==================== mm_master_initiator
==> mm_master_initiator/pdn.png <==
Scale bar: 20 µm. Pins as bars on the die edge.
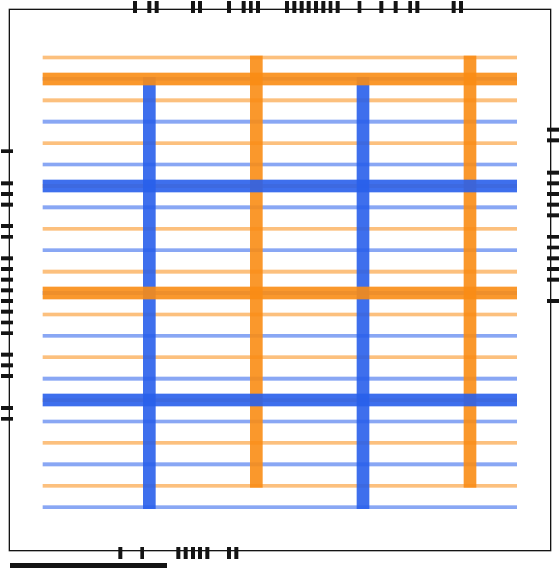

`src/rtl/mm_master_initiator_pkg.sv`:
```
// Shared definitions for the minimal-memory master protocol initiator.
//  - default port widths and timeout
//  - FSM state type
//  - size-mask helper: bit i of the read mask for an access of `size` bits
package mm_master_initiator_pkg;

  localparam int unsigned MM_ADDR_W  = 7;
  localparam int unsigned MM_DATA_W  = 8;
  localparam int unsigned MM_SIZE_W  = 4;
  localparam int unsigned MM_TIMEOUT = 255;

  typedef enum logic [1:0] {
    ST_IDLE   = 2'd0,
    ST_ACCESS = 2'd1,
    ST_RESP   = 2'd2
  } mm_state_e;

  // Size 0 and sizes at or beyond the bus width select the full word.
  function automatic logic size_mask_bit(input logic [31:0] size,
                                         input int unsigned bit_idx,
                                         input int unsigned data_w);
    if (size == 32'd0 || size >= data_w) return 1'b1;
    return bit_idx < size;
  endfunction

endpackage

```
`src/rtl/mm_master_initiator.sv`:
```
// mm_master_initiator
//  Initiator end of the minimal-memory master protocol. Accepts one command
//  at a time on a valid/ready stream, performs a single protocol access and
//  returns exactly one response per command.
// Ports
//  clock, reset              rising-edge clock, async active-low reset
//  cmd_valid/ready           command handshake
//  cmd_we/addr/wdata/size    command fields (size in bits)
//  rsp_valid/ready           response handshake
//  rsp_rdata, rsp_err        size-masked read data (0 for writes/errors), timeout flag
//  Mout_*                    protocol request outputs (registered)
//  M_Rdata_ram, M_DataRdy    protocol completion inputs
module mm_master_initiator
  import mm_master_initiator_pkg::*;
#(
  parameter int unsigned ADDR_W  = MM_ADDR_W,
  parameter int unsigned DATA_W  = MM_DATA_W,
  parameter int unsigned SIZE_W  = MM_SIZE_W,
  parameter int unsigned TIMEOUT = MM_TIMEOUT
) (
  input  logic              clock,
  input  logic              reset,
  input  logic              cmd_valid,
  output logic              cmd_ready,
  input  logic              cmd_we,
  input  logic [ADDR_W-1:0] cmd_addr,
  input  logic [DATA_W-1:0] cmd_wdata,
  input  logic [SIZE_W-1:0] cmd_size,
  output logic              rsp_valid,
  input  logic              rsp_ready,
  output logic [DATA_W-1:0] rsp_rdata,
  output logic              rsp_err,
  output logic              Mout_oe_ram,
  output logic              Mout_we_ram,
  output logic [ADDR_W-1:0] Mout_addr_ram,
  output logic [DATA_W-1:0] Mout_Wdata_ram,
  output logic [SIZE_W-1:0] Mout_data_ram_size,
  input  logic [DATA_W-1:0] M_Rdata_ram,
  input  logic              M_DataRdy
);

  localparam int unsigned CNT_W = ($clog2(TIMEOUT + 1) > 8) ? $clog2(TIMEOUT + 1) : 8;
  localparam logic [CNT_W-1:0] TC_LAST = (TIMEOUT == 0) ? '0 : CNT_W'(TIMEOUT - 1);

  mm_state_e         state;
  logic [CNT_W-1:0]  tcnt;
  logic [DATA_W-1:0] rd_mask;

  always_comb begin
    rd_mask = '0;
    for (int unsigned i = 0; i < DATA_W; i++)
      rd_mask[i] = size_mask_bit(32'(Mout_data_ram_size), i, DATA_W);
  end

  always_ff @(posedge clock or negedge reset) begin
    if (!reset) begin
      state              <= ST_IDLE;
      cmd_ready          <= 1'b1;
      rsp_valid          <= 1'b0;
      rsp_rdata          <= '0;
      rsp_err            <= 1'b0;
      Mout_oe_ram        <= 1'b0;
      Mout_we_ram        <= 1'b0;
      Mout_addr_ram      <= '0;
      Mout_Wdata_ram     <= '0;
      Mout_data_ram_size <= '0;
      tcnt               <= '0;
    end else begin
      case (state)
        ST_IDLE: begin
          if (cmd_valid) begin
            Mout_addr_ram      <= cmd_addr;
            Mout_Wdata_ram     <= cmd_wdata;
            Mout_data_ram_size <= cmd_size;
            Mout_oe_ram        <= ~cmd_we;
            Mout_we_ram        <= cmd_we;
            cmd_ready          <= 1'b0;
            tcnt               <= '0;
            state              <= ST_ACCESS;
          end
        end
        ST_ACCESS: begin
          // Completion takes priority over a timeout landing in the same cycle.
          if (M_DataRdy) begin
            rsp_rdata   <= Mout_we_ram ? '0 : (M_Rdata_ram & rd_mask);
            rsp_err     <= 1'b0;
            rsp_valid   <= 1'b1;
            Mout_oe_ram <= 1'b0;
            Mout_we_ram <= 1'b0;
            state       <= ST_RESP;
          end else if (TIMEOUT != 0 && tcnt == TC_LAST) begin
            rsp_rdata   <= '0;
            rsp_err     <= 1'b1;
            rsp_valid   <= 1'b1;
            Mout_oe_ram <= 1'b0;
            Mout_we_ram <= 1'b0;
            state       <= ST_RESP;
          end else begin
            tcnt <= tcnt + CNT_W'(1);
          end
        end
        ST_RESP: begin
          if (rsp_ready) begin
            rsp_valid <= 1'b0;
            cmd_ready <= 1'b1;
            state     <= ST_IDLE;
          end
        end
        default: state <= ST_IDLE;
      endcase
    end
  end

endmodule
```
`config.mk`:
```
export PLATFORM = sky130hd
export DESIGN_NAME = mm_master_initiator
export DESIGN_NICKNAME = d
export VERILOG_FILES = /design/src/rtl/mm_master_initiator_pkg.sv /design/src/rtl/mm_master_initiator.sv
export SDC_FILE = /design/constraint.sdc
export NUM_CORES = 1
export LEC_CHECK = 0
export CORE_MARGIN = 4
export CORE_UTILIZATION = 50
export CTS_BUF_LIST = sky130_fd_sc_hd__clkbuf_8
export CTS_CLUSTER_DIAMETER = 50
export DETAILED_ROUTE_END_ITERATION = 6
export GPL_TIMING_DRIVEN = 1
export PLACE_DENSITY = 0.85
export SYNTH_ARGS = -nofsm -noshare
export SYNTH_HDL_FRONTEND = slang
export SYNTH_SLANG_ARGS = --single-unit
```
`constraint.sdc`:
```
create_clock -name clock -period 2.8 [get_ports clock]
set_input_delay 0.42 -clock clock [delete_from_list [all_inputs] [get_ports clock]]
set_output_delay 0.42 -clock clock [all_outputs]
set_load 0.005 [all_outputs]
```
==================== conv_addr_gen
`src/rtl/conv_addr_gen.sv`:
```
// Convolution loop-nest sequencer: walks oc/oy/ox/ky/kx/ic and emits one tap tuple
// per accepted cycle with input, weight and output addresses and accumulation markers.
module conv_addr_gen #(
  parameter int DW     = 8,
  parameter int AW     = 16,
  parameter int IM_H   = 32,
  parameter int IM_W   = 32,
  parameter int IN_CH  = 1,
  parameter int OUT_CH = 32,
  parameter int K      = 5,
  parameter int STRIDE = 1,
  parameter int PAD    = 2
) (
  input  logic                 clk,
  input  logic                 reset,
  input  logic                 start,
  output logic                 busy,
  output logic                 done,
  output logic                 valid,
  input  logic                 ready,
  output logic [DW-1:0]        oc,
  output logic [DW-1:0]        oy,
  output logic [DW-1:0]        ox,
  output logic [DW-1:0]        ky,
  output logic [DW-1:0]        kx,
  output logic [DW-1:0]        ic,
  output logic signed [DW:0]   in_row,
  output logic signed [DW:0]   in_col,
  output logic                 pad,
  output logic                 acc_first,
  output logic                 acc_last,
  output logic [AW-1:0]        in_addr,
  output logic [AW-1:0]        w_addr,
  output logic [AW-1:0]        out_addr,
  output logic [1:0]           dbg_state
);

  localparam int OUT_H = (IM_H + 2*PAD - K) / STRIDE + 1;
  localparam int OUT_W = (IM_W + 2*PAD - K) / STRIDE + 1;

  localparam logic [DW-1:0] IC_MAX = DW'(IN_CH - 1);
  localparam logic [DW-1:0] K_MAX  = DW'(K - 1);
  localparam logic [DW-1:0] OW_MAX = DW'(OUT_W - 1);
  localparam logic [DW-1:0] OH_MAX = DW'(OUT_H - 1);
  localparam logic [DW-1:0] OC_MAX = DW'(OUT_CH - 1);
  localparam logic [DW-1:0] ONE    = DW'(1);

  typedef enum logic [1:0] {IDLE = 2'd0, RUN = 2'd1, FIN = 2'd2} state_t;
  state_t state;
  assign dbg_state = state;

  // Handshake: a tuple transfers on any rising edge where valid && ready; while
  // valid && !ready every output holds, and valid stays high for the whole pass.
  logic [DW-1:0]      n_oc, n_oy, n_ox, n_ky, n_kx, n_ic;
  logic               w_ic, w_kx, w_ky, w_ox, w_oy, last, load;
  int                 r, c;
  logic signed [DW:0] n_in_row, n_in_col;
  logic               n_pad, n_af, n_al;
  logic [AW-1:0]      n_in_addr, n_w_addr, n_out_addr;

  always_comb begin
    w_ic = (ic == IC_MAX);
    w_kx = w_ic && (kx == K_MAX);
    w_ky = w_kx && (ky == K_MAX);
    w_ox = w_ky && (ox == OW_MAX);
    w_oy = w_ox && (oy == OH_MAX);
    last = w_oy && (oc == OC_MAX);
    load = ((state == IDLE) && start) || ((state == RUN) && ready && !last);
    if (state == IDLE) begin
      n_ic = '0; n_kx = '0; n_ky = '0; n_ox = '0; n_oy = '0; n_oc = '0;
    end else begin
      n_ic = w_ic ? '0 : ic + ONE;
      n_kx = w_ic ? (w_kx ? '0 : kx + ONE) : kx;
      n_ky = w_kx ? (w_ky ? '0 : ky + ONE) : ky;
      n_ox = w_ky ? (w_ox ? '0 : ox + ONE) : ox;
      n_oy = w_ox ? (w_oy ? '0 : oy + ONE) : oy;
      n_oc = w_oy ? (last ? '0 : oc + ONE) : oc;
    end
    // Full-width signed row/col so the bounds check sees true negatives.
    r = int'(n_oy) * STRIDE + int'(n_ky) - PAD;
    c = int'(n_ox) * STRIDE + int'(n_kx) - PAD;
    n_in_row   = (DW+1)'(r);
    n_in_col   = (DW+1)'(c);
    n_pad      = (r < 0) || (r >= IM_H) || (c < 0) || (c >= IM_W);
    n_af       = (n_ky == '0) && (n_kx == '0) && (n_ic == '0);
    n_al       = (n_ky == K_MAX) && (n_kx == K_MAX) && (n_ic == IC_MAX);
    n_in_addr  = n_pad ? '0 : AW'((r * IM_W + c) * IN_CH + int'(n_ic));
    n_w_addr   = AW'(((int'(n_oc) * K + int'(n_ky)) * K + int'(n_kx)) * IN_CH + int'(n_ic));
    n_out_addr = AW'((int'(n_oy) * OUT_W + int'(n_ox)) * OUT_CH + int'(n_oc));
  end

  always_ff @(posedge clk) begin
    if (!reset) begin
      state <= IDLE;
      valid <= 1'b0;
      busy  <= 1'b0;
      done  <= 1'b0;
    end else begin
      case (state)
        IDLE: if (start) begin
          valid <= 1'b1;
          busy  <= 1'b1;
          state <= RUN;
        end
        RUN: if (ready && last) begin
          valid <= 1'b0;
          busy  <= 1'b0;
          done  <= 1'b1;
          state <= FIN;
        end
        FIN: begin
          done  <= 1'b0;
          state <= IDLE;
        end
        default: state <= IDLE;
      endcase
    end
  end

  always_ff @(posedge clk) begin
    if (!reset) begin
      oc <= '0; oy <= '0; ox <= '0; ky <= '0; kx <= '0; ic <= '0;
      in_row <= '0; in_col <= '0; pad <= 1'b0;
      acc_first <= 1'b0; acc_last <= 1'b0;
      in_addr <= '0; w_addr <= '0; out_addr <= '0;
    end else if (load) begin
      oc <= n_oc; oy <= n_oy; ox <= n_ox; ky <= n_ky; kx <= n_kx; ic <= n_ic;
      in_row <= n_in_row; in_col <= n_in_col; pad <= n_pad;
      acc_first <= n_af; acc_last <= n_al;
      in_addr <= n_in_addr; w_addr <= n_w_addr; out_addr <= n_out_addr;
    end
  end

endmodule

```
`config.mk`:
```
export PLATFORM = sky130hd
export DESIGN_NAME = conv_addr_gen
export DESIGN_NICKNAME = d
export VERILOG_FILES = /design/src/rtl/conv_addr_gen.sv
export SDC_FILE = /design/constraint.sdc
export NUM_CORES = 1
export LEC_CHECK = 0
export CORE_MARGIN = 2
export CORE_UTILIZATION = 35
export DETAILED_ROUTE_END_ITERATION = 10
export PLACE_DENSITY = 0.63
export SKIP_LAST_GASP = 1
export SYNTH_ARGS = -nofsm -noshare
export SYNTH_HDL_FRONTEND = slang
export SYNTH_SLANG_ARGS = --single-unit
```
`constraint.sdc`:
```
create_clock -name clk -period 8.3 [get_ports clk]
set_input_delay 1.66 -clock clk [delete_from_list [all_inputs] [get_ports clk]]
set_output_delay 1.66 -clock clk [all_outputs]
set_load 0.01 [all_outputs]
```
==> mm_master_initiator/cell_classes.png <==
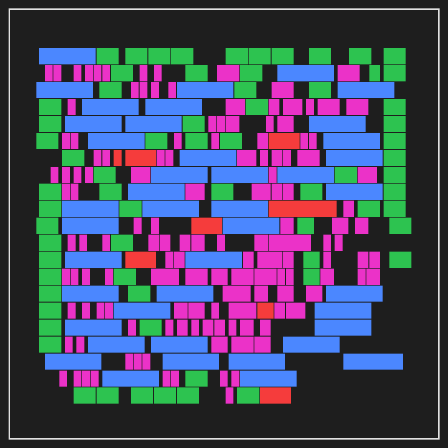
all other logic -> magenta  # cells 136, share of their area 29%
flip-flops -> blue  # cells 42, share of their area 41%
other buffers and delay cells -> green  # cells 67, share of their area 26%
clock drivers and dummy loads -> red  # cells 8, share of their area 4.3%

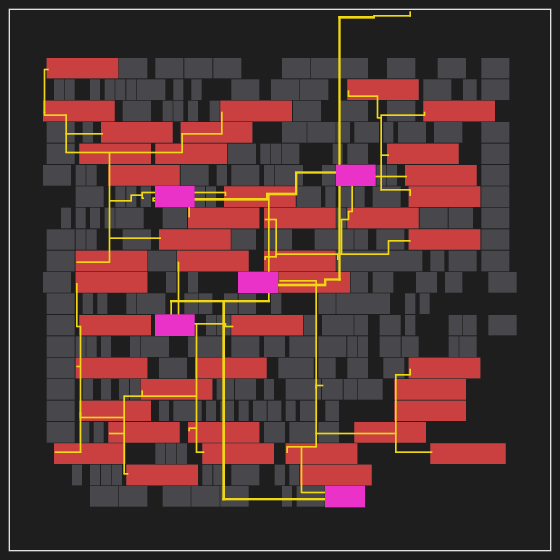
(mm_master_initiator/clock_map.png)
flip-flops -> red  # count 42
cells driving clock nets -> magenta  # count 5
clock wires -> yellow  # length 475 µm
routed clock nets = 6

About mm_master_initiator/pdn.png:
VDD -> orange
VSS -> blue
signal pins = 65
rows = 21
met5 straps = 4
met4 straps = 4

==> ci_impl_report.md, mm_master_initiator <==
### Yosys + OpenROAD results

| Metric | Value |
|---|---|
| Compound-Gate Fraction of Synth Area | `12.5%` |
| Routed WL | `4.02 mm` |
| Vias | `1,551` |
| Core Area | `3440 µm²` |
| Top cell category | `sequential cells` |
| Overflow after GRT | `0` |
| Post-synth EDFFs | `0` |
| DRT Pass-1 Iters | `4` |
| Leakage | `1.17 nW` |
| Most common cell in the netlist | `nand2_1` |
| Post-synthesis chip area from yosys | `1840 µm²` |
| Non-Filler Instances | `299` |
| Crit path launch | `Mout_data_ram_size[1]$_DFFE_PN0P_` |
| Synth-to-layout area growth | `42.7%` |
| Layout cells sized above 1 | `6.72%` |
| Status | `complete, no violations` |
| TAP cells | `46` |
| Vias per inst | `5.19` |
| Met1 GRT Util | `24.3%` |
| Vias in the first global route | `1,466` |
| Fin area | `2620 µm²` |
| Flops after synth | `42` |
| Top Metal Used | `met4` |
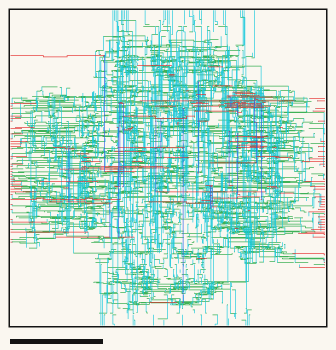
(conv_addr_gen/metal_stack.png)
Scale bar: 50 µm.
met4 -> blue  # wire length 656 µm
met2 -> cyan  # wire length 12,600 µm
met1 -> green  # wire length 12,900 µm
met3 -> red  # wire length 1,560 µm

==> ci_impl_report.md, conv_addr_gen <==
### Yosys + OpenROAD results

| Metric | Value |
|---|---|
| WP data required | `8620 ps` |
| Slew Viols, Final | `0` |
| Commonest Layout Cell | `nand2_1` |
| Fp util | `35.8%` |
| Worst Reg2Reg Path Length in Cells | `28` |
| Non-clk bufs | `136` |
| Clk root buf | `clkbuf_16` |
| Flop share of the area | `19.6%` |
| Status | `complete, no violations` |
| Crit Path Class | `reg2reg` |
| Largest Register | `in_addr` |
| CTS tree | `done` |
| Top cells by area | `dfxtp_1 (24%), ha_1 (16%), nand2_1 (7.0%)` |
| # Post-CTS Setup Buffers | `0` |
| Post-synth top area cell | `dfxtp_1` |
| Routed WL | `27.8 mm` |
| Synth Seq Share | `23.7%` |
| Vias in the first global route | `8,276` |
| Most common cell in the netlist | `nand2_1` |
| Port Buffers | `124` |

==================== board_link_tx
==> board_link_tx/pdn.png <==
Scale bar: 50 µm. Pins as bars on the die edge.
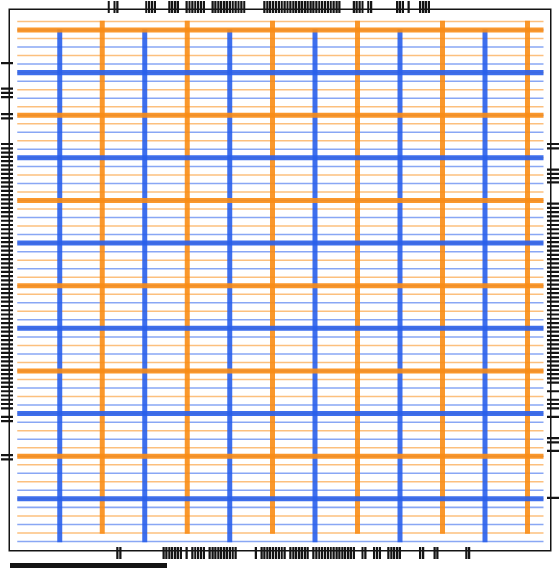

File: src/rtl/board_link_pkg.sv
// Shared definitions for the board-to-board checkers link (transmitter and receiver).
// Frame: 256-bit board image, MSB first, followed by one parity bit.
package board_link_pkg;

  localparam int BOARD_W    = 256;
  localparam int FRAME_BITS = BOARD_W + 1;

  localparam bit MSB_FIRST = 1'b1;

  typedef enum logic {
    PAR_EVEN,
    PAR_ODD
  } parity_t;

  localparam parity_t PARITY_TYPE = PAR_EVEN;

  typedef enum logic [2:0] {
    IDLE,
    WAIT_READY,
    SETUP,
    HIGH,
    LOW,
    DONE
  } tx_state_t;

endpackage

File: src/rtl/bit_sync.sv
// Multi-flop synchroniser for a single asynchronous input line.
// Output follows the input after SYNC_STAGES rising edges of clk.
module bit_sync #(
  parameter int SYNC_STAGES = 2
) (
  input  logic clk,
  input  logic rst_n,
  input  logic d_i,
  output logic q_o
);

  logic [SYNC_STAGES-1:0] sync_q;

  always_ff @(posedge clk or negedge rst_n) begin
    if (!rst_n) begin
      sync_q <= '0;
    end else begin
      sync_q[0] <= d_i;
      for (int i = 1; i < SYNC_STAGES; i++) begin
        sync_q[i] <= sync_q[i-1];
      end
    end
  end

  assign q_o = sync_q[SYNC_STAGES-1];

endmodule

File: src/rtl/board_link_tx.sv
// Serial transmitter for the board link: latches a board image, waits for the
// peer, then clocks out data MSB first plus a parity bit on a generated sclk.
module board_link_tx
  import board_link_pkg::*;
#(
  parameter int DATA_W      = BOARD_W,
  parameter int HALF_PERIOD = 4,
  parameter int SYNC_STAGES = 2
) (
  input  logic              clk,
  input  logic              rst_n,
  input  logic              send_req,
  input  logic [DATA_W-1:0] tx_data,
  input  logic              peer_ready,
  output logic              sclk_out,
  output logic              sdata_out,
  output logic              tx_active,
  output logic              busy,
  output logic              done,
  output logic              abort_err,
  output logic [8:0]        bit_idx
);

  localparam int              HC_W       = $clog2(HALF_PERIOD);
  localparam logic [HC_W-1:0] HC_LAST    = HC_W'(HALF_PERIOD - 1);
  localparam logic [8:0]      IDX_PARITY = 9'(DATA_W);
  localparam logic [8:0]      IDX_LAST   = 9'(DATA_W + 1);

  tx_state_t         state_q;
  logic [DATA_W-1:0] shreg_q;
  logic              parity_q;
  logic [HC_W-1:0]   hc_q;
  logic              sclk_q, sdata_q, tx_active_q, busy_q, done_q, abort_q;
  logic [8:0]        bit_idx_q;
  logic              pr_s;
  logic              hc_wrap;
  logic              next_bit;
  logic              in_frame;

  bit_sync #(.SYNC_STAGES(SYNC_STAGES)) u_pr_sync (
    .clk  (clk),
    .rst_n(rst_n),
    .d_i  (peer_ready),
    .q_o  (pr_s)
  );

  assign hc_wrap  = (hc_q == HC_LAST);
  assign in_frame = (state_q == SETUP) || (state_q == HIGH) || (state_q == LOW);
  // The bit after the last data bit is the parity bit, not the (now empty) shift MSB.
  assign next_bit = (bit_idx_q == IDX_PARITY) ? parity_q : shreg_q[DATA_W-2];

  always_ff @(posedge clk or negedge rst_n) begin
    if (!rst_n) begin
      state_q     <= IDLE;
      shreg_q     <= '0;
      parity_q    <= 1'b0;
      hc_q        <= '0;
      sclk_q      <= 1'b0;
      sdata_q     <= 1'b0;
      tx_active_q <= 1'b0;
      busy_q      <= 1'b0;
      done_q      <= 1'b0;
      abort_q     <= 1'b0;
      bit_idx_q   <= '0;
    end else begin
      done_q  <= 1'b0;
      abort_q <= 1'b0;
      // Peer loss takes priority over every in-frame transition, including the final one.
      if (in_frame && !pr_s) begin
        state_q     <= IDLE;
        abort_q     <= 1'b1;
        sclk_q      <= 1'b0;
        sdata_q     <= 1'b0;
        tx_active_q <= 1'b0;
        busy_q      <= 1'b0;
        bit_idx_q   <= '0;
        hc_q        <= '0;
      end else begin
        case (state_q)
          IDLE: begin
            if (send_req) begin
              shreg_q     <= tx_data;
              parity_q    <= (^tx_data) ^ (PARITY_TYPE == PAR_ODD);
              tx_active_q <= 1'b1;
              busy_q      <= 1'b1;
              bit_idx_q   <= '0;
              state_q     <= WAIT_READY;
            end
          end
          WAIT_READY: begin
            if (pr_s) begin
              sdata_q <= shreg_q[DATA_W-1];
              hc_q    <= '0;
              state_q <= SETUP;
            end
          end
          SETUP, LOW: begin
            if (hc_wrap) begin
              hc_q      <= '0;
              sclk_q    <= 1'b1;
              bit_idx_q <= bit_idx_q + 9'd1;
              state_q   <= HIGH;
            end else begin
              hc_q <= hc_q + HC_W'(1);
            end
          end
          HIGH: begin
            if (hc_wrap) begin
              hc_q   <= '0;
              sclk_q <= 1'b0;
              if (bit_idx_q == IDX_LAST) begin
                done_q      <= 1'b1;
                sdata_q     <= 1'b0;
                tx_active_q <= 1'b0;
                state_q     <= DONE;
              end else begin
                shreg_q <= shreg_q << 1;
                sdata_q <= next_bit;
                state_q <= LOW;
              end
            end else begin
              hc_q <= hc_q + HC_W'(1);
            end
          end
          DONE: begin
            busy_q  <= 1'b0;
            state_q <= IDLE;
          end
          default: state_q <= IDLE;
        endcase
      end
    end
  end

  assign sclk_out  = sclk_q;
  assign sdata_out = sdata_q;
  assign tx_active = tx_active_q;
  assign busy      = busy_q;
  assign done      = done_q;
  assign abort_err = abort_q;
  assign bit_idx   = bit_idx_q;

endmodule

File: config.mk
export PLATFORM = sky130hd
export DESIGN_NAME = board_link_tx
export DESIGN_NICKNAME = d
export VERILOG_FILES = /design/src/rtl/board_link_pkg.sv /design/src/rtl/bit_sync.sv /design/src/rtl/board_link_tx.sv
export SDC_FILE = /design/constraint.sdc
export NUM_CORES = 1
export LEC_CHECK = 0
export CORE_MARGIN = 2
export CORE_UTILIZATION = 54
export DETAILED_ROUTE_END_ITERATION = 6
export HOLD_SLACK_MARGIN = 0.1
export PLACE_DENSITY = 0.85
export SLEW_MARGIN = 20
export SYNTH_ARGS = -nofsm -noshare
export SYNTH_HDL_FRONTEND = slang
export SYNTH_HIERARCHICAL = 1
export SYNTH_SLANG_ARGS = --single-unit
File: constraint.sdc
create_clock -name clk -period 2.75 [get_ports clk]
set_input_delay 0.55 -clock clk [delete_from_list [all_inputs] [get_ports clk]]
set_output_delay 0.55 -clock clk [all_outputs]
set_load 0.1 [all_outputs]
==================== uart_tx_cfg
[src/rtl/uart_tx_cfg.sv]
// uart_tx_cfg -- parametrised UART transmitter with a one-entry holding register.
//
// Sends each frame LSB first: a start bit, DATA_BITS data bits, an optional
// parity bit, then STOP_BITS stop bits. Every bit boundary falls on an external
// baud pulse. A word accepted during a frame waits in the holding register. It
// goes out back-to-back, starting on the pulse that ends the last stop bit.
//
// Ports
//   clk         system clock, rising edge
//   rst         asynchronous reset, active low
//   pulse_tx    one-clk baud pulse; a bit lasts from one pulse to the next
//   tx_val      host word valid
//   tx_data     host word, taken when tx_val && tx_rdy
//   tx_rdy      holding register empty
//   tx          serial line, idle high
//   busy        frame in progress or word pending
//   frame_done  one-clk pulse when the last stop bit ends
//
// state    | meaning
// ---------+-----------------------------------------------
// S_IDLE   | line high, waiting for a pending word and a pulse
// S_START  | start bit (0) on the line
// S_DATA   | data bit bit_cnt on the line
// S_PARITY | parity bit on the line
// S_STOP   | stop bit stop_cnt on the line

module uart_tx_cfg #(
   parameter int DATA_BITS   = 8,
   parameter int PARITY_MODE = 0,
   parameter int STOP_BITS   = 1
) (
   input  logic                 clk,
   input  logic                 rst,
   input  logic                 pulse_tx,
   input  logic                 tx_val,
   input  logic [DATA_BITS-1:0] tx_data,
   output logic                 tx_rdy,
   output logic                 tx,
   output logic                 busy,
   output logic                 frame_done
);

   localparam int CW = $clog2(DATA_BITS + 1);
   localparam bit PAR_EN  = (PARITY_MODE == 1) || (PARITY_MODE == 2);
   localparam logic PAR_ODD = (PARITY_MODE == 2);
   localparam logic [CW-1:0] LAST_BIT  = CW'(DATA_BITS - 1);
   localparam logic [CW-1:0] LAST_STOP = CW'(STOP_BITS - 1);
   localparam logic [CW-1:0] CNT_ONE   = CW'(1);

   typedef enum logic [2:0] {
      S_IDLE, S_START, S_DATA, S_PARITY, S_STOP
   } state_t;

   state_t                 state_q, state_d;
   logic [DATA_BITS-1:0]   hold_q, hold_d;
   logic                   hold_valid_q, hold_valid_d;
   logic [DATA_BITS-1:0]   shift_q, shift_d;
   logic                   par_q, par_d;
   logic [CW-1:0]          bit_cnt_q, bit_cnt_d;
   logic [CW-1:0]          stop_cnt_q, stop_cnt_d;
   logic                   tx_q, tx_d;
   logic                   busy_q, busy_d;
   logic                   frame_done_q, frame_done_d;
   logic                   load;

   always_comb begin
      state_d      = state_q;
      hold_d       = hold_q;
      hold_valid_d = hold_valid_q;
      shift_d      = shift_q;
      par_d        = par_q;
      bit_cnt_d    = bit_cnt_q;
      stop_cnt_d   = stop_cnt_q;
      tx_d         = tx_q;
      frame_done_d = 1'b0;
      load         = 1'b0;

      // An accept can never coincide with a load: loading needs a full hold,
      // accepting needs an empty one.
      if (tx_val && !hold_valid_q) begin
         hold_d       = tx_data;
         hold_valid_d = 1'b1;
      end

      if (pulse_tx) begin
         unique case (state_q)
            S_IDLE: begin
               if (hold_valid_q) load = 1'b1;
            end
            S_START: begin
               tx_d      = shift_q[0];
               shift_d   = shift_q >> 1;
               bit_cnt_d = '0;
               state_d   = S_DATA;
            end
            S_DATA: begin
               if (bit_cnt_q == LAST_BIT) begin
                  if (PAR_EN) begin
                     tx_d    = par_q;
                     state_d = S_PARITY;
                  end else begin
                     tx_d       = 1'b1;
                     stop_cnt_d = '0;
                     state_d    = S_STOP;
                  end
               end else begin
                  tx_d      = shift_q[0];
                  shift_d   = shift_q >> 1;
                  bit_cnt_d = bit_cnt_q + CNT_ONE;
               end
            end
            S_PARITY: begin
               tx_d       = 1'b1;
               stop_cnt_d = '0;
               state_d    = S_STOP;
            end
            S_STOP: begin
               if (stop_cnt_q == LAST_STOP) begin
                  frame_done_d = 1'b1;
                  if (hold_valid_q) begin
                     load = 1'b1;
                  end else begin
                     tx_d    = 1'b1;
                     state_d = S_IDLE;
                  end
               end else begin
                  stop_cnt_d = stop_cnt_q + CNT_ONE;
               end
            end
            default: state_d = S_IDLE;
         endcase
      end

      // Parity is fixed when the word is loaded, so the shift register can
      // consume the data bits freely.
      if (load) begin
         shift_d      = hold_q;
         par_d        = (^hold_q) ^ PAR_ODD;
         hold_valid_d = 1'b0;
         bit_cnt_d    = '0;
         tx_d         = 1'b0;
         state_d      = S_START;
      end

      busy_d = (state_d != S_IDLE) || hold_valid_d;
   end

   always_ff @(posedge clk or negedge rst) begin
      if (!rst) begin
         state_q      <= S_IDLE;
         hold_q       <= '0;
         hold_valid_q <= 1'b0;
         shift_q      <= '0;
         par_q        <= 1'b0;
         bit_cnt_q    <= '0;
         stop_cnt_q   <= '0;
         tx_q         <= 1'b1;
         busy_q       <= 1'b0;
         frame_done_q <= 1'b0;
      end else begin
         state_q      <= state_d;
         hold_q       <= hold_d;
         hold_valid_q <= hold_valid_d;
         shift_q      <= shift_d;
         par_q        <= par_d;
         bit_cnt_q    <= bit_cnt_d;
         stop_cnt_q   <= stop_cnt_d;
         tx_q         <= tx_d;
         busy_q       <= busy_d;
         frame_done_q <= frame_done_d;
      end
   end

   assign tx_rdy     = ~hold_valid_q;
   assign tx         = tx_q;
   assign busy       = busy_q;
   assign frame_done = frame_done_q;

endmodule

[config.mk]
export PLATFORM = sky130hd
export DESIGN_NAME = uart_tx_cfg
export DESIGN_NICKNAME = d
export VERILOG_FILES = /design/src/rtl/uart_tx_cfg.sv
export SDC_FILE = /design/constraint.sdc
export NUM_CORES = 1
export LEC_CHECK = 0
export ABC_AREA = 1
export CORE_MARGIN = 8
export CORE_UTILIZATION = 40
export CTS_BUF_LIST = sky130_fd_sc_hd__clkbuf_2 sky130_fd_sc_hd__clkbuf_4 sky130_fd_sc_hd__clkbuf_8
export CTS_CLUSTER_DIAMETER = 80
export CTS_CLUSTER_SIZE = 40
export DETAILED_ROUTE_END_ITERATION = 8
export MAX_ROUTING_LAYER = met4
export SLEW_MARGIN = 0
export SYNTH_ARGS = -nofsm -noshare
export SYNTH_HDL_FRONTEND = slang
export SYNTH_SLANG_ARGS = --single-unit
[constraint.sdc]
create_clock -name clk -period 1.6 [get_ports clk]
set_input_delay 0.48 -clock clk [delete_from_list [all_inputs] [get_ports clk]]
set_output_delay 0.48 -clock clk [all_outputs]
set_load 0.05 [all_outputs]
==================== spi_pi_mem_bridge
File: config.mk
export PLATFORM = sky130hd
export DESIGN_NAME = spi_pi_mem_bridge
export DESIGN_NICKNAME = d
export VERILOG_FILES = /design/src/rtl/spi_pi_mem_bridge.sv
export SDC_FILE = /design/constraint.sdc
export NUM_CORES = 1
export LEC_CHECK = 0
export ABC_AREA = 1
export CORE_UTILIZATION = 45
export DETAILED_ROUTE_END_ITERATION = 8
export GPL_TIMING_DRIVEN = 0
export PLACE_DENSITY = 0.71
export SLEW_MARGIN = 10
export SYNTH_ARGS = -nofsm -noshare
export SYNTH_HDL_FRONTEND = slang
export SYNTH_SLANG_ARGS = --single-unit
File: constraint.sdc
create_clock -name iCLK -period 9.4 [get_ports iCLK]
set_input_delay 1.41 -clock iCLK [delete_from_list [all_inputs] [get_ports iCLK]]
set_output_delay 1.41 -clock iCLK [all_outputs]
set_load 0.01 [all_outputs]
File: src/rtl/spi_pi_mem_bridge.sv
// SPI mode-0 slave bridging the Raspberry Pi header to port s2 of the shared
// Nios/Pi mailbox memory; SPI pins are oversampled in the iCLK domain.
module spi_pi_mem_bridge #(
    parameter int ADDR_W      = 7,
    parameter int DATA_W      = 32,
    parameter int SYNC_STAGES = 2,
    parameter int RD_LATENCY  = 1
) (
    input  logic              iCLK,
    input  logic              iRST,
    input  logic              iSPI_CLK,
    input  logic              iSPI_CS_N,
    input  logic              iSPI_MOSI,
    output logic              oSPI_MISO,
    output logic [ADDR_W-1:0] oMEM_ADDR,
    output logic              oMEM_WE,
    output logic [DATA_W-1:0] oMEM_WDATA,
    input  logic [DATA_W-1:0] iMEM_RDATA,
    output logic              oXFER_DONE,
    output logic              oXFER_ERR
);

    localparam int CNT_W = $clog2(DATA_W);

    typedef enum logic [2:0] {
        IDLE,
        CMD,
        RD_FETCH,
        RD_DATA,
        WR_DATA
    } state_t;

    state_t state_q, state_d;

    logic [SYNC_STAGES-1:0] sclkSync_q, csSync_q, mosiSync_q;
    logic                   sclkPrev_q, csPrev_q;

    logic [CNT_W-1:0]  bitCnt_q, bitCnt_d;
    logic              wordDone_q, wordDone_d;
    logic [3:0]        fetchCnt_q, fetchCnt_d;
    logic [ADDR_W-1:0] addr_q, addr_d;
    logic [ADDR_W-1:0] memAddr_q, memAddr_d;
    logic [DATA_W-1:0] rxShift_q, rxShift_d;
    logic [DATA_W-1:0] txShift_q, txShift_d;
    logic [DATA_W-1:0] memWdata_q, memWdata_d;
    logic              memWe_q, memWe_d;
    logic              miso_q, miso_d;
    logic              done_q, done_d;
    logic              err_q, err_d;

    logic              sclkS, csS, mosiS;
    logic              riseP, fallP, csFall, csRise;
    logic              lastBit;
    logic [DATA_W-1:0] rxNext;

    assign sclkS   = sclkSync_q[SYNC_STAGES-1];
    assign csS     = csSync_q[SYNC_STAGES-1];
    assign mosiS   = mosiSync_q[SYNC_STAGES-1];
    assign riseP   = sclkS & ~sclkPrev_q;
    assign fallP   = ~sclkS & sclkPrev_q;
    // The CS synchronizer resets low, so a frame already running at reset
    // release produces no falling edge and is ignored until CS toggles.
    assign csFall  = ~csS & csPrev_q;
    assign csRise  = csS & ~csPrev_q;
    assign lastBit = (bitCnt_q == CNT_W'(DATA_W - 1));
    assign rxNext  = {rxShift_q[DATA_W-2:0], mosiS};

    always_comb begin
        state_d    = state_q;
        bitCnt_d   = bitCnt_q;
        wordDone_d = wordDone_q;
        fetchCnt_d = fetchCnt_q;
        addr_d     = addr_q;
        memAddr_d  = memAddr_q;
        rxShift_d  = rxShift_q;
        txShift_d  = txShift_q;
        memWdata_d = memWdata_q;
        memWe_d    = 1'b0;
        miso_d     = miso_q;
        done_d     = 1'b0;
        err_d      = 1'b0;

        case (state_q)
            IDLE: begin
                miso_d = 1'b0;
                if (csFall) begin
                    state_d    = CMD;
                    bitCnt_d   = '0;
                    wordDone_d = 1'b0;
                    rxShift_d  = '0;
                end
            end
            CMD: begin
                miso_d = 1'b0;
                if (riseP) begin
                    rxShift_d = rxNext;
                    bitCnt_d  = bitCnt_q + 1'b1;
                    if (bitCnt_q == CNT_W'(7)) begin
                        bitCnt_d = '0;
                        addr_d   = rxNext[ADDR_W-1:0];
                        if (rxNext[7]) begin
                            state_d = WR_DATA;
                        end else begin
                            state_d    = RD_FETCH;
                            memAddr_d  = rxNext[ADDR_W-1:0];
                            fetchCnt_d = '0;
                        end
                    end
                end
            end
            // SCLK edges seen here violate the rate limit and are dropped.
            RD_FETCH: begin
                if (fetchCnt_q == 4'(RD_LATENCY)) begin
                    txShift_d = iMEM_RDATA;
                    state_d   = RD_DATA;
                end else begin
                    fetchCnt_d = fetchCnt_q + 1'b1;
                end
            end
            RD_DATA: begin
                if (fallP) begin
                    miso_d    = txShift_q[DATA_W-1];
                    txShift_d = txShift_q << 1;
                end
                if (riseP) begin
                    bitCnt_d = bitCnt_q + 1'b1;
                    if (lastBit) begin
                        bitCnt_d   = '0;
                        wordDone_d = 1'b1;
                        addr_d     = addr_q + 1'b1;
                        memAddr_d  = addr_q + 1'b1;
                        fetchCnt_d = '0;
                        state_d    = RD_FETCH;
                    end
                end
            end
            WR_DATA: begin
                miso_d = 1'b0;
                if (riseP) begin
                    rxShift_d = rxNext;
                    bitCnt_d  = bitCnt_q + 1'b1;
                    if (lastBit) begin
                        bitCnt_d   = '0;
                        wordDone_d = 1'b1;
                        memWe_d    = 1'b1;
                        memAddr_d  = addr_q;
                        memWdata_d = rxNext;
                        addr_d     = addr_q + 1'b1;
                    end
                end
            end
            default: state_d = IDLE;
        endcase

        // Judged on next-state values so a word completing together with
        // the CS rise still counts as a clean end of frame.
        if (state_q != IDLE && csRise) begin
            state_d = IDLE;
            miso_d  = 1'b0;
            if (bitCnt_d == '0 && wordDone_d)
                done_d = 1'b1;
            else
                err_d = 1'b1;
        end
    end

    always_ff @(posedge iCLK or posedge iRST) begin
        if (iRST) begin
            sclkSync_q <= '0;
            csSync_q   <= '0;
            mosiSync_q <= '0;
            sclkPrev_q <= 1'b0;
            csPrev_q   <= 1'b0;
        end else begin
            sclkSync_q <= {sclkSync_q[SYNC_STAGES-2:0], iSPI_CLK};
            csSync_q   <= {csSync_q[SYNC_STAGES-2:0], iSPI_CS_N};
            mosiSync_q <= {mosiSync_q[SYNC_STAGES-2:0], iSPI_MOSI};
            sclkPrev_q <= sclkS;
            csPrev_q   <= csS;
        end
    end

    always_ff @(posedge iCLK or posedge iRST) begin
        if (iRST) begin
            state_q    <= IDLE;
            bitCnt_q   <= '0;
            wordDone_q <= 1'b0;
            fetchCnt_q <= '0;
            addr_q     <= '0;
            memAddr_q  <= '0;
            rxShift_q  <= '0;
            txShift_q  <= '0;
            memWdata_q <= '0;
            memWe_q    <= 1'b0;
            miso_q     <= 1'b0;
            done_q     <= 1'b0;
            err_q      <= 1'b0;
        end else begin
            state_q    <= state_d;
            bitCnt_q   <= bitCnt_d;
            wordDone_q <= wordDone_d;
            fetchCnt_q <= fetchCnt_d;
            addr_q     <= addr_d;
            memAddr_q  <= memAddr_d;
            rxShift_q  <= rxShift_d;
            txShift_q  <= txShift_d;
            memWdata_q <= memWdata_d;
            memWe_q    <= memWe_d;
            miso_q     <= miso_d;
            done_q     <= done_d;
            err_q      <= err_d;
        end
    end

    assign oSPI_MISO  = miso_q;
    assign oMEM_ADDR  = memAddr_q;
    assign oMEM_WE    = memWe_q;
    assign oMEM_WDATA = memWdata_q;
    assign oXFER_DONE = done_q;
    assign oXFER_ERR  = err_q;

endmodule


==> gallery <==
Routed clock nets over the placement.
picture 1
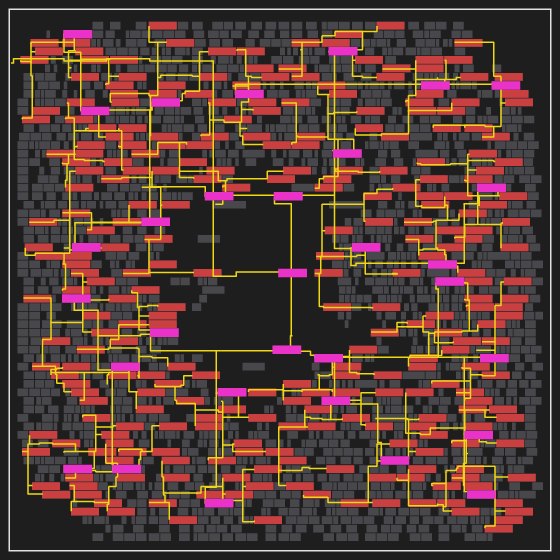
picture 2
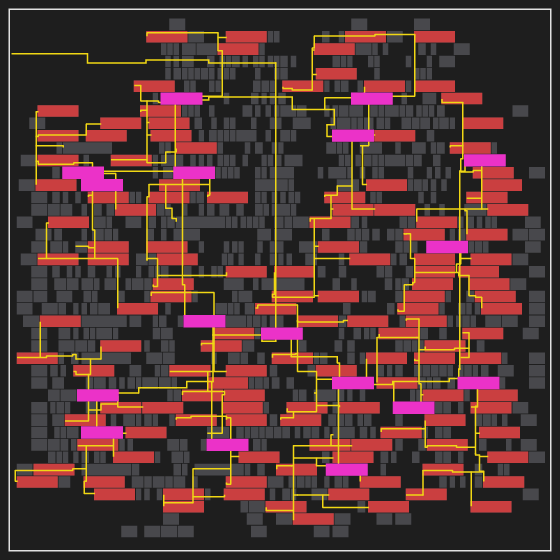
picture 3
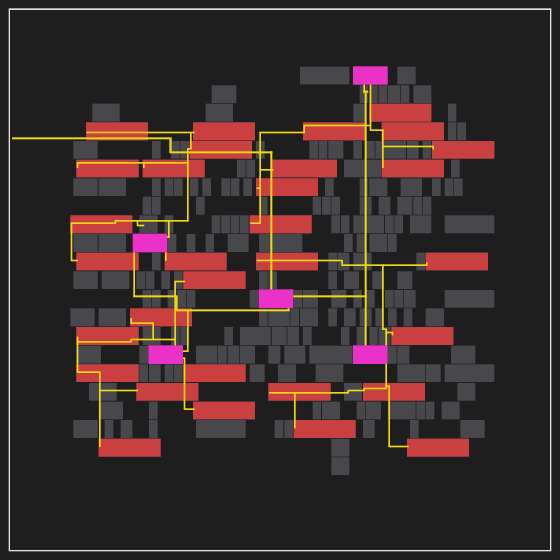
uart_tx_cfg -> picture 3
board_link_tx -> picture 1
spi_pi_mem_bridge -> picture 2

Key to picture 2:
clock wires -> yellow  # length 1,670 µm
flip-flops -> red  # count 134
cells driving clock nets -> magenta  # count 17
flops lie = spread over the die

==> board_link_tx/metal_stack.png <==
Scale bar: 50 µm.
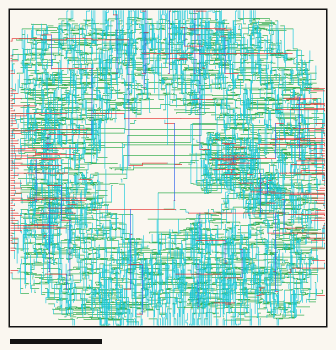
met3 -> red  # wire length 1,990 µm
met4 -> blue  # wire length 827 µm
met2 -> cyan  # wire length 18,400 µm
met1 -> green  # wire length 16,200 µm

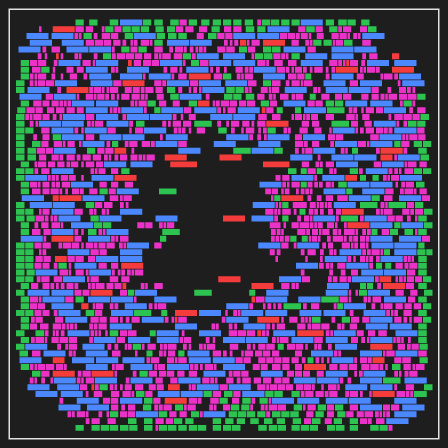
(board_link_tx/cell_classes.png)
all other logic -> magenta  # cells 1,151, share of their area 41%
other buffers and delay cells -> green  # cells 313, share of their area 17%
clock drivers and dummy loads -> red  # cells 56, share of their area 5.6%
flip-flops -> blue  # cells 279, share of their area 37%

About board_link_tx/pdn.png:
VSS -> blue
VDD -> orange
met1 rails = 62
signal pins = 275
met5 straps = 12

==> ci_impl_report.md, board_link_tx <==
### Yosys + OpenROAD results

| Metric | Value |
|---|---|
| R2R Setup Slk | `270 ps` |
| Most common cell in the netlist | `dfrtp_1` |
| Non-clk bufs | `313` |
| Post-layout period usage | `90.3%` |
| Net switching power | `6.41 mW` |
| Clk. pwr | `4.27 mW` |
| Share of total power in the clock network | `23.7%` |
| Setup crit end | `shreg_q[61]$_DFFE_PN0P_` |
| Clk_buf instances | `44` |
| #MultiIn Comb | `1,146` |
| Placed cells | `2,120` |
| Critical-path cell list | `nor2b_2 -> and2_4 -> buf_12 -> mux2i_1 -> o21ai_0` |
| Final Hold Vio Count | `0` |
| Rows | `61` |
| Routed WL | `37.4 mm` |
| Family with the most delay on the worst path | `flip-flops` |
| WP data required | `3160 ps` |
| Status | `complete, no violations` |
| Largest net degree at the start of global routing | `130` |
| Tool warnings | `32` |
| GRT Util Overall | `25.1%` |
| Most frequent cells in the layout | `dfrtp_1 (279), nand2_1 (276), clkdlybuf4s50_1 (258)` |
| Top cells by count | `dfrtp_1 (279), nand2_1 (276), mux2i_1 (257)` |
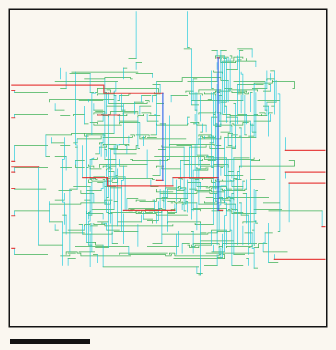
(uart_tx_cfg/metal_stack.png)
Scale bar: 20 µm.
met4 -> blue  # wire length 59.8 µm
met2 -> cyan  # wire length 1,540 µm
met3 -> red  # wire length 151 µm
met1 -> green  # wire length 1,550 µm

==> ci_impl_report.md, uart_tx_cfg <==
### Yosys + OpenROAD results

| Metric | Value |
|---|---|
| Status | `complete, no violations` |
| Layout cells sized above 1 | `24.4%` |
| R2R Setup Slk | `170 ps` |
| Top Metal Used | `met4` |
| Flops after synth | `31` |
| Non-clk bufs | `27` |
| CTS Hold Bufs | `0` |
| H-Tree Depth | `2` |
| # setup viols final | `0` |
| Adder Area Share | `2.37%` |
| Commonest Layout Cell | `nand2_1` |
| Wire length per cell | `12.0 µm` |
| Place WS | `-283 ps` |
| Max-cap violation count | `0` |
| Non-Filler Instances | `275` |
| Largest logic family | `simple AND/OR/NAND/NOR gates` |
| Overflow after GRT | `0` |
| Fin worst setup slack | `76.3 ps` |
| Worst Setup End Kind | `output port` |
| Family with the most delay on the worst path | `flip-flops` |
| Hold Path Class | `reg2reg` |
| Non-CTS inverters | `17` |
| PD cells | `1700 nW/µm²` |
| Top cells by area | `dfrtp_1 (47%), nand2_1 (20%), mux2_2 (5.0%)` |
| Post-Synthesis Cells | `192` |
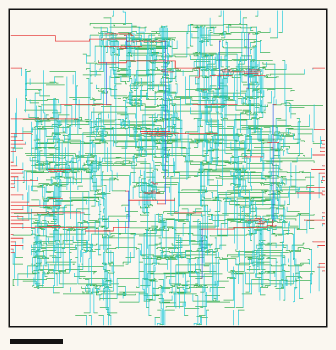
(spi_pi_mem_bridge/metal_stack.png)
Scale bar: 20 µm.
met4 -> blue  # wire length 195 µm
met2 -> cyan  # wire length 6,570 µm
met3 -> red  # wire length 668 µm
met1 -> green  # wire length 6,280 µm

==> ci_impl_report.md, spi_pi_mem_bridge <==
### Yosys + OpenROAD results

| Metric | Value |
|---|---|
| Buf/Inv on CP | `1` |
| Share of power burned in registers | `33.5%` |
| Final antenna-violating net count | `0` |
| Hold depth | `0` |
| Post-synthesis chip area from yosys | `6130 µm²` |
| Status | `complete, no violations` |
| Hold slack | `348 ps` |
| Starting DRC count in detailed routing | `383` |
| Worst slew pin tran | `457 ps` |
| GRT Util Overall | `20.9%` |
| Post-Synthesis Cells | `714` |
| Flop share of the area | `42.6%` |
| RSZ-0062 raised after global routing | `false` |
| Worst reg2reg startpoint | `bitCnt_q[0]$_DFF_PP0_` |
| Setup tns final | `0 ps` |
| CP Depth | `1` |
| CP arrival | `1350 ps` |
| Comb gate area | `2230 µm²` |
| Hold worst-path end | `sclkSync_q[1]$_DFF_PP0_` |
| Crit Path Max Fanout | `2` |
| Overflow after GRT | `0` |
| XORs/XNORs by Area | `0.714%` |
| Power Combinational | `756 µW` |
| Tool warnings | `27` |
| Die Y | `119 µm` |
| Routed WL | `13.7 mm` |
| Synth Seq Share | `54.7%` |
| Post-synth top area cell | `dfrtp_1` |
| Sink Count | `134` |
| DRT met1 WL | `6.28 mm` |

==================== janus_alu
==> janus_alu/cell_classes.png <==
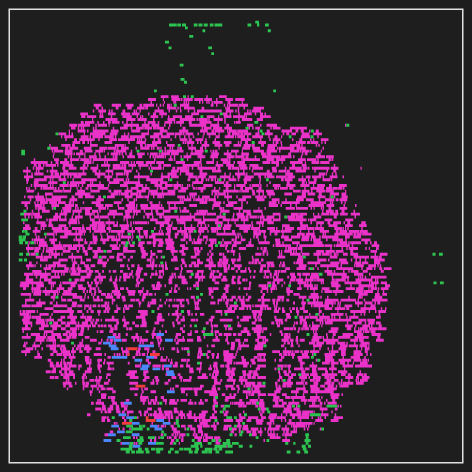

### src/rtl/janus_alu_pkg.sv
// Shared function-code encodings for the Janus ALU.
// The function code is {class[2:0], op[5:0]}.
package janus_alu_pkg;

  localparam logic [2:0] CLS_ARITH = 3'b000;
  localparam logic [2:0] CLS_MUL   = 3'b001;
  localparam logic [2:0] CLS_LOGIC = 3'b010;
  localparam logic [2:0] CLS_NOP   = 3'b100;

  localparam logic [5:0] OP_ADD   = 6'd0;
  localparam logic [5:0] OP_SUB   = 6'd1;
  localparam logic [5:0] OP_ADC   = 6'd2;
  localparam logic [5:0] OP_SBC   = 6'd3;

  localparam logic [5:0] OP_MUL   = 6'd0;
  localparam logic [5:0] OP_MULHU = 6'd1;

  localparam logic [5:0] OP_AND   = 6'd0;
  localparam logic [5:0] OP_OR    = 6'd1;
  localparam logic [5:0] OP_XOR   = 6'd2;
  localparam logic [5:0] OP_LSL   = 6'd3;
  localparam logic [5:0] OP_LSR   = 6'd4;

endpackage

### src/rtl/janus_alu_shifter.sv
// Combinational logical shifter with carry-out of the last bit shifted out.
// A zero shift amount yields carry 0.
module janus_alu_shifter #(
  parameter int WIDTH = 32,
  parameter int SHW   = $clog2(WIDTH)
) (
  input  logic [WIDTH-1:0] a,
  input  logic [SHW-1:0]   amt,
  input  logic             right,
  output logic [WIDTH-1:0] res,
  output logic             carry
);

  // One guard bit on the exit side catches the last bit shifted out.
  logic [WIDTH:0] lsl_ext;
  logic [WIDTH:0] lsr_ext;

  always_comb begin
    lsl_ext = {1'b0, a} << amt;
    lsr_ext = {a, 1'b0} >> amt;
    if (right) begin
      res   = lsr_ext[WIDTH:1];
      carry = lsr_ext[0];
    end else begin
      res   = lsl_ext[WIDTH-1:0];
      carry = lsl_ext[WIDTH];
    end
  end

endmodule

### src/rtl/janus_alu.sv
// Registered 32-bit Janus ALU: arithmetic, multiply, logic and shift.
// Results and flags appear one cycle after the function code is sampled.
module janus_alu
  import janus_alu_pkg::*;
#(
  parameter int WIDTH = 32
) (
  input  logic             clk,
  input  logic             rst,
  input  logic [WIDTH-1:0] inp_a,
  input  logic [WIDTH-1:0] inp_b,
  input  logic [8:0]       fnct_sel,
  output logic [WIDTH-1:0] out,
  output logic             cf,
  output logic             nf,
  output logic             zf,
  output logic             vf,
  output logic             alu_ack
);

  localparam int SHW = $clog2(WIDTH);

  logic [WIDTH-1:0]   out_reg, out_next;
  logic               cf_reg, cf_next;
  logic               vf_reg, vf_next;
  logic               nf_reg, zf_reg;
  logic               ack_reg;
  logic               valid;

  logic [2:0]         cls;
  logic [5:0]         op;
  logic [WIDTH-1:0]   b_eff;
  logic               cin;
  logic [WIDTH:0]     sum;
  logic [2*WIDTH-1:0] product;
  logic [WIDTH-1:0]   sh_res;
  logic               sh_carry;

  assign cls = fnct_sel[8:6];
  assign op  = fnct_sel[5:0];

  janus_alu_shifter #(.WIDTH(WIDTH), .SHW(SHW)) u_shifter (
    .a     (inp_a),
    .amt   (inp_b[SHW-1:0]),
    .right (op == OP_LSR),
    .res   (sh_res),
    .carry (sh_carry)
  );

  // Subtraction is a + ~b + carry_in, so carry-out is NOT borrow.
  always_comb begin
    b_eff = inp_b;
    cin   = 1'b0;
    unique case (op)
      OP_SUB:  begin b_eff = ~inp_b; cin = 1'b1;   end
      OP_ADC:  begin cin = cf_reg;                 end
      OP_SBC:  begin b_eff = ~inp_b; cin = cf_reg; end
      default: ;
    endcase
    sum     = {1'b0, inp_a} + {1'b0, b_eff} + {{WIDTH{1'b0}}, cin};
    product = {{WIDTH{1'b0}}, inp_a} * {{WIDTH{1'b0}}, inp_b};
  end

  always_comb begin
    out_next = out_reg;
    cf_next  = cf_reg;
    vf_next  = vf_reg;
    valid    = 1'b0;
    case (cls)
      CLS_ARITH: begin
        if (op <= OP_SBC) begin
          valid    = 1'b1;
          out_next = sum[WIDTH-1:0];
          cf_next  = sum[WIDTH];
          vf_next  = (inp_a[WIDTH-1] == b_eff[WIDTH-1]) &&
                     (sum[WIDTH-1] != inp_a[WIDTH-1]);
        end
      end
      CLS_MUL: begin
        if (op == OP_MUL || op == OP_MULHU) begin
          valid    = 1'b1;
          out_next = (op == OP_MUL) ? product[WIDTH-1:0] : product[2*WIDTH-1:WIDTH];
          cf_next  = 1'b0;
          vf_next  = 1'b0;
        end
      end
      CLS_LOGIC: begin
        valid   = 1'b1;
        cf_next = 1'b0;
        vf_next = 1'b0;
        case (op)
          OP_AND:  out_next = inp_a & inp_b;
          OP_OR:   out_next = inp_a | inp_b;
          OP_XOR:  out_next = inp_a ^ inp_b;
          OP_LSL, OP_LSR: begin
            out_next = sh_res;
            cf_next  = sh_carry;
          end
          default: begin
            valid    = 1'b0;
            out_next = out_reg;
            cf_next  = cf_reg;
            vf_next  = vf_reg;
          end
        endcase
      end
      default: ;
    endcase
  end

  always_ff @(posedge clk) begin
    if (rst) begin
      out_reg <= '0;
      cf_reg  <= 1'b0;
      nf_reg  <= 1'b0;
      zf_reg  <= 1'b0;
      vf_reg  <= 1'b0;
      ack_reg <= 1'b0;
    end else begin
      ack_reg <= valid;
      if (valid) begin
        out_reg <= out_next;
        cf_reg  <= cf_next;
        vf_reg  <= vf_next;
        nf_reg  <= out_next[WIDTH-1];
        zf_reg  <= (out_next == '0);
      end
    end
  end

  assign out     = out_reg;
  assign cf      = cf_reg;
  assign nf      = nf_reg;
  assign zf      = zf_reg;
  assign vf      = vf_reg;
  assign alu_ack = ack_reg;

endmodule

### config.mk
export PLATFORM = sky130hd
export DESIGN_NAME = janus_alu
export DESIGN_NICKNAME = d
export VERILOG_FILES = /design/src/rtl/janus_alu_pkg.sv /design/src/rtl/janus_alu_shifter.sv /design/src/rtl/janus_alu.sv
export SDC_FILE = /design/constraint.sdc
export NUM_CORES = 2
export LEC_CHECK = 0
export CAP_MARGIN = 20
export CORE_MARGIN = 8
export CORE_UTILIZATION = 25
export DETAILED_ROUTE_END_ITERATION = 8
export PLACE_DENSITY = 0.5
export SYNTH_ARGS = -nofsm -noshare
export SYNTH_HDL_FRONTEND = slang
export SYNTH_SLANG_ARGS = --single-unit
### constraint.sdc
create_clock -name clk -period 15.2 [get_ports clk]
set_input_delay 2.28 -clock clk [delete_from_list [all_inputs] [get_ports clk]]
set_output_delay 2.28 -clock clk [all_outputs]
set_load 0.02 [all_outputs]
==================== mem_access_ctrl_flat
[src/rtl/mem_access_ctrl_if.sv]
// Request/response handshake bundle for mem_access_ctrl.
// The master side issues requests and consumes responses; the slave side is the controller.
interface mem_access_ctrl_if #(
    parameter int unsigned LINE_WIDTH = 4,
    parameter int unsigned ADDR_WIDTH = 8
) ();
    logic                  req_valid;
    logic                  req_ready;
    logic [1:0]            req_op;
    logic [ADDR_WIDTH-1:0] req_addr;
    logic [LINE_WIDTH-1:0] req_data;
    logic                  rsp_valid;
    logic                  rsp_ready;
    logic [LINE_WIDTH-1:0] rsp_data;
    logic                  rsp_err;

    modport master (
        output req_valid, req_op, req_addr, req_data, rsp_ready,
        input  req_ready, rsp_valid, rsp_data, rsp_err
    );

    modport slave (
        input  req_valid, req_op, req_addr, req_data, rsp_ready,
        output req_ready, rsp_valid, rsp_data, rsp_err
    );
endinterface

[src/rtl/mem_access_ctrl.sv]
// Memory access controller: read, write and whole-memory fill over a valid/ready request port.
// Define MEM_ACCESS_CTRL_WRITE_ACK_EN to make writes and fills return an acknowledge response.
module mem_access_ctrl #(
    parameter int unsigned CELL_COUNT = 256,
    parameter int unsigned LINE_WIDTH = 4,
    parameter int unsigned ADDR_WIDTH = 8
) (
    input  logic                  clk_i,
    input  logic                  reset_i,
    mem_access_ctrl_if.slave      ctrl_io,
    output logic [ADDR_WIDTH-1:0] mem_read_address_o,
    input  logic [LINE_WIDTH-1:0] mem_read_data_i,
    output logic [ADDR_WIDTH-1:0] mem_write_address_o,
    output logic [LINE_WIDTH-1:0] mem_write_data_o,
    output logic                  mem_write_enable_o
);

`ifdef MEM_ACCESS_CTRL_WRITE_ACK_EN
    localparam bit WriteAck = 1'b1;
`else
    localparam bit WriteAck = 1'b0;
`endif

    localparam logic [1:0] OpRead  = 2'b00;
    localparam logic [1:0] OpWrite = 2'b01;
    localparam logic [1:0] OpFill  = 2'b10;
    localparam logic [ADDR_WIDTH-1:0] LastAddr = ADDR_WIDTH'(CELL_COUNT - 1);

    typedef enum logic [2:0] {StIdle, StRead, StWrite, StFill, StResp} state_e;

    state_e                state_q;
    logic                  req_ready_q;
    logic                  rsp_valid_q;
    logic                  rsp_err_q;
    logic [LINE_WIDTH-1:0] rsp_data_q;
    logic [ADDR_WIDTH-1:0] rd_addr_q;
    logic                  wr_en_q;
    logic [ADDR_WIDTH-1:0] wr_addr_q;
    logic [LINE_WIDTH-1:0] wr_data_q;
    logic [ADDR_WIDTH-1:0] fill_cnt_q;
    logic                  addr_ok;

    assign addr_ok = 32'(ctrl_io.req_addr) < CELL_COUNT;

    always_ff @(posedge clk_i) begin
        if (reset_i) begin
            state_q     <= StIdle;
            req_ready_q <= 1'b1;
            rsp_valid_q <= 1'b0;
            rsp_err_q   <= 1'b0;
            rsp_data_q  <= '0;
            rd_addr_q   <= '0;
            wr_en_q     <= 1'b0;
            wr_addr_q   <= '0;
            wr_data_q   <= '0;
            fill_cnt_q  <= '0;
        end else begin
            unique case (state_q)
                StIdle: begin
                    if (ctrl_io.req_valid && req_ready_q) begin
                        req_ready_q <= 1'b0;
                        if (ctrl_io.req_op == OpRead && addr_ok) begin
                            state_q   <= StRead;
                            rd_addr_q <= ctrl_io.req_addr;
                        end else if (ctrl_io.req_op == OpWrite && addr_ok) begin
                            state_q   <= StWrite;
                            wr_en_q   <= 1'b1;
                            wr_addr_q <= ctrl_io.req_addr;
                            wr_data_q <= ctrl_io.req_data;
                        end else if (ctrl_io.req_op == OpFill) begin
                            state_q    <= StFill;
                            wr_en_q    <= 1'b1;
                            wr_addr_q  <= '0;
                            wr_data_q  <= ctrl_io.req_data;
                            fill_cnt_q <= '0;
                        end else begin
                            // Reserved op or out-of-range address: error response, no write.
                            state_q     <= StResp;
                            rsp_valid_q <= 1'b1;
                            rsp_err_q   <= 1'b1;
                            rsp_data_q  <= '0;
                        end
                    end
                end
                StRead: begin
                    state_q     <= StResp;
                    rsp_valid_q <= 1'b1;
                    rsp_err_q   <= 1'b0;
                    rsp_data_q  <= mem_read_data_i;
                end
                StWrite, StFill: begin
                    if (state_q == StWrite || fill_cnt_q == LastAddr) begin
                        wr_en_q    <= 1'b0;
                        fill_cnt_q <= '0;
                        if (WriteAck) begin
                            state_q     <= StResp;
                            rsp_valid_q <= 1'b1;
                            rsp_err_q   <= 1'b0;
                            rsp_data_q  <= '0;
                        end else begin
                            state_q     <= StIdle;
                            req_ready_q <= 1'b1;
                        end
                    end else begin
                        fill_cnt_q <= fill_cnt_q + 1'b1;
                        wr_addr_q  <= fill_cnt_q + 1'b1;
                    end
                end
                StResp: begin
                    if (ctrl_io.rsp_ready) begin
                        state_q     <= StIdle;
                        req_ready_q <= 1'b1;
                        rsp_valid_q <= 1'b0;
                        rsp_err_q   <= 1'b0;
                        rsp_data_q  <= '0;
                    end
                end
                default: begin
                    state_q     <= StIdle;
                    req_ready_q <= 1'b1;
                    wr_en_q     <= 1'b0;
                end
            endcase
        end
    end

    assign ctrl_io.req_ready   = req_ready_q;
    assign ctrl_io.rsp_valid   = rsp_valid_q;
    assign ctrl_io.rsp_err     = rsp_err_q;
    assign ctrl_io.rsp_data    = rsp_data_q;
    assign mem_read_address_o  = rd_addr_q;
    assign mem_write_enable_o  = wr_en_q;
    assign mem_write_address_o = wr_addr_q;
    assign mem_write_data_o    = wr_data_q;

endmodule
[src/flat_wrapper.sv]
// flat-port wrapper written by rule: the top's interface ports become plain ports
module mem_access_ctrl_flat 
#(
    parameter int unsigned CELL_COUNT = 256,
    parameter int unsigned LINE_WIDTH = 4,
    parameter int unsigned ADDR_WIDTH = 8
)
  (clk_i, reset_i, mem_read_address_o, mem_read_data_i, mem_write_address_o, mem_write_data_o, mem_write_enable_o, ctrl_io_req_valid, ctrl_io_req_op, ctrl_io_req_addr, ctrl_io_req_data, ctrl_io_rsp_ready, ctrl_io_req_ready, ctrl_io_rsp_valid, ctrl_io_rsp_data, ctrl_io_rsp_err);
  mem_access_ctrl_if #(.LINE_WIDTH(LINE_WIDTH), .ADDR_WIDTH(ADDR_WIDTH)) ctrl_io_i ();
  input  logic clk_i;
  input  logic reset_i;
  output logic [ADDR_WIDTH-1:0] mem_read_address_o;
  input  logic [LINE_WIDTH-1:0] mem_read_data_i;
  output logic [ADDR_WIDTH-1:0] mem_write_address_o;
  output logic [LINE_WIDTH-1:0] mem_write_data_o;
  output logic mem_write_enable_o;
  input wire logic [$bits(ctrl_io_i.req_valid)-1:0] ctrl_io_req_valid;
  input wire logic [$bits(ctrl_io_i.req_op)-1:0] ctrl_io_req_op;
  input wire logic [$bits(ctrl_io_i.req_addr)-1:0] ctrl_io_req_addr;
  input wire logic [$bits(ctrl_io_i.req_data)-1:0] ctrl_io_req_data;
  input wire logic [$bits(ctrl_io_i.rsp_ready)-1:0] ctrl_io_rsp_ready;
  output wire logic [$bits(ctrl_io_i.req_ready)-1:0] ctrl_io_req_ready;
  output wire logic [$bits(ctrl_io_i.rsp_valid)-1:0] ctrl_io_rsp_valid;
  output wire logic [$bits(ctrl_io_i.rsp_data)-1:0] ctrl_io_rsp_data;
  output wire logic [$bits(ctrl_io_i.rsp_err)-1:0] ctrl_io_rsp_err;
  assign ctrl_io_i.req_valid = ctrl_io_req_valid;
  assign ctrl_io_i.req_op = ctrl_io_req_op;
  assign ctrl_io_i.req_addr = ctrl_io_req_addr;
  assign ctrl_io_i.req_data = ctrl_io_req_data;
  assign ctrl_io_i.rsp_ready = ctrl_io_rsp_ready;
  assign ctrl_io_req_ready = ctrl_io_i.req_ready;
  assign ctrl_io_rsp_valid = ctrl_io_i.rsp_valid;
  assign ctrl_io_rsp_data = ctrl_io_i.rsp_data;
  assign ctrl_io_rsp_err = ctrl_io_i.rsp_err;
  mem_access_ctrl #(.CELL_COUNT(CELL_COUNT), .LINE_WIDTH(LINE_WIDTH), .ADDR_WIDTH(ADDR_WIDTH)) u_core (.clk_i(clk_i), .reset_i(reset_i), .ctrl_io(ctrl_io_i), .mem_read_address_o(mem_read_address_o), .mem_read_data_i(mem_read_data_i), .mem_write_address_o(mem_write_address_o), .mem_write_data_o(mem_write_data_o), .mem_write_enable_o(mem_write_enable_o));
endmodule
[config.mk]
export PLATFORM = sky130hd
export DESIGN_NAME = mem_access_ctrl_flat
export DESIGN_NICKNAME = d
export VERILOG_FILES = /design/src/rtl/mem_access_ctrl_if.sv /design/src/rtl/mem_access_ctrl.sv /design/src/flat_wrapper.sv
export SDC_FILE = /design/constraint.sdc
export NUM_CORES = 1
export LEC_CHECK = 0
export CELL_PAD_IN_SITES_DETAIL_PLACEMENT = 0
export CELL_PAD_IN_SITES_GLOBAL_PLACEMENT = 1
export CORE_ASPECT_RATIO = 0.5
export CORE_MARGIN = 4
export CORE_UTILIZATION = 36
export DETAILED_ROUTE_END_ITERATION = 6
export GPL_ROUTABILITY_DRIVEN = 0
export PLACE_DENSITY_LB_ADDON = 0.1
export SYNTH_ARGS = -nofsm -noshare
export SYNTH_HDL_FRONTEND = slang
export SYNTH_SLANG_ARGS = --single-unit
[constraint.sdc]
create_clock -name clk_i -period 2.55 [get_ports clk_i]
set_input_delay 0.51 -clock clk_i [delete_from_list [all_inputs] [get_ports clk_i]]
set_output_delay 0.51 -clock clk_i [all_outputs]
set_load 0.02 [all_outputs]
==================== button_conditioner_flat
--- src/rtl/button_conditioner_if.sv ---
// Button bus between the raw switch lines and the conditioner: raw lines in,
// debounced level and one-cycle press pulse out.
interface button_conditioner_if #(
  parameter int NUM_BTN = 7
);
  logic [NUM_BTN-1:0] btn_raw;
  logic [NUM_BTN-1:0] btn_level;
  logic [NUM_BTN-1:0] btn_pulse;

  modport master (output btn_raw, input btn_level, btn_pulse);
  modport slave  (input btn_raw, output btn_level, btn_pulse);
endinterface

--- src/rtl/button_conditioner.sv ---
// Button front end: per-line 2-flop sync + counter debounce + registered press pulse.
// Optional auto-repeat on REPEAT_BIT when BTN_AUTO_REPEAT_EN is defined.

module btn_lane #(
  parameter int CNT_W     = 16,
  parameter int DB_CYCLES = 4
) (
  input  logic Clk,
  input  logic Reset,
  input  logic raw,
  output logic level,
  output logic level_nxt
);
  localparam logic [CNT_W-1:0] DB_LAST = CNT_W'(DB_CYCLES - 1);

  logic             s1_q, s1_d, s2_q, s2_d, level_q, level_d;
  logic [CNT_W-1:0] cnt_q, cnt_d;

  always_comb begin
    s1_d    = raw;
    s2_d    = s1_q;
    level_d = level_q;
    cnt_d   = cnt_q + 1'b1;
    // Any sample agreeing with the accepted level restarts the run.
    if (s2_q == level_q) begin
      cnt_d = '0;
    end else if (cnt_q == DB_LAST) begin
      level_d = s2_q;
      cnt_d   = '0;
    end
  end

  always_ff @(posedge Clk or negedge Reset) begin
    if (!Reset) begin
      s1_q    <= 1'b0;
      s2_q    <= 1'b0;
      level_q <= 1'b0;
      cnt_q   <= '0;
    end else begin
      s1_q    <= s1_d;
      s2_q    <= s2_d;
      level_q <= level_d;
      cnt_q   <= cnt_d;
    end
  end

  assign level     = level_q;
  assign level_nxt = level_d;
endmodule

module button_conditioner #(
  parameter int NUM_BTN       = 7,
  parameter int CNT_W         = 16,
  parameter int DB_CYCLES     = 4,
  parameter int REPEAT_BIT    = 1,
  parameter int REPEAT_DELAY  = 8,
  parameter int REPEAT_PERIOD = 4
) (
  input  logic                 Clk,
  input  logic                 Reset,
  button_conditioner_if.slave  bus
);
  logic [NUM_BTN-1:0] lvl, lvl_nxt, rep_fire;
  logic [NUM_BTN-1:0] pulse_q, pulse_d;

  for (genvar i = 0; i < NUM_BTN; i++) begin : g_lane
    btn_lane #(.CNT_W(CNT_W), .DB_CYCLES(DB_CYCLES)) u_lane (
      .Clk       (Clk),
      .Reset     (Reset),
      .raw       (bus.btn_raw[i]),
      .level     (lvl[i]),
      .level_nxt (lvl_nxt[i])
    );
  end

`ifdef BTN_AUTO_REPEAT_EN
  localparam logic [CNT_W-1:0] RPT_FIRST  = CNT_W'(REPEAT_DELAY);
  localparam logic [CNT_W-1:0] RPT_NEXT   = CNT_W'(REPEAT_DELAY + REPEAT_PERIOD);
  localparam logic [CNT_W-1:0] RPT_RELOAD = CNT_W'(REPEAT_DELAY + 1);

  logic [CNT_W-1:0] rc_q, rc_d;

  // rc is 0 during the press-pulse cycle and counts cycles held since then;
  // after the first repeat it cycles RPT_RELOAD..RPT_NEXT to give the period.
  always_comb begin
    rc_d     = rc_q;
    rep_fire = '0;
    if (!lvl[REPEAT_BIT]) begin
      rc_d = '0;
    end else begin
      if ((rc_q == RPT_FIRST || rc_q == RPT_NEXT) && lvl_nxt[REPEAT_BIT])
        rep_fire[REPEAT_BIT] = 1'b1;
      if (rc_q == RPT_NEXT)  rc_d = RPT_RELOAD;
      else if (rc_q != '1)   rc_d = rc_q + 1'b1;
    end
  end

  always_ff @(posedge Clk or negedge Reset) begin
    if (!Reset) rc_q <= '0;
    else        rc_q <= rc_d;
  end
`else
  assign rep_fire = '0;
`endif

  always_comb pulse_d = (lvl_nxt & ~lvl) | rep_fire;

  always_ff @(posedge Clk or negedge Reset) begin
    if (!Reset) pulse_q <= '0;
    else        pulse_q <= pulse_d;
  end

  assign bus.btn_level = lvl;
  assign bus.btn_pulse = pulse_q;
endmodule
--- src/flat_wrapper.sv ---
// flat-port wrapper written by rule: the top's interface ports become plain ports
module button_conditioner_flat 
#(
  parameter int NUM_BTN       = 7,
  parameter int CNT_W         = 16,
  parameter int DB_CYCLES     = 4,
  parameter int REPEAT_BIT    = 1,
  parameter int REPEAT_DELAY  = 8,
  parameter int REPEAT_PERIOD = 4
)
  (Clk, Reset, bus_btn_raw, bus_btn_level, bus_btn_pulse);
  button_conditioner_if #(.NUM_BTN(NUM_BTN)) bus_i ();
  input  logic Clk;
  input  logic Reset;
  input wire logic [$bits(bus_i.btn_raw)-1:0] bus_btn_raw;
  output wire logic [$bits(bus_i.btn_level)-1:0] bus_btn_level;
  output wire logic [$bits(bus_i.btn_pulse)-1:0] bus_btn_pulse;
  assign bus_i.btn_raw = bus_btn_raw;
  assign bus_btn_level = bus_i.btn_level;
  assign bus_btn_pulse = bus_i.btn_pulse;
  button_conditioner #(.NUM_BTN(NUM_BTN), .CNT_W(CNT_W), .DB_CYCLES(DB_CYCLES), .REPEAT_BIT(REPEAT_BIT), .REPEAT_DELAY(REPEAT_DELAY), .REPEAT_PERIOD(REPEAT_PERIOD)) u_core (.Clk(Clk), .Reset(Reset), .bus(bus_i));
endmodule
--- config.mk ---
export PLATFORM = sky130hd
export DESIGN_NAME = button_conditioner_flat
export DESIGN_NICKNAME = d
export VERILOG_FILES = /design/src/rtl/button_conditioner_if.sv /design/src/rtl/button_conditioner.sv /design/src/flat_wrapper.sv
export SDC_FILE = /design/constraint.sdc
export NUM_CORES = 1
export LEC_CHECK = 0
export ABC_CLOCK_PERIOD_IN_PS = 1800
export CAP_MARGIN = 20
export CORE_MARGIN = 5
export CORE_UTILIZATION = 30
export DETAILED_ROUTE_END_ITERATION = 7
export DONT_BUFFER_PORTS = 1
export GPL_TIMING_DRIVEN = 0
export HOLD_SLACK_MARGIN = 0.02
export SLEW_MARGIN = 0
export SYNTH_ARGS = -nofsm -noshare
export SYNTH_HDL_FRONTEND = slang
export SYNTH_SLANG_ARGS = --single-unit
--- constraint.sdc ---
create_clock -name Clk -period 1.8 [get_ports Clk]
set_input_delay 0.36 -clock Clk [delete_from_list [all_inputs] [get_ports Clk]]
set_output_delay 0.36 -clock Clk [all_outputs]
set_load 0.02 [all_outputs]
==================== pla_top_ctrl
$ cat src/rtl/pla_pkg.sv
// rtl/pla_pkg.sv - shared opcodes, function codes and enums for the PLA dispatch controller
package pla_pkg;

  localparam logic [5:0] OPC_ACCEL = 6'b111111;

  localparam logic [2:0] FN_FFT = 3'b001;
  localparam logic [2:0] FN_FIR = 3'b011;
  localparam logic [2:0] FN_IIR = 3'b111;

  typedef enum logic [1:0] {
    IDLE,
    READ,
    WRITE,
    DONE
  } state_t;

  typedef enum logic [1:0] {
    SEL_NONE,
    SEL_FFT,
    SEL_FIR,
    SEL_IIR
  } sel_t;

endpackage

$ cat src/rtl/pla_decode.sv
// rtl/pla_decode.sv - combinational accelerator instruction decoder
module pla_decode
  import pla_pkg::*;
(
  input  logic [31:0] instruction,
  output logic        valid,
  output sel_t        sel
);

  // Bits [25:3] carry no meaning for dispatch.
  logic unused_bits;
  assign unused_bits = ^instruction[25:3];

  always_comb begin
    sel = SEL_NONE;
    if (instruction[31:26] == OPC_ACCEL) begin
      case (instruction[2:0])
        FN_FFT:  sel = SEL_FFT;
        FN_FIR:  sel = SEL_FIR;
        FN_IIR:  sel = SEL_IIR;
        default: sel = SEL_NONE;
      endcase
    end
    valid = (sel != SEL_NONE);
  end

endmodule

$ cat src/rtl/pla_top_ctrl.sv
// rtl/pla_top_ctrl.sv - FFT/FIR/IIR dispatch FSM with registered enables and completion flag
module pla_top_ctrl
  import pla_pkg::*;
(
  input  logic        clk,
  input  logic        reset,
  input  logic [31:0] instruction,
  input  logic        fft_read_done,
  input  logic        fft_write_done,
  input  logic        fir_read_done,
  input  logic        fir_write_done,
  input  logic        iir_read_done,
  input  logic        iir_write_done,
  output logic        fft_enable,
  output logic        fir_enable,
  output logic        iir_enable,
  output logic        acc_done
);

  state_t      state;
  sel_t        sel_q;
  logic [31:0] instr_q;

  logic        dec_valid;
  sel_t        dec_sel;
  logic        read_done;
  logic        write_done;

  pla_decode u_decode (
    .instruction (instruction),
    .valid       (dec_valid),
    .sel         (dec_sel)
  );

  // Only the latched unit's done levels are visible, so stale levels elsewhere are ignored.
  always_comb begin
    read_done  = 1'b0;
    write_done = 1'b0;
    case (sel_q)
      SEL_FFT: begin read_done = fft_read_done; write_done = fft_write_done; end
      SEL_FIR: begin read_done = fir_read_done; write_done = fir_write_done; end
      SEL_IIR: begin read_done = iir_read_done; write_done = iir_write_done; end
      default: begin read_done = 1'b0;          write_done = 1'b0;           end
    endcase
  end

  always_ff @(posedge clk) begin
    if (reset) begin
      state      <= IDLE;
      sel_q      <= SEL_NONE;
      instr_q    <= 32'd0;
      fft_enable <= 1'b0;
      fir_enable <= 1'b0;
      iir_enable <= 1'b0;
      acc_done   <= 1'b0;
    end else begin
      case (state)
        IDLE: begin
          fft_enable <= 1'b0;
          fir_enable <= 1'b0;
          iir_enable <= 1'b0;
          acc_done   <= 1'b0;
          if (dec_valid) begin
            sel_q      <= dec_sel;
            instr_q    <= instruction;
            fft_enable <= (dec_sel == SEL_FFT);
            fir_enable <= (dec_sel == SEL_FIR);
            iir_enable <= (dec_sel == SEL_IIR);
            state      <= READ;
          end
        end
        READ: begin
          if (read_done) state <= WRITE;
        end
        WRITE: begin
          if (write_done) begin
            fft_enable <= 1'b0;
            fir_enable <= 1'b0;
            iir_enable <= 1'b0;
            acc_done   <= 1'b1;
            state      <= DONE;
          end
        end
        DONE: begin
          // Holding the same word keeps us here; it must be removed before a reissue.
          if (instruction != instr_q) begin
            acc_done <= 1'b0;
            state    <= IDLE;
          end
        end
        default: begin
          fft_enable <= 1'b0;
          fir_enable <= 1'b0;
          iir_enable <= 1'b0;
          acc_done   <= 1'b0;
          state      <= IDLE;
        end
      endcase
    end
  end

endmodule

$ cat config.mk
export PLATFORM = sky130hd
export DESIGN_NAME = pla_top_ctrl
export DESIGN_NICKNAME = d
export VERILOG_FILES = /design/src/rtl/pla_pkg.sv /design/src/rtl/pla_decode.sv /design/src/rtl/pla_top_ctrl.sv
export SDC_FILE = /design/constraint.sdc
export NUM_CORES = 1
export LEC_CHECK = 0
export CAP_MARGIN = 20
export CORE_ASPECT_RATIO = 2
export CORE_MARGIN = 1
export CORE_UTILIZATION = 52
export CTS_BUF_LIST = sky130_fd_sc_hd__clkbuf_8
export DETAILED_ROUTE_END_ITERATION = 10
export HOLD_SLACK_MARGIN = 0.08
export PLACE_DENSITY_LB_ADDON = 0.05
export SLEW_MARGIN = 20
export SYNTH_ARGS = -nofsm -noshare
export SYNTH_HDL_FRONTEND = slang
export SYNTH_SLANG_ARGS = --single-unit
export TNS_END_PERCENT = 100
$ cat constraint.sdc
create_clock -name clk -period 1.9 [get_ports clk]
set_input_delay 0.19 -clock clk [delete_from_list [all_inputs] [get_ports clk]]
set_output_delay 0.19 -clock clk [all_outputs]
set_load 0.005 [all_outputs]
==> pla_top_ctrl/metal_stack.png <==
Scale bar: 10 µm.
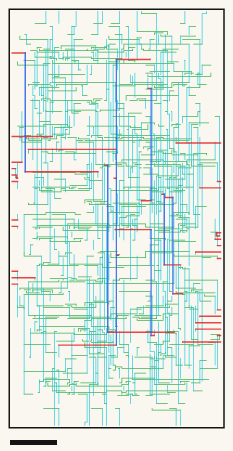
met2 -> cyan  # wire length 2,280 µm
met3 -> red  # wire length 162 µm
met1 -> green  # wire length 1,720 µm
met4 -> blue  # wire length 203 µm

==> ci_impl_report.md, pla_top_ctrl <==
### Yosys + OpenROAD results

| Metric | Value |
|---|---|
| Netlist cell types | `31` |
| Slew Viols, Final | `0` |
| Compound-Gate Fraction of Synth Area | `12.2%` |
| Hold depth | `2` |
| Register Area | `801 µm²` |
| H-Tree Depth | `2` |
| Crit-path slowest cell | `clkdlybuf4s50_1` |
| Die Y | `88.3 µm` |
| Post-synthesis chip area from yosys | `1940 µm²` |
| Family with the most delay on the worst path | `simple AND/OR/NAND/NOR gates` |
| Met2 Track Usage GR | `44.1%` |
| Worst reg2reg startpoint | `instr_q[14]$_SDFFE_PP0P_` |
| Status | `complete, no violations` |
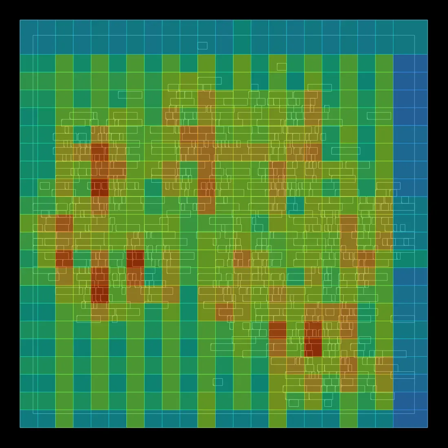
(button_conditioner_flat/final_congestion.png)
GRT Util Overall: 10.3%
met2 Track Usage GR: 16.1%
final core occ: 35.9%
met1 GRT Util: 13.6%

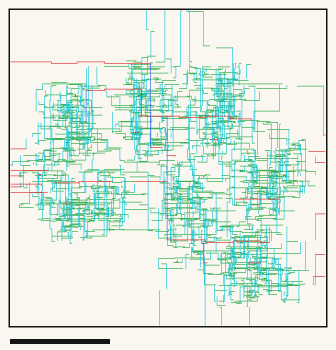
(button_conditioner_flat/metal_stack.png)
Scale bar: 50 µm.
met4 -> blue  # wire length 146 µm
met3 -> red  # wire length 410 µm
met1 -> green  # wire length 5,850 µm
met2 -> cyan  # wire length 5,350 µm

==> ci_impl_report.md, button_conditioner_flat <==
### Yosys + OpenROAD results

| Metric | Value |
|---|---|
| Die Y | `158 µm` |
| Synth Seq Share | `53.1%` |
| Hold Path Class | `in2async` |
| Post-synth top area cell | `dfrtp_1` |
| Failing checks | `hold timing` |
| Status | `finished, violations left` |
| Fin worst setup slack | `124 ps` |
| Top cell category | `sequential cells` |
| Synth-to-layout area growth | `18.5%` |
| Post-synthesis mux area share | `1.20%` |
| Hold slack | `-371 ps` |
| Final Hold Vio Count | `140` |
| # DRC | `0` |
| # Post-CTS Setup Buffers | `2` |
| Clk root buf | `clkbuf_16` |
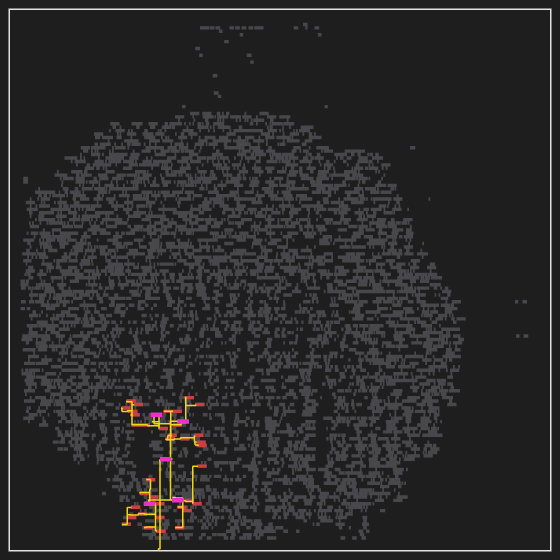
(janus_alu/clock_map.png)
cells driving clock nets -> magenta  # count 5
clock wires -> yellow  # length 578 µm
flip-flops -> red  # count 36
flops lie = lower left
routed clock nets = 6

Notes on janus_alu/cell_classes.png above:
all other logic -> magenta  # cells 4,820, share of their area 93%
other buffers and delay cells -> green  # cells 271, share of their area 5.3%
clock drivers and dummy loads -> red  # cells 7, share of their area 0.31%
flip-flops -> blue  # cells 36, share of their area 1.6%

==> ci_impl_report.md, janus_alu <==
### Yosys + OpenROAD results

| Metric | Value |
|---|---|
| Status | `complete, no violations` |
| Post-layout period usage | `85.8%` |
| # setup viols final | `0` |
| Vias per inst | `5.29` |
| Post-Syn Area | `42,600 µm²` |
| Setup tns final | `0 ps` |
| Fin area | `46,600 µm²` |
| Comb/total area | `79.3%` |
| NumNets Final | `6,466` |
| Port Buffers | `111` |
| Worst slew pin tran | `1220 ps` |
| Met2 Track Usage GR | `34.8%` |
| Clock latency on the worst-skew pair | `290 ps` |
| Cell count in the Yosys report | `5,208` |
| CTS resizes | `0` |
| Fillers | `18,306` |
| Synth Seq Share | `1.69%` |
| Fin worst setup slack | `2160 ps` |
| # DRC | `0` |
| Starting DRC count in detailed routing | `3,909` |
| Ys Warns | `0` |
| Post-synth EDFFs | `0` |
| DRT met1 WL | `82.2 mm` |
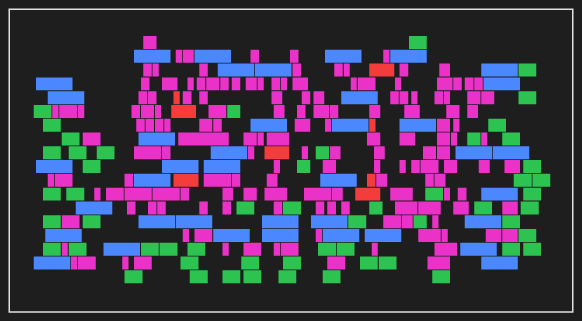
(mem_access_ctrl_flat/cell_classes.png)
flip-flops -> blue  # cells 39, share of their area 32%
all other logic -> magenta  # cells 158, share of their area 43%
other buffers and delay cells -> green  # cells 55, share of their area 22%
clock drivers and dummy loads -> red  # cells 8, share of their area 3.3%

==> ci_impl_report.md, mem_access_ctrl_flat <==
### Yosys + OpenROAD results

| Metric | Value |
|---|---|
| Seq cells | `39` |
| Clock latency on the worst-skew pair | `290 ps` |
| #MultiIn Comb | `152` |
| Avg Inst Size Synth | `8.99 µm²` |
| Slew Viols, Final | `0` |
| Clk_skew | `8.18 ps` |
| # DRC | `0` |
| Rows | `18` |
| DIE AREA | `6600 µm²` |
| Hold worst-path end | `u_core.ctrl_io.rsp_valid$_SDFFE_PP0P_` |
| Non-clock buffer share | `21.1%` |
| Crit Path Class | `in2reg` |
| Post-synthesis chip area from yosys | `1910 µm²` |
| Setup tns final | `0 ps` |
| Post-synth EDFFs | `0` |
| Post-DP Area | `2460 µm²` |
| Worst setup SP type | `input pin` |
| CTS resizes | `0` |
| Hold slack | `467 ps` |
| Largest logic family | `AND-OR/OR-AND gates` |
| Status | `complete, no violations` |
| Adder Area Share | `3.28%` |
| Non-Filler Instances | `330` |

==================== im_boot_loader
==> im_boot_loader/final_congestion.png <==
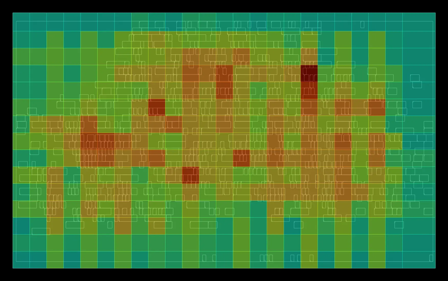

[src/rtl/im_boot_loader.sv]
// Byte-stream boot loader: parses a 2-byte word count, packs big-endian words, writes them to instruction memory.
// Holds the CPU until the image is fully written; reports oversize images and stalled streams as errors.
module im_boot_loader #(
    parameter logic [31:0] BASE_ADDR      = 32'h00003000,
    parameter int          DEPTH          = 1024,
    parameter int          TIMEOUT_CYCLES = 65535
) (
    input  logic        clk,
    input  logic        reset,
    input  logic        start,
    input  logic        byte_valid,
    input  logic [7:0]  byte_data,
    output logic        byte_ready,
    output logic        im_we,
    output logic [31:0] im_waddr,
    output logic [31:0] im_wdata,
    output logic [10:0] word_count,
    output logic        cpu_hold,
    output logic        load_done,
    output logic        err
);

    localparam int IW = $clog2(TIMEOUT_CYCLES + 1);

    typedef enum logic [2:0] {HDR0, HDR1, CHECK, DATA, FIN, DONE, ERR} state_t;

    state_t        state, state_nxt;
    logic [15:0]   n;
    logic [23:0]   shreg;
    logic [1:0]    byte_idx;
    logic [IW-1:0] idle;
    logic          accept;
    logic          last_word;
    logic          timed_out;
    logic          idle_state;

    always_comb begin
        byte_ready = (state == HDR0) || (state == HDR1) || (state == DATA);
        accept     = byte_valid && byte_ready;
        idle_state = (state == HDR1) || (state == DATA);
        // The counter would reach TIMEOUT_CYCLES on this edge.
        timed_out  = idle_state && !accept && (idle == IW'(TIMEOUT_CYCLES - 1));
        last_word  = ({5'd0, word_count} + 16'd1) == n;
        state_nxt  = state;
        case (state)
            HDR0:  if (accept) state_nxt = HDR1;
            HDR1: begin
                if (accept)         state_nxt = CHECK;
                else if (timed_out) state_nxt = ERR;
            end
            CHECK: begin
                if ({16'd0, n} > 32'(DEPTH)) state_nxt = ERR;
                else if (n == 16'd0)         state_nxt = FIN;
                else                         state_nxt = DATA;
            end
            DATA: begin
                if (accept && byte_idx == 2'd3 && last_word) state_nxt = FIN;
                else if (timed_out)                          state_nxt = ERR;
            end
            FIN:       state_nxt = DONE;
            DONE, ERR: if (start) state_nxt = HDR0;
            default:   state_nxt = HDR0;
        endcase
    end

    always_ff @(posedge clk) begin
        if (reset) begin
            state      <= HDR0;
            n          <= 16'd0;
            shreg      <= 24'd0;
            byte_idx   <= 2'd0;
            idle       <= '0;
            im_we      <= 1'b0;
            im_waddr   <= BASE_ADDR;
            im_wdata   <= 32'd0;
            word_count <= 11'd0;
            cpu_hold   <= 1'b1;
            load_done  <= 1'b0;
            err        <= 1'b0;
        end else begin
            state <= state_nxt;
            im_we <= 1'b0;
            if (idle_state && !accept) idle <= idle + 1'b1;
            else                       idle <= '0;

            case (state)
                HDR0: if (accept) n <= {byte_data, 8'd0};
                HDR1: if (accept) n[7:0] <= byte_data;
                DATA: begin
                    if (accept) begin
                        byte_idx <= byte_idx + 2'd1;
                        if (byte_idx == 2'd3) begin
                            im_we      <= 1'b1;
                            im_wdata   <= {shreg, byte_data};
                            im_waddr   <= BASE_ADDR + {19'd0, word_count, 2'b00};
                            word_count <= word_count + 11'd1;
                        end else begin
                            shreg <= {shreg[15:0], byte_data};
                        end
                    end
                end
                FIN: begin
                    load_done <= 1'b1;
                    cpu_hold  <= 1'b0;
                end
                DONE, ERR: begin
                    if (start) begin
                        load_done  <= 1'b0;
                        err        <= 1'b0;
                        word_count <= 11'd0;
                        byte_idx   <= 2'd0;
                        cpu_hold   <= 1'b1;
                        im_waddr   <= BASE_ADDR;
                    end
                end
                default: ;
            endcase

            // Entering ERR drops any half-assembled word.
            if (state_nxt == ERR && state != ERR) begin
                err       <= 1'b1;
                cpu_hold  <= 1'b1;
                load_done <= 1'b0;
                byte_idx  <= 2'd0;
            end
        end
    end

endmodule

[config.mk]
export PLATFORM = sky130hd
export DESIGN_NAME = im_boot_loader
export DESIGN_NICKNAME = d
export VERILOG_FILES = /design/src/rtl/im_boot_loader.sv
export SDC_FILE = /design/constraint.sdc
export NUM_CORES = 1
export LEC_CHECK = 0
export ABC_AREA = 1
export CAP_MARGIN = 20
export CORE_ASPECT_RATIO = 0.6
export CORE_UTILIZATION = 30
export DETAILED_ROUTE_END_ITERATION = 16
export HOLD_SLACK_MARGIN = 0.1
export SETUP_SLACK_MARGIN = 0.2
export SLEW_MARGIN = 5
export SYNTH_ARGS = -nofsm -noshare
export SYNTH_HDL_FRONTEND = slang
export SYNTH_SLANG_ARGS = --single-unit
[constraint.sdc]
create_clock -name clk -period 2.55 [get_ports clk]
set_input_delay 0.3825 -clock clk [delete_from_list [all_inputs] [get_ports clk]]
set_output_delay 0.3825 -clock clk [all_outputs]
set_load 0.03 [all_outputs]
==================== wave_sequencer
`config.mk`:
```
export PLATFORM = sky130hd
export DESIGN_NAME = wave_sequencer
export DESIGN_NICKNAME = d
export VERILOG_FILES = /design/src/rtl/wave_seq_pkg.sv /design/src/rtl/wave_seq_table.sv /design/src/rtl/wave_sequencer.sv
export SDC_FILE = /design/constraint.sdc
export NUM_CORES = 1
export LEC_CHECK = 0
export CORE_ASPECT_RATIO = 2
export CORE_MARGIN = 4
export CORE_UTILIZATION = 42
export CTS_CLUSTER_DIAMETER = 200
export CTS_CLUSTER_SIZE = 10
export DETAILED_ROUTE_END_ITERATION = 10
export PLACE_DENSITY_LB_ADDON = 0.12
export SLEW_MARGIN = 20
export SYNTH_ARGS = -nofsm -noshare
export SYNTH_HDL_FRONTEND = slang
export SYNTH_SLANG_ARGS = --single-unit
```
`constraint.sdc`:
```
create_clock -name clk -period 3.5 [get_ports clk]
set_input_delay 0.7 -clock clk [delete_from_list [all_inputs] [get_ports clk]]
set_output_delay 0.7 -clock clk [all_outputs]
set_load 0.02 [all_outputs]
```
`src/rtl/wave_seq_pkg.sv`:
```
// -----------------------------------------------------------------------------
// wave_seq_pkg
// Shared types and constants for the wave sequencer.
//   - wave_t   : generator select encoding (SQUARE=0, SAW=1, TRI=2, OFF=3)
//   - state_t  : sequencer FSM states
//   - default geometry (depth, index width, dwell width, alignment limit)
//   - segment entry layout {type[1:0], dwell[DWELL_W-1:0]} and a pack helper
// -----------------------------------------------------------------------------
package wave_seq_pkg;

    localparam int DEPTH_DEF     = 8;
    localparam int ADDR_W_DEF    = 3;
    localparam int DWELL_W_DEF   = 8;
    localparam int ALIGN_MAX_DEF = 40;
    localparam int TYPE_W        = 2;
    localparam int ENTRY_W_DEF   = TYPE_W + DWELL_W_DEF;

    typedef enum logic [1:0] {
        SQUARE = 2'd0,
        SAW    = 2'd1,
        TRI    = 2'd2,
        OFF    = 2'd3
    } wave_t;

    typedef enum logic [2:0] {
        S_IDLE  = 3'd0,
        S_LOAD  = 3'd1,
        S_DWELL = 3'd2,
        S_ALIGN = 3'd3,
        S_DONE  = 3'd4
    } state_t;

    // Builds a table word for the default dwell width.
    function automatic logic [ENTRY_W_DEF-1:0] pack_entry(input wave_t t,
                                                          input logic [DWELL_W_DEF-1:0] d);
        return {t, d};
    endfunction

endpackage

```
`src/rtl/wave_seq_table.sv`:
```
// -----------------------------------------------------------------------------
// wave_seq_table
// Segment table: DEPTH x DATA_W register file, one synchronous write port and
// one asynchronous read port. All entries clear to zero on reset.
// Ports:
//   clk, rst_n   clock, asynchronous active-low reset
//   i_we         write strobe (already qualified by the caller)
//   i_waddr      write index
//   i_wdata      write data
//   i_raddr      read index
//   o_rdata      read data (combinational)
// -----------------------------------------------------------------------------
module wave_seq_table #(
    parameter int DEPTH  = 8,
    parameter int ADDR_W = 3,
    parameter int DATA_W = 10
) (
    input  logic              clk,
    input  logic              rst_n,
    input  logic              i_we,
    input  logic [ADDR_W-1:0] i_waddr,
    input  logic [DATA_W-1:0] i_wdata,
    input  logic [ADDR_W-1:0] i_raddr,
    output logic [DATA_W-1:0] o_rdata
);

    logic [DATA_W-1:0] r_mem [DEPTH];

    // NOTE: the table is small and must read as all-zero after reset, so it is
    // built from flops with a reset rather than an inferred RAM, which has none.
    always_ff @(posedge clk or negedge rst_n) begin
        if (!rst_n) begin
            for (int i = 0; i < DEPTH; i++) begin
                r_mem[i] <= '0;
            end
        end else if (i_we) begin
            r_mem[i_waddr] <= i_wdata;
        end
    end

    assign o_rdata = r_mem[i_raddr];

endmodule

```
`src/rtl/wave_sequencer.sv`:
```
// -----------------------------------------------------------------------------
// wave_sequencer
// Plays a programmed list of (wave type, dwell) segments by driving the signal
// generator's wave_choise select. Each segment is held for its dwell count and
// then until the generator output crosses zero (bounded by ALIGN_MAX cycles),
// so segment switches never cut a waveform mid-period.
// Optional build macro: WAVE_SEQ_LOOP_EN -- when defined the list repeats until
// stop, pulsing done at each wrap; otherwise it plays once and returns to OFF.
// Ports:
//   clk, rst_n    clock, asynchronous active-low reset
//   cfg_we        table write strobe (dropped while busy)
//   cfg_addr      table entry index
//   cfg_wdata     {type[1:0], dwell[DWELL_W-1:0]}
//   cfg_len       active entry count, sampled at start (0 ignores start)
//   start         begin playback from entry 0 (ignored while busy)
//   stop          abort playback, wins over start
//   wave_in       generator output used for zero alignment
//   wave_choise   generator select (0 square, 1 saw, 2 triangle, 3 off)
//   busy          high whenever not idle
//   seg_idx       entry currently being played
//   done          one-cycle pulse at end of list
// -----------------------------------------------------------------------------
module wave_sequencer
    import wave_seq_pkg::*;
#(
    parameter int DEPTH     = DEPTH_DEF,
    parameter int ADDR_W    = ADDR_W_DEF,
    parameter int DWELL_W   = DWELL_W_DEF,
    parameter int ALIGN_MAX = ALIGN_MAX_DEF
) (
    input  logic                      clk,
    input  logic                      rst_n,
    input  logic                      cfg_we,
    input  logic [ADDR_W-1:0]         cfg_addr,
    input  logic [TYPE_W+DWELL_W-1:0] cfg_wdata,
    input  logic [ADDR_W:0]           cfg_len,
    input  logic                      start,
    input  logic                      stop,
    input  logic [4:0]                wave_in,
    output logic [1:0]                wave_choise,
    output logic                      busy,
    output logic [ADDR_W-1:0]         seg_idx,
    output logic                      done
);

    localparam int                ENTRY_W    = TYPE_W + DWELL_W;
    localparam int                ALIGN_W    = $clog2(ALIGN_MAX);
    localparam logic [ALIGN_W-1:0] ALIGN_LAST = ALIGN_W'(ALIGN_MAX - 1);
    localparam logic [ADDR_W:0]   LEN_MAX    = (ADDR_W + 1)'(DEPTH);
    localparam logic [ADDR_W:0]   LEN_ONE    = (ADDR_W + 1)'(1);

    state_t               r_state;
    wave_t                r_wave;
    logic [ADDR_W:0]      r_len;
    logic [ADDR_W-1:0]    r_seg_idx;
    logic [DWELL_W-1:0]   r_dwell_cnt;
    logic [ALIGN_W-1:0]   r_align_cnt;
    logic                 r_done;

    logic [ENTRY_W-1:0]   w_rd_data;
    wave_t                w_rd_type;
    logic [DWELL_W-1:0]   w_rd_dwell;
    logic                 w_tbl_we;
    logic                 w_last;
    logic                 w_aligned;
    state_t               w_adv_state;
    logic [ADDR_W-1:0]    w_adv_idx;
    logic                 w_adv_done;

    // Table is only writable while idle so a running list cannot change under us.
    assign w_tbl_we = cfg_we && (r_state == S_IDLE);

    wave_seq_table #(
        .DEPTH  (DEPTH),
        .ADDR_W (ADDR_W),
        .DATA_W (ENTRY_W)
    ) u_table (
        .clk     (clk),
        .rst_n   (rst_n),
        .i_we    (w_tbl_we),
        .i_waddr (cfg_addr),
        .i_wdata (cfg_wdata),
        .i_raddr (r_seg_idx),
        .o_rdata (w_rd_data)
    );

    assign w_rd_type  = wave_t'(w_rd_data[ENTRY_W-1 -: TYPE_W]);
    assign w_rd_dwell = w_rd_data[DWELL_W-1:0];

    assign w_last    = ({1'b0, r_seg_idx} == (r_len - LEN_ONE));
    assign w_aligned = (wave_in == 5'd0) || (r_align_cnt == ALIGN_LAST);

    // Where to go once a segment is finished: from an aligned ALIGN exit or
    // from a zero-dwell entry skipped in LOAD.
    // NOTE: every signal gets a default before the if, otherwise a path that
    // leaves it unassigned would infer a latch.
    always_comb begin
        w_adv_state = S_LOAD;
        w_adv_idx   = r_seg_idx + ADDR_W'(1);
        w_adv_done  = 1'b0;
        if (w_last) begin
`ifdef WAVE_SEQ_LOOP_EN
            w_adv_idx   = '0;
            w_adv_done  = 1'b1;
`else
            w_adv_state = S_DONE;
            w_adv_idx   = r_seg_idx;
            w_adv_done  = 1'b1;
`endif
        end
    end

    // NOTE: sequential state uses non-blocking assignments so every register
    // samples pre-edge values regardless of statement order.
    always_ff @(posedge clk or negedge rst_n) begin
        if (!rst_n) begin
            r_state     <= S_IDLE;
            r_wave      <= OFF;
            r_len       <= '0;
            r_seg_idx   <= '0;
            r_dwell_cnt <= '0;
            r_align_cnt <= '0;
            r_done      <= 1'b0;
        end else begin
            r_done <= 1'b0;
            if ((r_state != S_IDLE) && stop) begin
                // Abort: silence the generator, no done pulse.
                r_state     <= S_IDLE;
                r_wave      <= OFF;
                r_dwell_cnt <= '0;
                r_align_cnt <= '0;
            end else begin
                case (r_state)
                    S_IDLE: begin
                        r_wave <= OFF;
                        if (start && !stop && (cfg_len != '0)) begin
                            // Clamp so the index can never run past the table.
                            r_len     <= (cfg_len > LEN_MAX) ? LEN_MAX : cfg_len;
                            r_seg_idx <= '0;
                            r_state   <= S_LOAD;
                        end
                    end
                    S_LOAD: begin
                        if (w_rd_dwell == '0) begin
                            // Empty segment: behave as if already aligned,
                            // keeping the current select.
                            r_state   <= w_adv_state;
                            r_seg_idx <= w_adv_idx;
                            r_done    <= w_adv_done;
                        end else begin
                            r_wave      <= w_rd_type;
                            r_dwell_cnt <= w_rd_dwell;
                            r_state     <= S_DWELL;
                        end
                    end
                    S_DWELL: begin
                        if (r_dwell_cnt != '0) begin
                            r_dwell_cnt <= r_dwell_cnt - DWELL_W'(1);
                        end
                        // Leaving on the count of one gives exactly dwell cycles here.
                        if (r_dwell_cnt <= DWELL_W'(1)) begin
                            r_align_cnt <= '0;
                            r_state     <= S_ALIGN;
                        end
                    end
                    S_ALIGN: begin
                        if (w_aligned) begin
                            r_state   <= w_adv_state;
                            r_seg_idx <= w_adv_idx;
                            r_done    <= w_adv_done;
                        end else begin
                            r_align_cnt <= r_align_cnt + ALIGN_W'(1);
                        end
                    end
                    S_DONE: begin
                        r_wave  <= OFF;
                        r_state <= S_IDLE;
                    end
                    default: begin
                        r_wave  <= OFF;
                        r_state <= S_IDLE;
                    end
                endcase
            end
        end
    end

    assign wave_choise = r_wave;
    assign busy        = (r_state != S_IDLE);
    assign seg_idx     = r_seg_idx;
    assign done        = r_done;

endmodule
```
==================== alu_cc_flat
### config.mk
export PLATFORM = sky130hd
export DESIGN_NAME = alu_cc_flat
export DESIGN_NICKNAME = d
export VERILOG_FILES = /design/src/rtl/y86_pkg.sv /design/src/rtl/alu_cc_if.sv /design/src/rtl/alu_core.sv /design/src/rtl/alu_cc.sv /design/src/flat_wrapper.sv
export SDC_FILE = /design/constraint.sdc
export NUM_CORES = 1
export LEC_CHECK = 0
export CORE_ASPECT_RATIO = 0.5
export CORE_MARGIN = 5
export CORE_UTILIZATION = 45
export CTS_BUF_LIST = sky130_fd_sc_hd__clkbuf_16
export DETAILED_ROUTE_END_ITERATION = 10
export PLACE_DENSITY = 0.7
export SYNTH_ARGS = -nofsm -noshare
export SYNTH_HDL_FRONTEND = slang
export SYNTH_SLANG_ARGS = --single-unit
export TNS_END_PERCENT = 30
### constraint.sdc
create_clock -name clk -period 6.5 [get_ports clk]
set_clock_uncertainty 0.15 [all_clocks]
set_input_delay 1.3 -clock clk [delete_from_list [all_inputs] [get_ports clk]]
set_output_delay 1.3 -clock clk [all_outputs]
set_load 0.005 [all_outputs]
### src/rtl/y86_pkg.sv
`default_nettype none
// ============================================================================
// Module   : y86_pkg
// Brief    : Shared Y86 constants: ALU function codes, CC bit indices, stat codes.
// Revision : 1.0
// ============================================================================
package y86_pkg;

  localparam logic [3:0] ALU_ADD = 4'h0;
  localparam logic [3:0] ALU_SUB = 4'h1;
  localparam logic [3:0] ALU_AND = 4'h2;
  localparam logic [3:0] ALU_XOR = 4'h3;

  localparam int ZSO_Z = 2;
  localparam int ZSO_S = 1;
  localparam int ZSO_O = 0;

  // Y86 power-on condition codes: ZF set, SF/OF clear
  localparam logic [2:0] CC_RESET = 3'b100;

  typedef enum logic [2:0] {
    STAT_AOK = 3'd1,
    STAT_HLT = 3'd2,
    STAT_ADR = 3'd3,
    STAT_INS = 3'd4
  } stat_t;

  function automatic logic alufun_legal(input logic [3:0] fun);
    return (fun == ALU_ADD) || (fun == ALU_SUB) || (fun == ALU_AND) || (fun == ALU_XOR);
  endfunction

endpackage
`default_nettype wire

### src/rtl/alu_cc_if.sv
`default_nettype none
// ============================================================================
// Module   : alu_cc_if
// Brief    : E-stage ALU operand/control bundle and its CC/result returns.
// Revision : 1.0
// ============================================================================
interface alu_cc_if #(
  parameter int WIDTH = 64
);

  logic [WIDTH-1:0] aluA;
  logic [WIDTH-1:0] aluB;
  logic [3:0]       alufun;
  logic             set_cc;
  logic             m_exc;
  logic             W_exc;
  logic             e_stall;
  logic [WIDTH-1:0] valE;
  logic [2:0]       ZSO;
  logic             cc_wr;
  logic             alu_err;

  modport master (
    output aluA, aluB, alufun, set_cc, m_exc, W_exc, e_stall,
    input  valE, ZSO, cc_wr, alu_err
  );

  modport slave (
    input  aluA, aluB, alufun, set_cc, m_exc, W_exc, e_stall,
    output valE, ZSO, cc_wr, alu_err
  );

endinterface
`default_nettype wire

### src/rtl/alu_core.sv
`default_nettype none
// ============================================================================
// Module   : alu_core
// Brief    : Combinational Y86 ALU: result, next Z/S/O flags and illegal-op flag.
// Revision : 1.0
// ============================================================================
module alu_core
  import y86_pkg::*;
#(
  parameter int WIDTH = 64
) (
  input  wire logic [WIDTH-1:0] aluA,
  input  wire logic [WIDTH-1:0] aluB,
  input  wire logic [3:0]       alufun,
  output logic      [WIDTH-1:0] valE,
  output logic      [2:0]       flags,
  output logic                  alu_err
);

  localparam int c_MSB = WIDTH - 1;

  logic [WIDTH-1:0] w_t;
  logic             w_of;

  always_comb begin
    w_t     = '0;
    w_of    = 1'b0;
    alu_err = 1'b0;
    case (alufun)
      ALU_ADD: begin
        w_t  = aluB + aluA;
        w_of = (aluA[c_MSB] == aluB[c_MSB]) & (w_t[c_MSB] != aluA[c_MSB]);
      end
      ALU_SUB: begin
        w_t  = aluB - aluA;
        w_of = (aluA[c_MSB] != aluB[c_MSB]) & (w_t[c_MSB] != aluB[c_MSB]);
      end
      ALU_AND: w_t = aluB & aluA;
      ALU_XOR: w_t = aluB ^ aluA;
      default: alu_err = 1'b1;
    endcase
  end

  assign valE         = w_t;
  assign flags[ZSO_Z] = (w_t == '0);
  assign flags[ZSO_S] = w_t[c_MSB];
  assign flags[ZSO_O] = w_of;

endmodule
`default_nettype wire

### src/rtl/alu_cc.sv
`default_nettype none
// ============================================================================
// Module   : alu_cc
// Brief    : Execute-stage ALU with the Y86 condition-code register and commit gating.
// Revision : 1.0
// ============================================================================
module alu_cc
  import y86_pkg::*;
#(
  parameter int WIDTH = 64
) (
  input  wire logic clk,
  input  wire logic rst,
  alu_cc_if.slave   bus
);

  logic [WIDTH-1:0] w_vale;
  logic [2:0]       w_flags;
  logic             w_err;
  logic             w_commit;
  logic [2:0]       r_zso;
  logic             r_cc_wr;

  alu_core #(
    .WIDTH   (WIDTH)
  ) u_core (
    .aluA    (bus.aluA),
    .aluB    (bus.aluB),
    .alufun  (bus.alufun),
    .valE    (w_vale),
    .flags   (w_flags),
    .alu_err (w_err)
  );

  // Exceptions and stalls drop the update outright; squashing is pipeline control's job
  assign w_commit = bus.set_cc & ~bus.m_exc & ~bus.W_exc & ~bus.e_stall & ~w_err;

  always_ff @(posedge clk) begin
    if (rst) begin
      r_zso   <= CC_RESET;
      r_cc_wr <= 1'b0;
    end else begin
      r_cc_wr <= w_commit;
      if (w_commit) begin
        r_zso <= w_flags;
      end
    end
  end

  assign bus.valE    = w_vale;
  assign bus.alu_err = w_err;
  assign bus.ZSO     = r_zso;
  assign bus.cc_wr   = r_cc_wr;

endmodule
`default_nettype wire
### src/flat_wrapper.sv
// flat-port wrapper written by rule: the top's interface ports become plain ports
module alu_cc_flat import y86_pkg::*;
#(
  parameter int WIDTH = 64
)
  (clk, rst, bus_aluA, bus_aluB, bus_alufun, bus_set_cc, bus_m_exc, bus_W_exc, bus_e_stall, bus_valE, bus_ZSO, bus_cc_wr, bus_alu_err);
  alu_cc_if #(.WIDTH(WIDTH)) bus_i ();
  input  wire logic clk;
  input  wire logic rst;
  input wire logic [$bits(bus_i.aluA)-1:0] bus_aluA;
  input wire logic [$bits(bus_i.aluB)-1:0] bus_aluB;
  input wire logic [$bits(bus_i.alufun)-1:0] bus_alufun;
  input wire logic [$bits(bus_i.set_cc)-1:0] bus_set_cc;
  input wire logic [$bits(bus_i.m_exc)-1:0] bus_m_exc;
  input wire logic [$bits(bus_i.W_exc)-1:0] bus_W_exc;
  input wire logic [$bits(bus_i.e_stall)-1:0] bus_e_stall;
  output wire logic [$bits(bus_i.valE)-1:0] bus_valE;
  output wire logic [$bits(bus_i.ZSO)-1:0] bus_ZSO;
  output wire logic [$bits(bus_i.cc_wr)-1:0] bus_cc_wr;
  output wire logic [$bits(bus_i.alu_err)-1:0] bus_alu_err;
  assign bus_i.aluA = bus_aluA;
  assign bus_i.aluB = bus_aluB;
  assign bus_i.alufun = bus_alufun;
  assign bus_i.set_cc = bus_set_cc;
  assign bus_i.m_exc = bus_m_exc;
  assign bus_i.W_exc = bus_W_exc;
  assign bus_i.e_stall = bus_e_stall;
  assign bus_valE = bus_i.valE;
  assign bus_ZSO = bus_i.ZSO;
  assign bus_cc_wr = bus_i.cc_wr;
  assign bus_alu_err = bus_i.alu_err;
  alu_cc #(.WIDTH(WIDTH)) u_core (.clk(clk), .rst(rst), .bus(bus_i));
endmodule
==> alu_cc_flat/metal_stack.png <==
Scale bar: 50 µm.
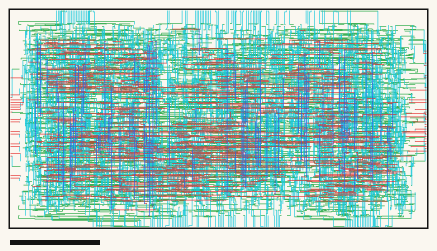
met4 -> blue  # wire length 2,760 µm
met3 -> red  # wire length 9,250 µm
met2 -> cyan  # wire length 25.5 mm
met1 -> green  # wire length 24.8 mm

==> ci_impl_report.md, alu_cc_flat <==
### Yosys + OpenROAD results

| Metric | Value |
|---|---|
| Number of flip-flops in the largest register | `3` |
| Top cells by count | `a21oi_1 (193), nand2_1 (182), nor2_1 (174)` |
| Post-layout period usage | `101%` |
| Pwr top | `combinational logic` |
| DRT Pass-1 Iters | `7` |
| Post-DP Area | `16,900 µm²` |
| Place WS | `-512 ps` |
| PD cells | `107 nW/µm²` |
| Non-CTS inverters | `132` |
| Fin worst setup slack | `-94.4 ps` |
| Register Area | `80.1 µm²` |
| Rel. slew slack | `32.8%` |
| Met2 Track Usage GR | `61.4%` |
| # setup viols final | `3` |
| Power Combinational | `1.79 mW` |
| Status | `finished, violations left` |
| Share of total power in the clock network | `5.0%` |
| Wire length per cell | `22.8 µm` |
| RSZ-0062 raised after global routing | `true` |
| # DRC | `0` |
| Setup crit end | `bus_valE[58]` |
| Worst VDD drop | `0.0000699 V` |
| Clk. pwr | `95.8 µW` |
| Worst Reg2Reg Path Length in Cells | `2` |
| Starting DRC count in detailed routing | `2,870` |
| Final Hold Vio Count | `0` |
| Top Usage Layer GRT | `met2` |
| Failing checks | `setup timing` |
| Core Area | `24,100 µm²` |
| Fp util | `46.1%` |
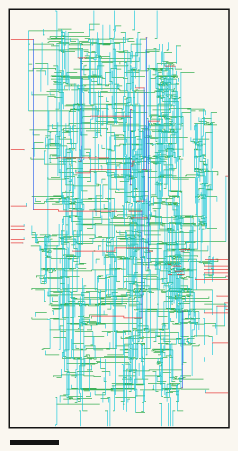
(wave_sequencer/metal_stack.png)
Scale bar: 20 µm.
met2 -> cyan  # wire length 7,700 µm
met4 -> blue  # wire length 377 µm
met1 -> green  # wire length 4,920 µm
met3 -> red  # wire length 334 µm

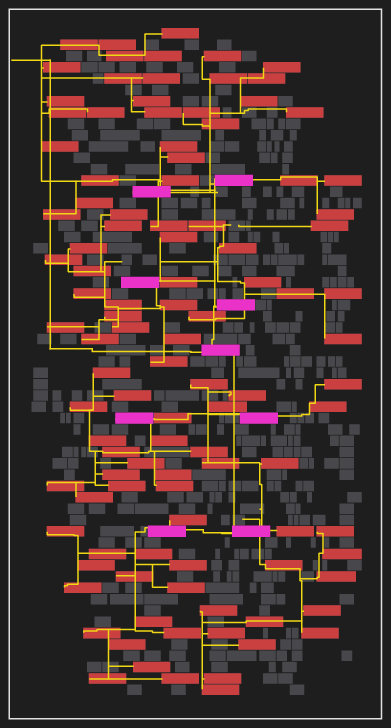
(wave_sequencer/clock_map.png)
cells driving clock nets -> magenta  # count 9
flip-flops -> red  # count 107
clock wires -> yellow  # length 1,370 µm
routed clock nets = 10
flops lie = spread over the die

==> ci_impl_report.md, wave_sequencer <==
### Yosys + OpenROAD results

| Metric | Value |
|---|---|
| Setup tns final | `0 ps` |
| Place WS | `508 ps` |
| CP Depth | `3` |
| Vias | `3,740` |
| Share of power burned in registers | `39.3%` |
| Setup crit end | `busy` |
| Net switching power | `2.00 mW` |
| Post-DP Area | `6080 µm²` |
| Status | `complete, no violations` |
| Crit-path slowest cell | `clkdlybuf4s50_1` |
| Fin worst setup slack | `486 ps` |
| Flop share of the area | `41.9%` |
| Hold slack | `387 ps` |
| Largest regs | `u_table.r_mem (80), r_dwell_cnt (8), r_align_cnt (6)` |
| Internal power | `3.62 mW` |
| Top Metal Used | `met4` |
| Most frequent cells in the layout | `dfrtp_1 (104), mux2_2 (83), clkdlybuf4s50_1 (32)` |
| Number of flip-flops in the largest register | `80` |
| DRT Pass-1 Iters | `4` |
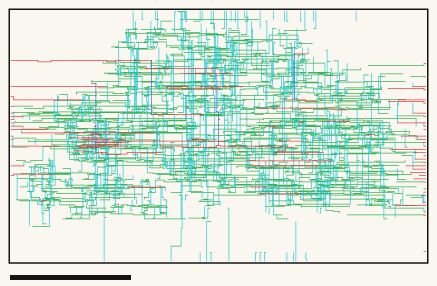
(im_boot_loader/metal_stack.png)
Scale bar: 50 µm.
met4 -> blue  # wire length 101 µm
met1 -> green  # wire length 7,880 µm
met2 -> cyan  # wire length 5,130 µm
met3 -> red  # wire length 1,000 µm

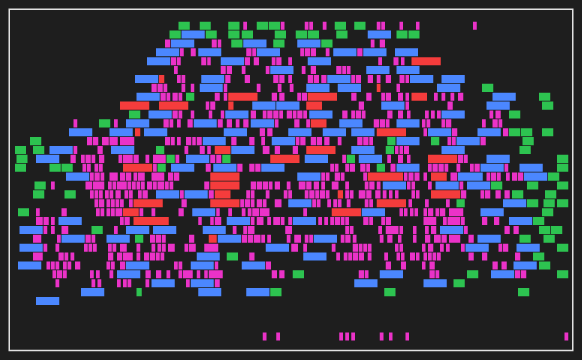
(im_boot_loader/cell_classes.png)
clock drivers and dummy loads -> red  # cells 32, share of their area 9.5%
flip-flops -> blue  # cells 120, share of their area 37%
all other logic -> magenta  # cells 582, share of their area 41%
other buffers and delay cells -> green  # cells 84, share of their area 12%

About im_boot_loader/final_congestion.png:
met2 Track Usage GR: 20.1%
final core occ: 40.5%

==> ci_impl_report.md, im_boot_loader <==
### Yosys + OpenROAD results

| Metric | Value |
|---|---|
| Status | `complete, no violations` |
| Non-Filler Instances | `1,046` |
| CTS Hold Bufs | `0` |
| Initial antenna violation count | `0` |
| Rel. slew slack | `60.5%` |
| Leakage | `2.66 nW` |
| Flop share of the area | `35.7%` |
| Wire length per cell | `13.5 µm` |
| Number of flip-flops in the largest register | `32` |
| Post-layout period usage | `87.1%` |
| Core Area | `16,600 µm²` |
| CP Depth | `5` |
| XORs/XNORs by Area | `0.504%` |
| First-pass GRT wire length | `22.8 mm` |
| Worst reg2reg startpoint | `word_count[1]$_SDFFE_PP0P_` |
| Worst Setup End Kind | `output port` |

==================== end_screen_sequencer
==> end_screen_sequencer/pdn.png <==
Scale bar: 20 µm. Pins as bars on the die edge.
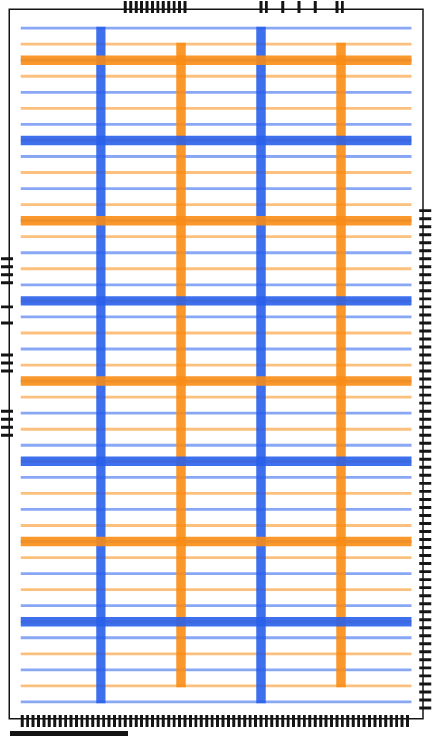
==> end_screen_sequencer/cell_classes.png <==
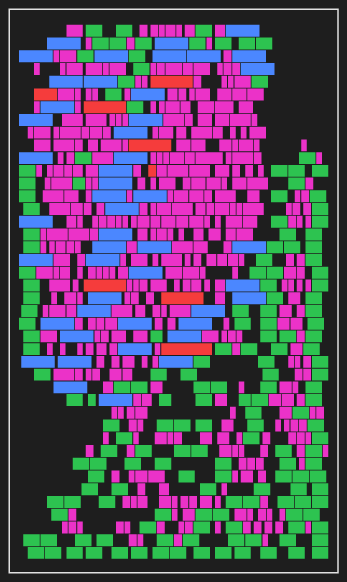
--- src/rtl/end_screen_pkg.sv ---
// Shared types for the end-of-game overlay: sequencer states and layer roles.
package end_screen_pkg;
  typedef enum logic [1:0] {
    ST_IDLE  = 2'd0,
    ST_LATCH = 2'd1,
    ST_TALLY = 2'd2,
    ST_SHOW  = 2'd3
  } state_t;

  localparam int LYR_LABEL = 0;
  localparam int LYR_TALLY = 1;
  localparam int LYR_HIGH  = 2;
  localparam int LYR_BADGE = 3;
endpackage

--- src/rtl/end_screen_sequencer_layer_priority_mux.sv ---
// Fixed-priority compositor: lowest-index visible hit wins, black otherwise.
module layer_priority_mux #(
  parameter int N_LAYERS = 4
) (
  input  logic [N_LAYERS-1:0]       i_hit,
  input  logic [N_LAYERS-1:0]       i_vis,
  input  logic [N_LAYERS-1:0][23:0] i_rgb,
  output logic [23:0]               o_rgb,
  output logic                      o_hit
);
  logic [N_LAYERS-1:0] w_live;

  assign w_live = i_hit & i_vis;
  assign o_hit  = |w_live;

  // Walk from the top down so the lowest live index is written last.
  always_comb begin
    o_rgb = '0;
    for (int k = N_LAYERS-1; k >= 0; k--) begin
      if (w_live[k]) o_rgb = i_rgb[k];
    end
  end
endmodule

--- src/rtl/end_screen_sequencer.sv ---
// End-of-game sequencer: latches score, tracks high score, animates the tally
// per frame and drives the layer visibility for the overlay compositor.
module end_screen_sequencer
  import end_screen_pkg::*;
#(
  parameter int SCORE_W      = 12,
  parameter int N_LAYERS     = 4,
  parameter int TALLY_STEP   = 7,
  parameter int BLINK_FRAMES = 16
) (
  input  logic                  i_clk,
  input  logic                  i_rst,
  input  logic                  i_v_sync,
  input  logic                  i_is_end,
  input  logic [SCORE_W-1:0]    i_score,
  input  logic [24*N_LAYERS-1:0] i_layer_rgb,
  input  logic [N_LAYERS-1:0]   i_layer_hit,
  output logic [SCORE_W-1:0]    o_tally_value,
  output logic [SCORE_W-1:0]    o_high_score,
  output logic                  o_new_record,
  output logic                  o_done,
  output logic [7:0]            o_red,
  output logic [7:0]            o_green,
  output logic [7:0]            o_blue,
  output logic                  o_sprite_hit
);
  localparam int CNT_W = (BLINK_FRAMES > 1) ? $clog2(BLINK_FRAMES) : 1;

  state_t               r_state, w_next;
  logic                 r_vs_q, r_end_q;
  logic [SCORE_W-1:0]   r_score_q, r_tally, r_high;
  logic                 r_new_rec, r_done, r_blink_ph;
  logic [CNT_W-1:0]     r_blink_cnt;

  logic                 w_tick, w_end_rise;
  logic [SCORE_W:0]     w_sum;
  logic [SCORE_W-1:0]   w_tally_nxt;
  logic [N_LAYERS-1:0]  w_vis;
  logic [23:0]          w_rgb;

  assign w_tick     = i_v_sync & ~r_vs_q;
  assign w_end_rise = i_is_end & ~r_end_q;

  // One extra bit so the step can never wrap past the target.
  assign w_sum       = {1'b0, r_tally} + (SCORE_W+1)'(TALLY_STEP);
  assign w_tally_nxt = (w_sum >= {1'b0, r_score_q}) ? r_score_q : w_sum[SCORE_W-1:0];

  always_ff @(posedge i_clk) begin
    if (i_rst) r_state <= ST_IDLE;
    else       r_state <= w_next;
  end

  always_comb begin
    w_next = r_state;
    case (r_state)
      ST_IDLE:  if (w_end_rise) w_next = ST_LATCH;
      ST_LATCH: w_next = ST_TALLY;
      ST_TALLY: if (r_tally == r_score_q) w_next = ST_SHOW;
      ST_SHOW:  w_next = ST_SHOW;
      default:  w_next = ST_IDLE;
    endcase
    // Game-over dropping wins over everything else.
    if (r_state != ST_IDLE && !i_is_end) w_next = ST_IDLE;
  end

  always_ff @(posedge i_clk) begin
    if (i_rst) begin
      r_vs_q      <= 1'b0;
      r_end_q     <= 1'b0;
      r_score_q   <= '0;
      r_tally     <= '0;
      r_high      <= '0;
      r_new_rec   <= 1'b0;
      r_done      <= 1'b0;
      r_blink_ph  <= 1'b0;
      r_blink_cnt <= '0;
    end else begin
      r_vs_q  <= i_v_sync;
      r_end_q <= i_is_end;
      r_done  <= (w_next == ST_SHOW);
      case (r_state)
        ST_LATCH: if (i_is_end) begin
          r_score_q <= i_score;
          r_tally   <= '0;
          if (i_score > r_high) begin
            r_high    <= i_score;
            r_new_rec <= 1'b1;
          end else begin
            r_new_rec <= 1'b0;
          end
        end
        ST_TALLY: begin
          if (w_tick) r_tally <= w_tally_nxt;
          if (w_next == ST_SHOW) begin
            r_blink_ph  <= 1'b1;
            r_blink_cnt <= '0;
          end
        end
        ST_SHOW: if (w_tick) begin
          if (r_blink_cnt == CNT_W'(BLINK_FRAMES-1)) begin
            r_blink_cnt <= '0;
            r_blink_ph  <= ~r_blink_ph;
          end else begin
            r_blink_cnt <= r_blink_cnt + 1'b1;
          end
        end
        default: ;
      endcase
      if (w_next == ST_IDLE) r_tally <= '0;
    end
  end

  always_comb begin
    w_vis = '0;
    for (int k = 0; k < N_LAYERS; k++) begin
      if (k == LYR_TALLY)      w_vis[k] = (r_state == ST_TALLY) || (r_state == ST_SHOW);
      else if (k == LYR_HIGH)  w_vis[k] = (r_state == ST_SHOW);
      else if (k == LYR_BADGE) w_vis[k] = (r_state == ST_SHOW) && r_new_rec && r_blink_ph;
      else                     w_vis[k] = (r_state != ST_IDLE);
    end
  end

  layer_priority_mux #(.N_LAYERS(N_LAYERS)) u_mux (
    .i_hit (i_layer_hit),
    .i_vis (w_vis),
    .i_rgb (i_layer_rgb),
    .o_rgb (w_rgb),
    .o_hit (o_sprite_hit)
  );

  assign o_red         = w_rgb[23:16];
  assign o_green       = w_rgb[15:8];
  assign o_blue        = w_rgb[7:0];
  assign o_tally_value = r_tally;
  assign o_high_score  = r_high;
  assign o_new_record  = r_new_rec;
  assign o_done        = r_done;
endmodule
--- config.mk ---
export PLATFORM = sky130hd
export DESIGN_NAME = end_screen_sequencer
export DESIGN_NICKNAME = d
export VERILOG_FILES = /design/src/rtl/end_screen_pkg.sv /design/src/rtl/end_screen_sequencer_layer_priority_mux.sv /design/src/rtl/end_screen_sequencer.sv
export SDC_FILE = /design/constraint.sdc
export NUM_CORES = 1
export LEC_CHECK = 0
export CORE_ASPECT_RATIO = 1.75
export CORE_MARGIN = 1.5
export CORE_UTILIZATION = 45
export DETAILED_ROUTE_END_ITERATION = 10
export PLACE_DENSITY = 0.95
export SLEW_MARGIN = 30
export SYNTH_ARGS = -nofsm -noshare
export SYNTH_HDL_FRONTEND = slang
export SYNTH_SLANG_ARGS = --single-unit
--- constraint.sdc ---
create_clock -name i_clk -period 7.3 [get_ports i_clk]
set_input_delay 1.46 -clock i_clk [delete_from_list [all_inputs] [get_ports i_clk]]
set_output_delay 1.46 -clock i_clk [all_outputs]
set_load 0.01 [all_outputs]
==> ci_impl_report.md <==
### Yosys + OpenROAD results

| Metric | Value |
|---|---|
| Status | `complete, no violations` |
| Top cell category | `multi-input combinational cells` |
| Fin worst setup slack | `1860 ps` |
| Net Sw Frac | `24.7%` |
| Post-Syn Area | `3520 µm²` |
| Vias in the first global route | `4,110` |
| Ports | `167` |
| CTS Hold Bufs | `0` |
| Worst VDD drop | `0.000155 V` |
| CTS tree | `done` |
| Met1 GRT Util | `34.2%` |
| # setup viols final | `0` |
| GRT Util Overall | `30.3%` |
| Synth Seq Share | `26.7%` |
| Fin area | `5360 µm²` |
| Most frequent cells in the layout | `clkdlybuf4s50_1 (165), nand2_1 (66), a21oi_1 (53)` |
| Critical Path Max Stage Delay | `620 ps` |
| Critical-path cell list | `clkdlybuf4s50_1 -> nand3_1 -> nor3_2 -> buf_4 -> a22oi_1 -> nor2_1 -> a21oi_1 -> o21ai_1 -> clkdlybuf4s50_1` |
| Post-synthesis chip area from yosys | `3520 µm²` |
| Fin crit period | `5440 ps` |
| Buf/Inv on CP | `3` |
| Internal power | `536 µW` |
| TAP cells | `88` |
| Share of total power in the clock network | `37.1%` |
Notes on end_screen_sequencer/pdn.png above:
VDD -> orange
VSS -> blue
met4 straps = 4
met1 rails = 43
met5 straps = 8

Notes on end_screen_sequencer/cell_classes.png above:
clock drivers and dummy loads -> red  # cells 8, share of their area 3.3%
flip-flops -> blue  # cells 47, share of their area 18%
other buffers and delay cells -> green  # cells 170, share of their area 32%
all other logic -> magenta  # cells 408, share of their area 47%



==> layout pictures side by side <==
Supply network.
(a)
Scale bar: 50 µm. Pins as bars on the die edge.
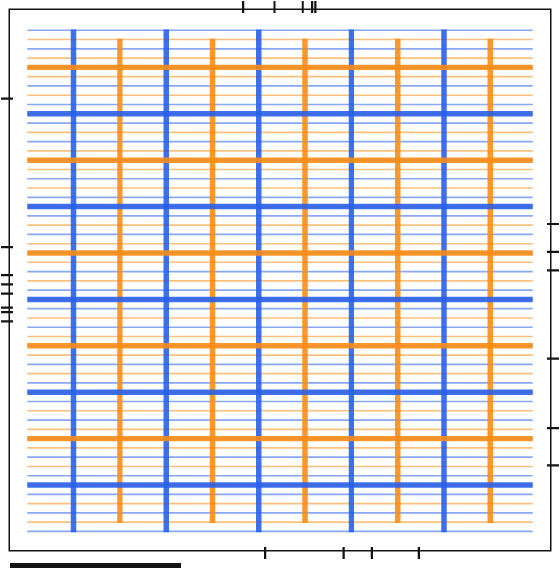
(b)
Scale bar: 20 µm. Pins as bars on the die edge.
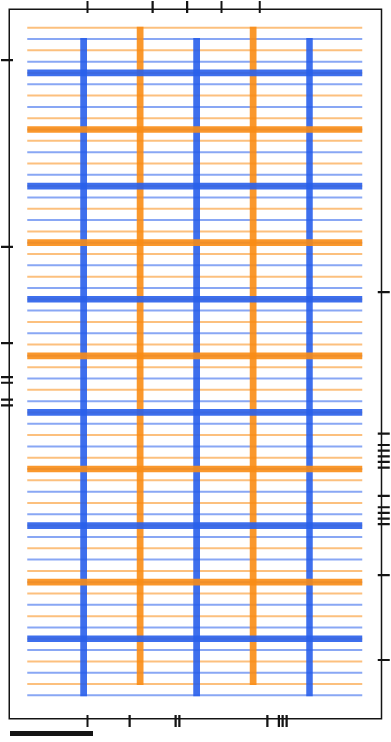
(c)
Scale bar: 10 µm. Pins as bars on the die edge.
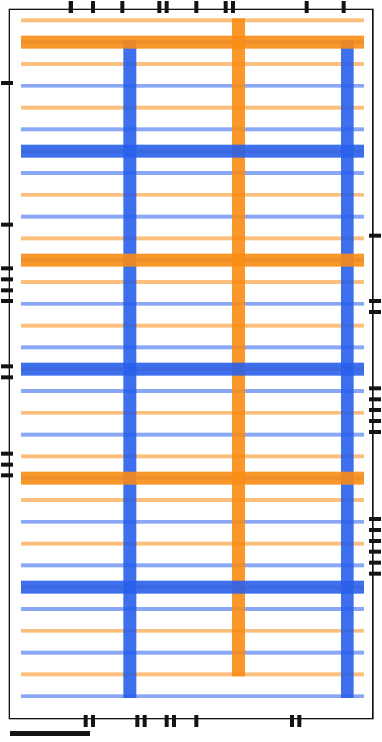
(d)
Scale bar: 20 µm. Pins as bars on the die edge.
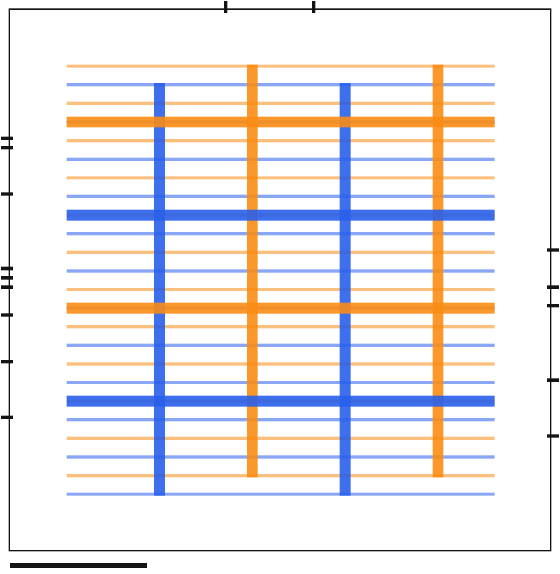
(e)
Scale bar: 50 µm. Pins as bars on the die edge.
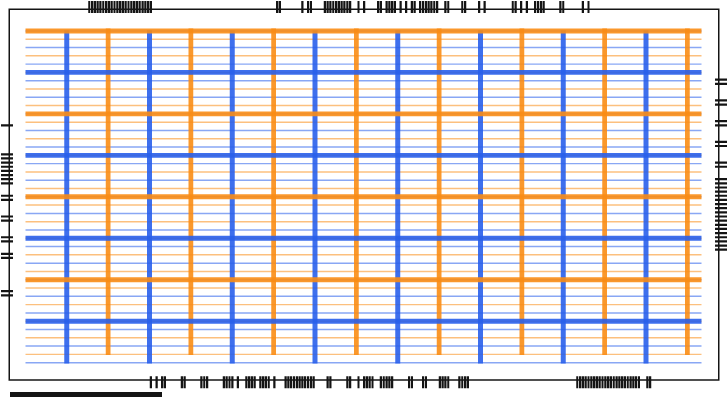
(f)
Scale bar: 50 µm. Pins as bars on the die edge.
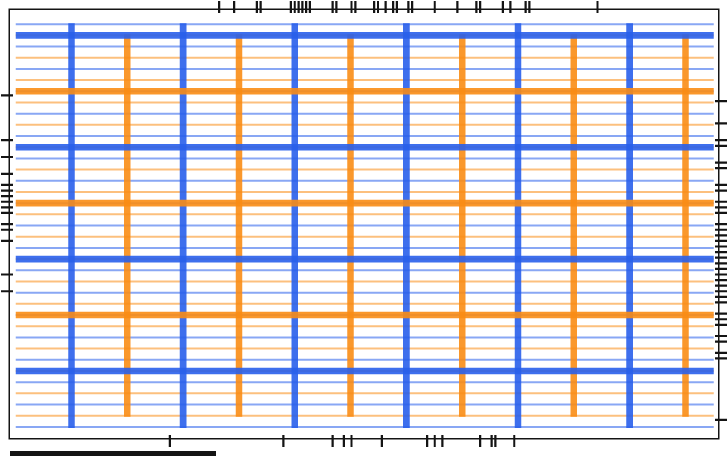
For im_boot_loader, see (f).
For pla_top_ctrl, see (c).
For button_conditioner_flat, see (a).
For alu_cc_flat, see (e).
For uart_tx_cfg, see (d).
For wave_sequencer, see (b).
- most pins: (e)


## Gallery

Congestion heat map.
panel A
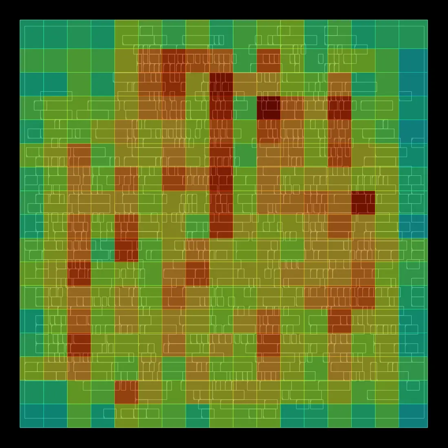
panel B
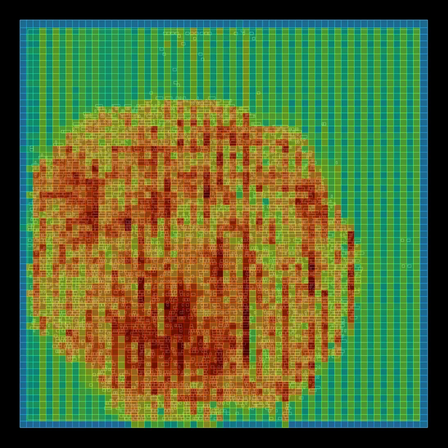
panel C
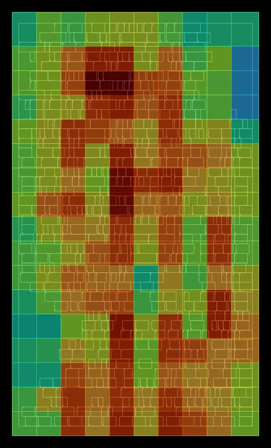
panel D
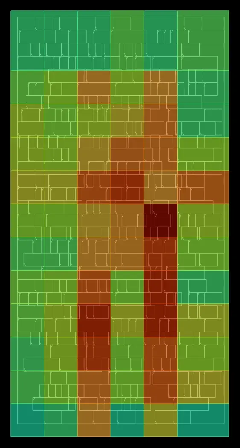
panel E
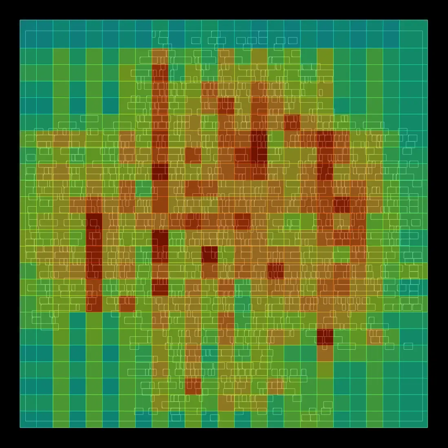
panel F
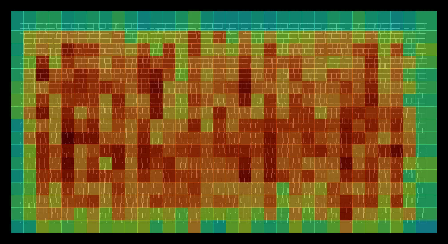
The one with the most wire per cell is panel B.
The one with the lowest utilization is panel B.
- conv_addr_gen = panel E
- pla_top_ctrl = panel D
- alu_cc_flat = panel F
- janus_alu = panel B
- spi_pi_mem_bridge = panel A
- end_screen_sequencer = panel C

Power figures rest on the tool's default switching activity, not on a simulated workload.
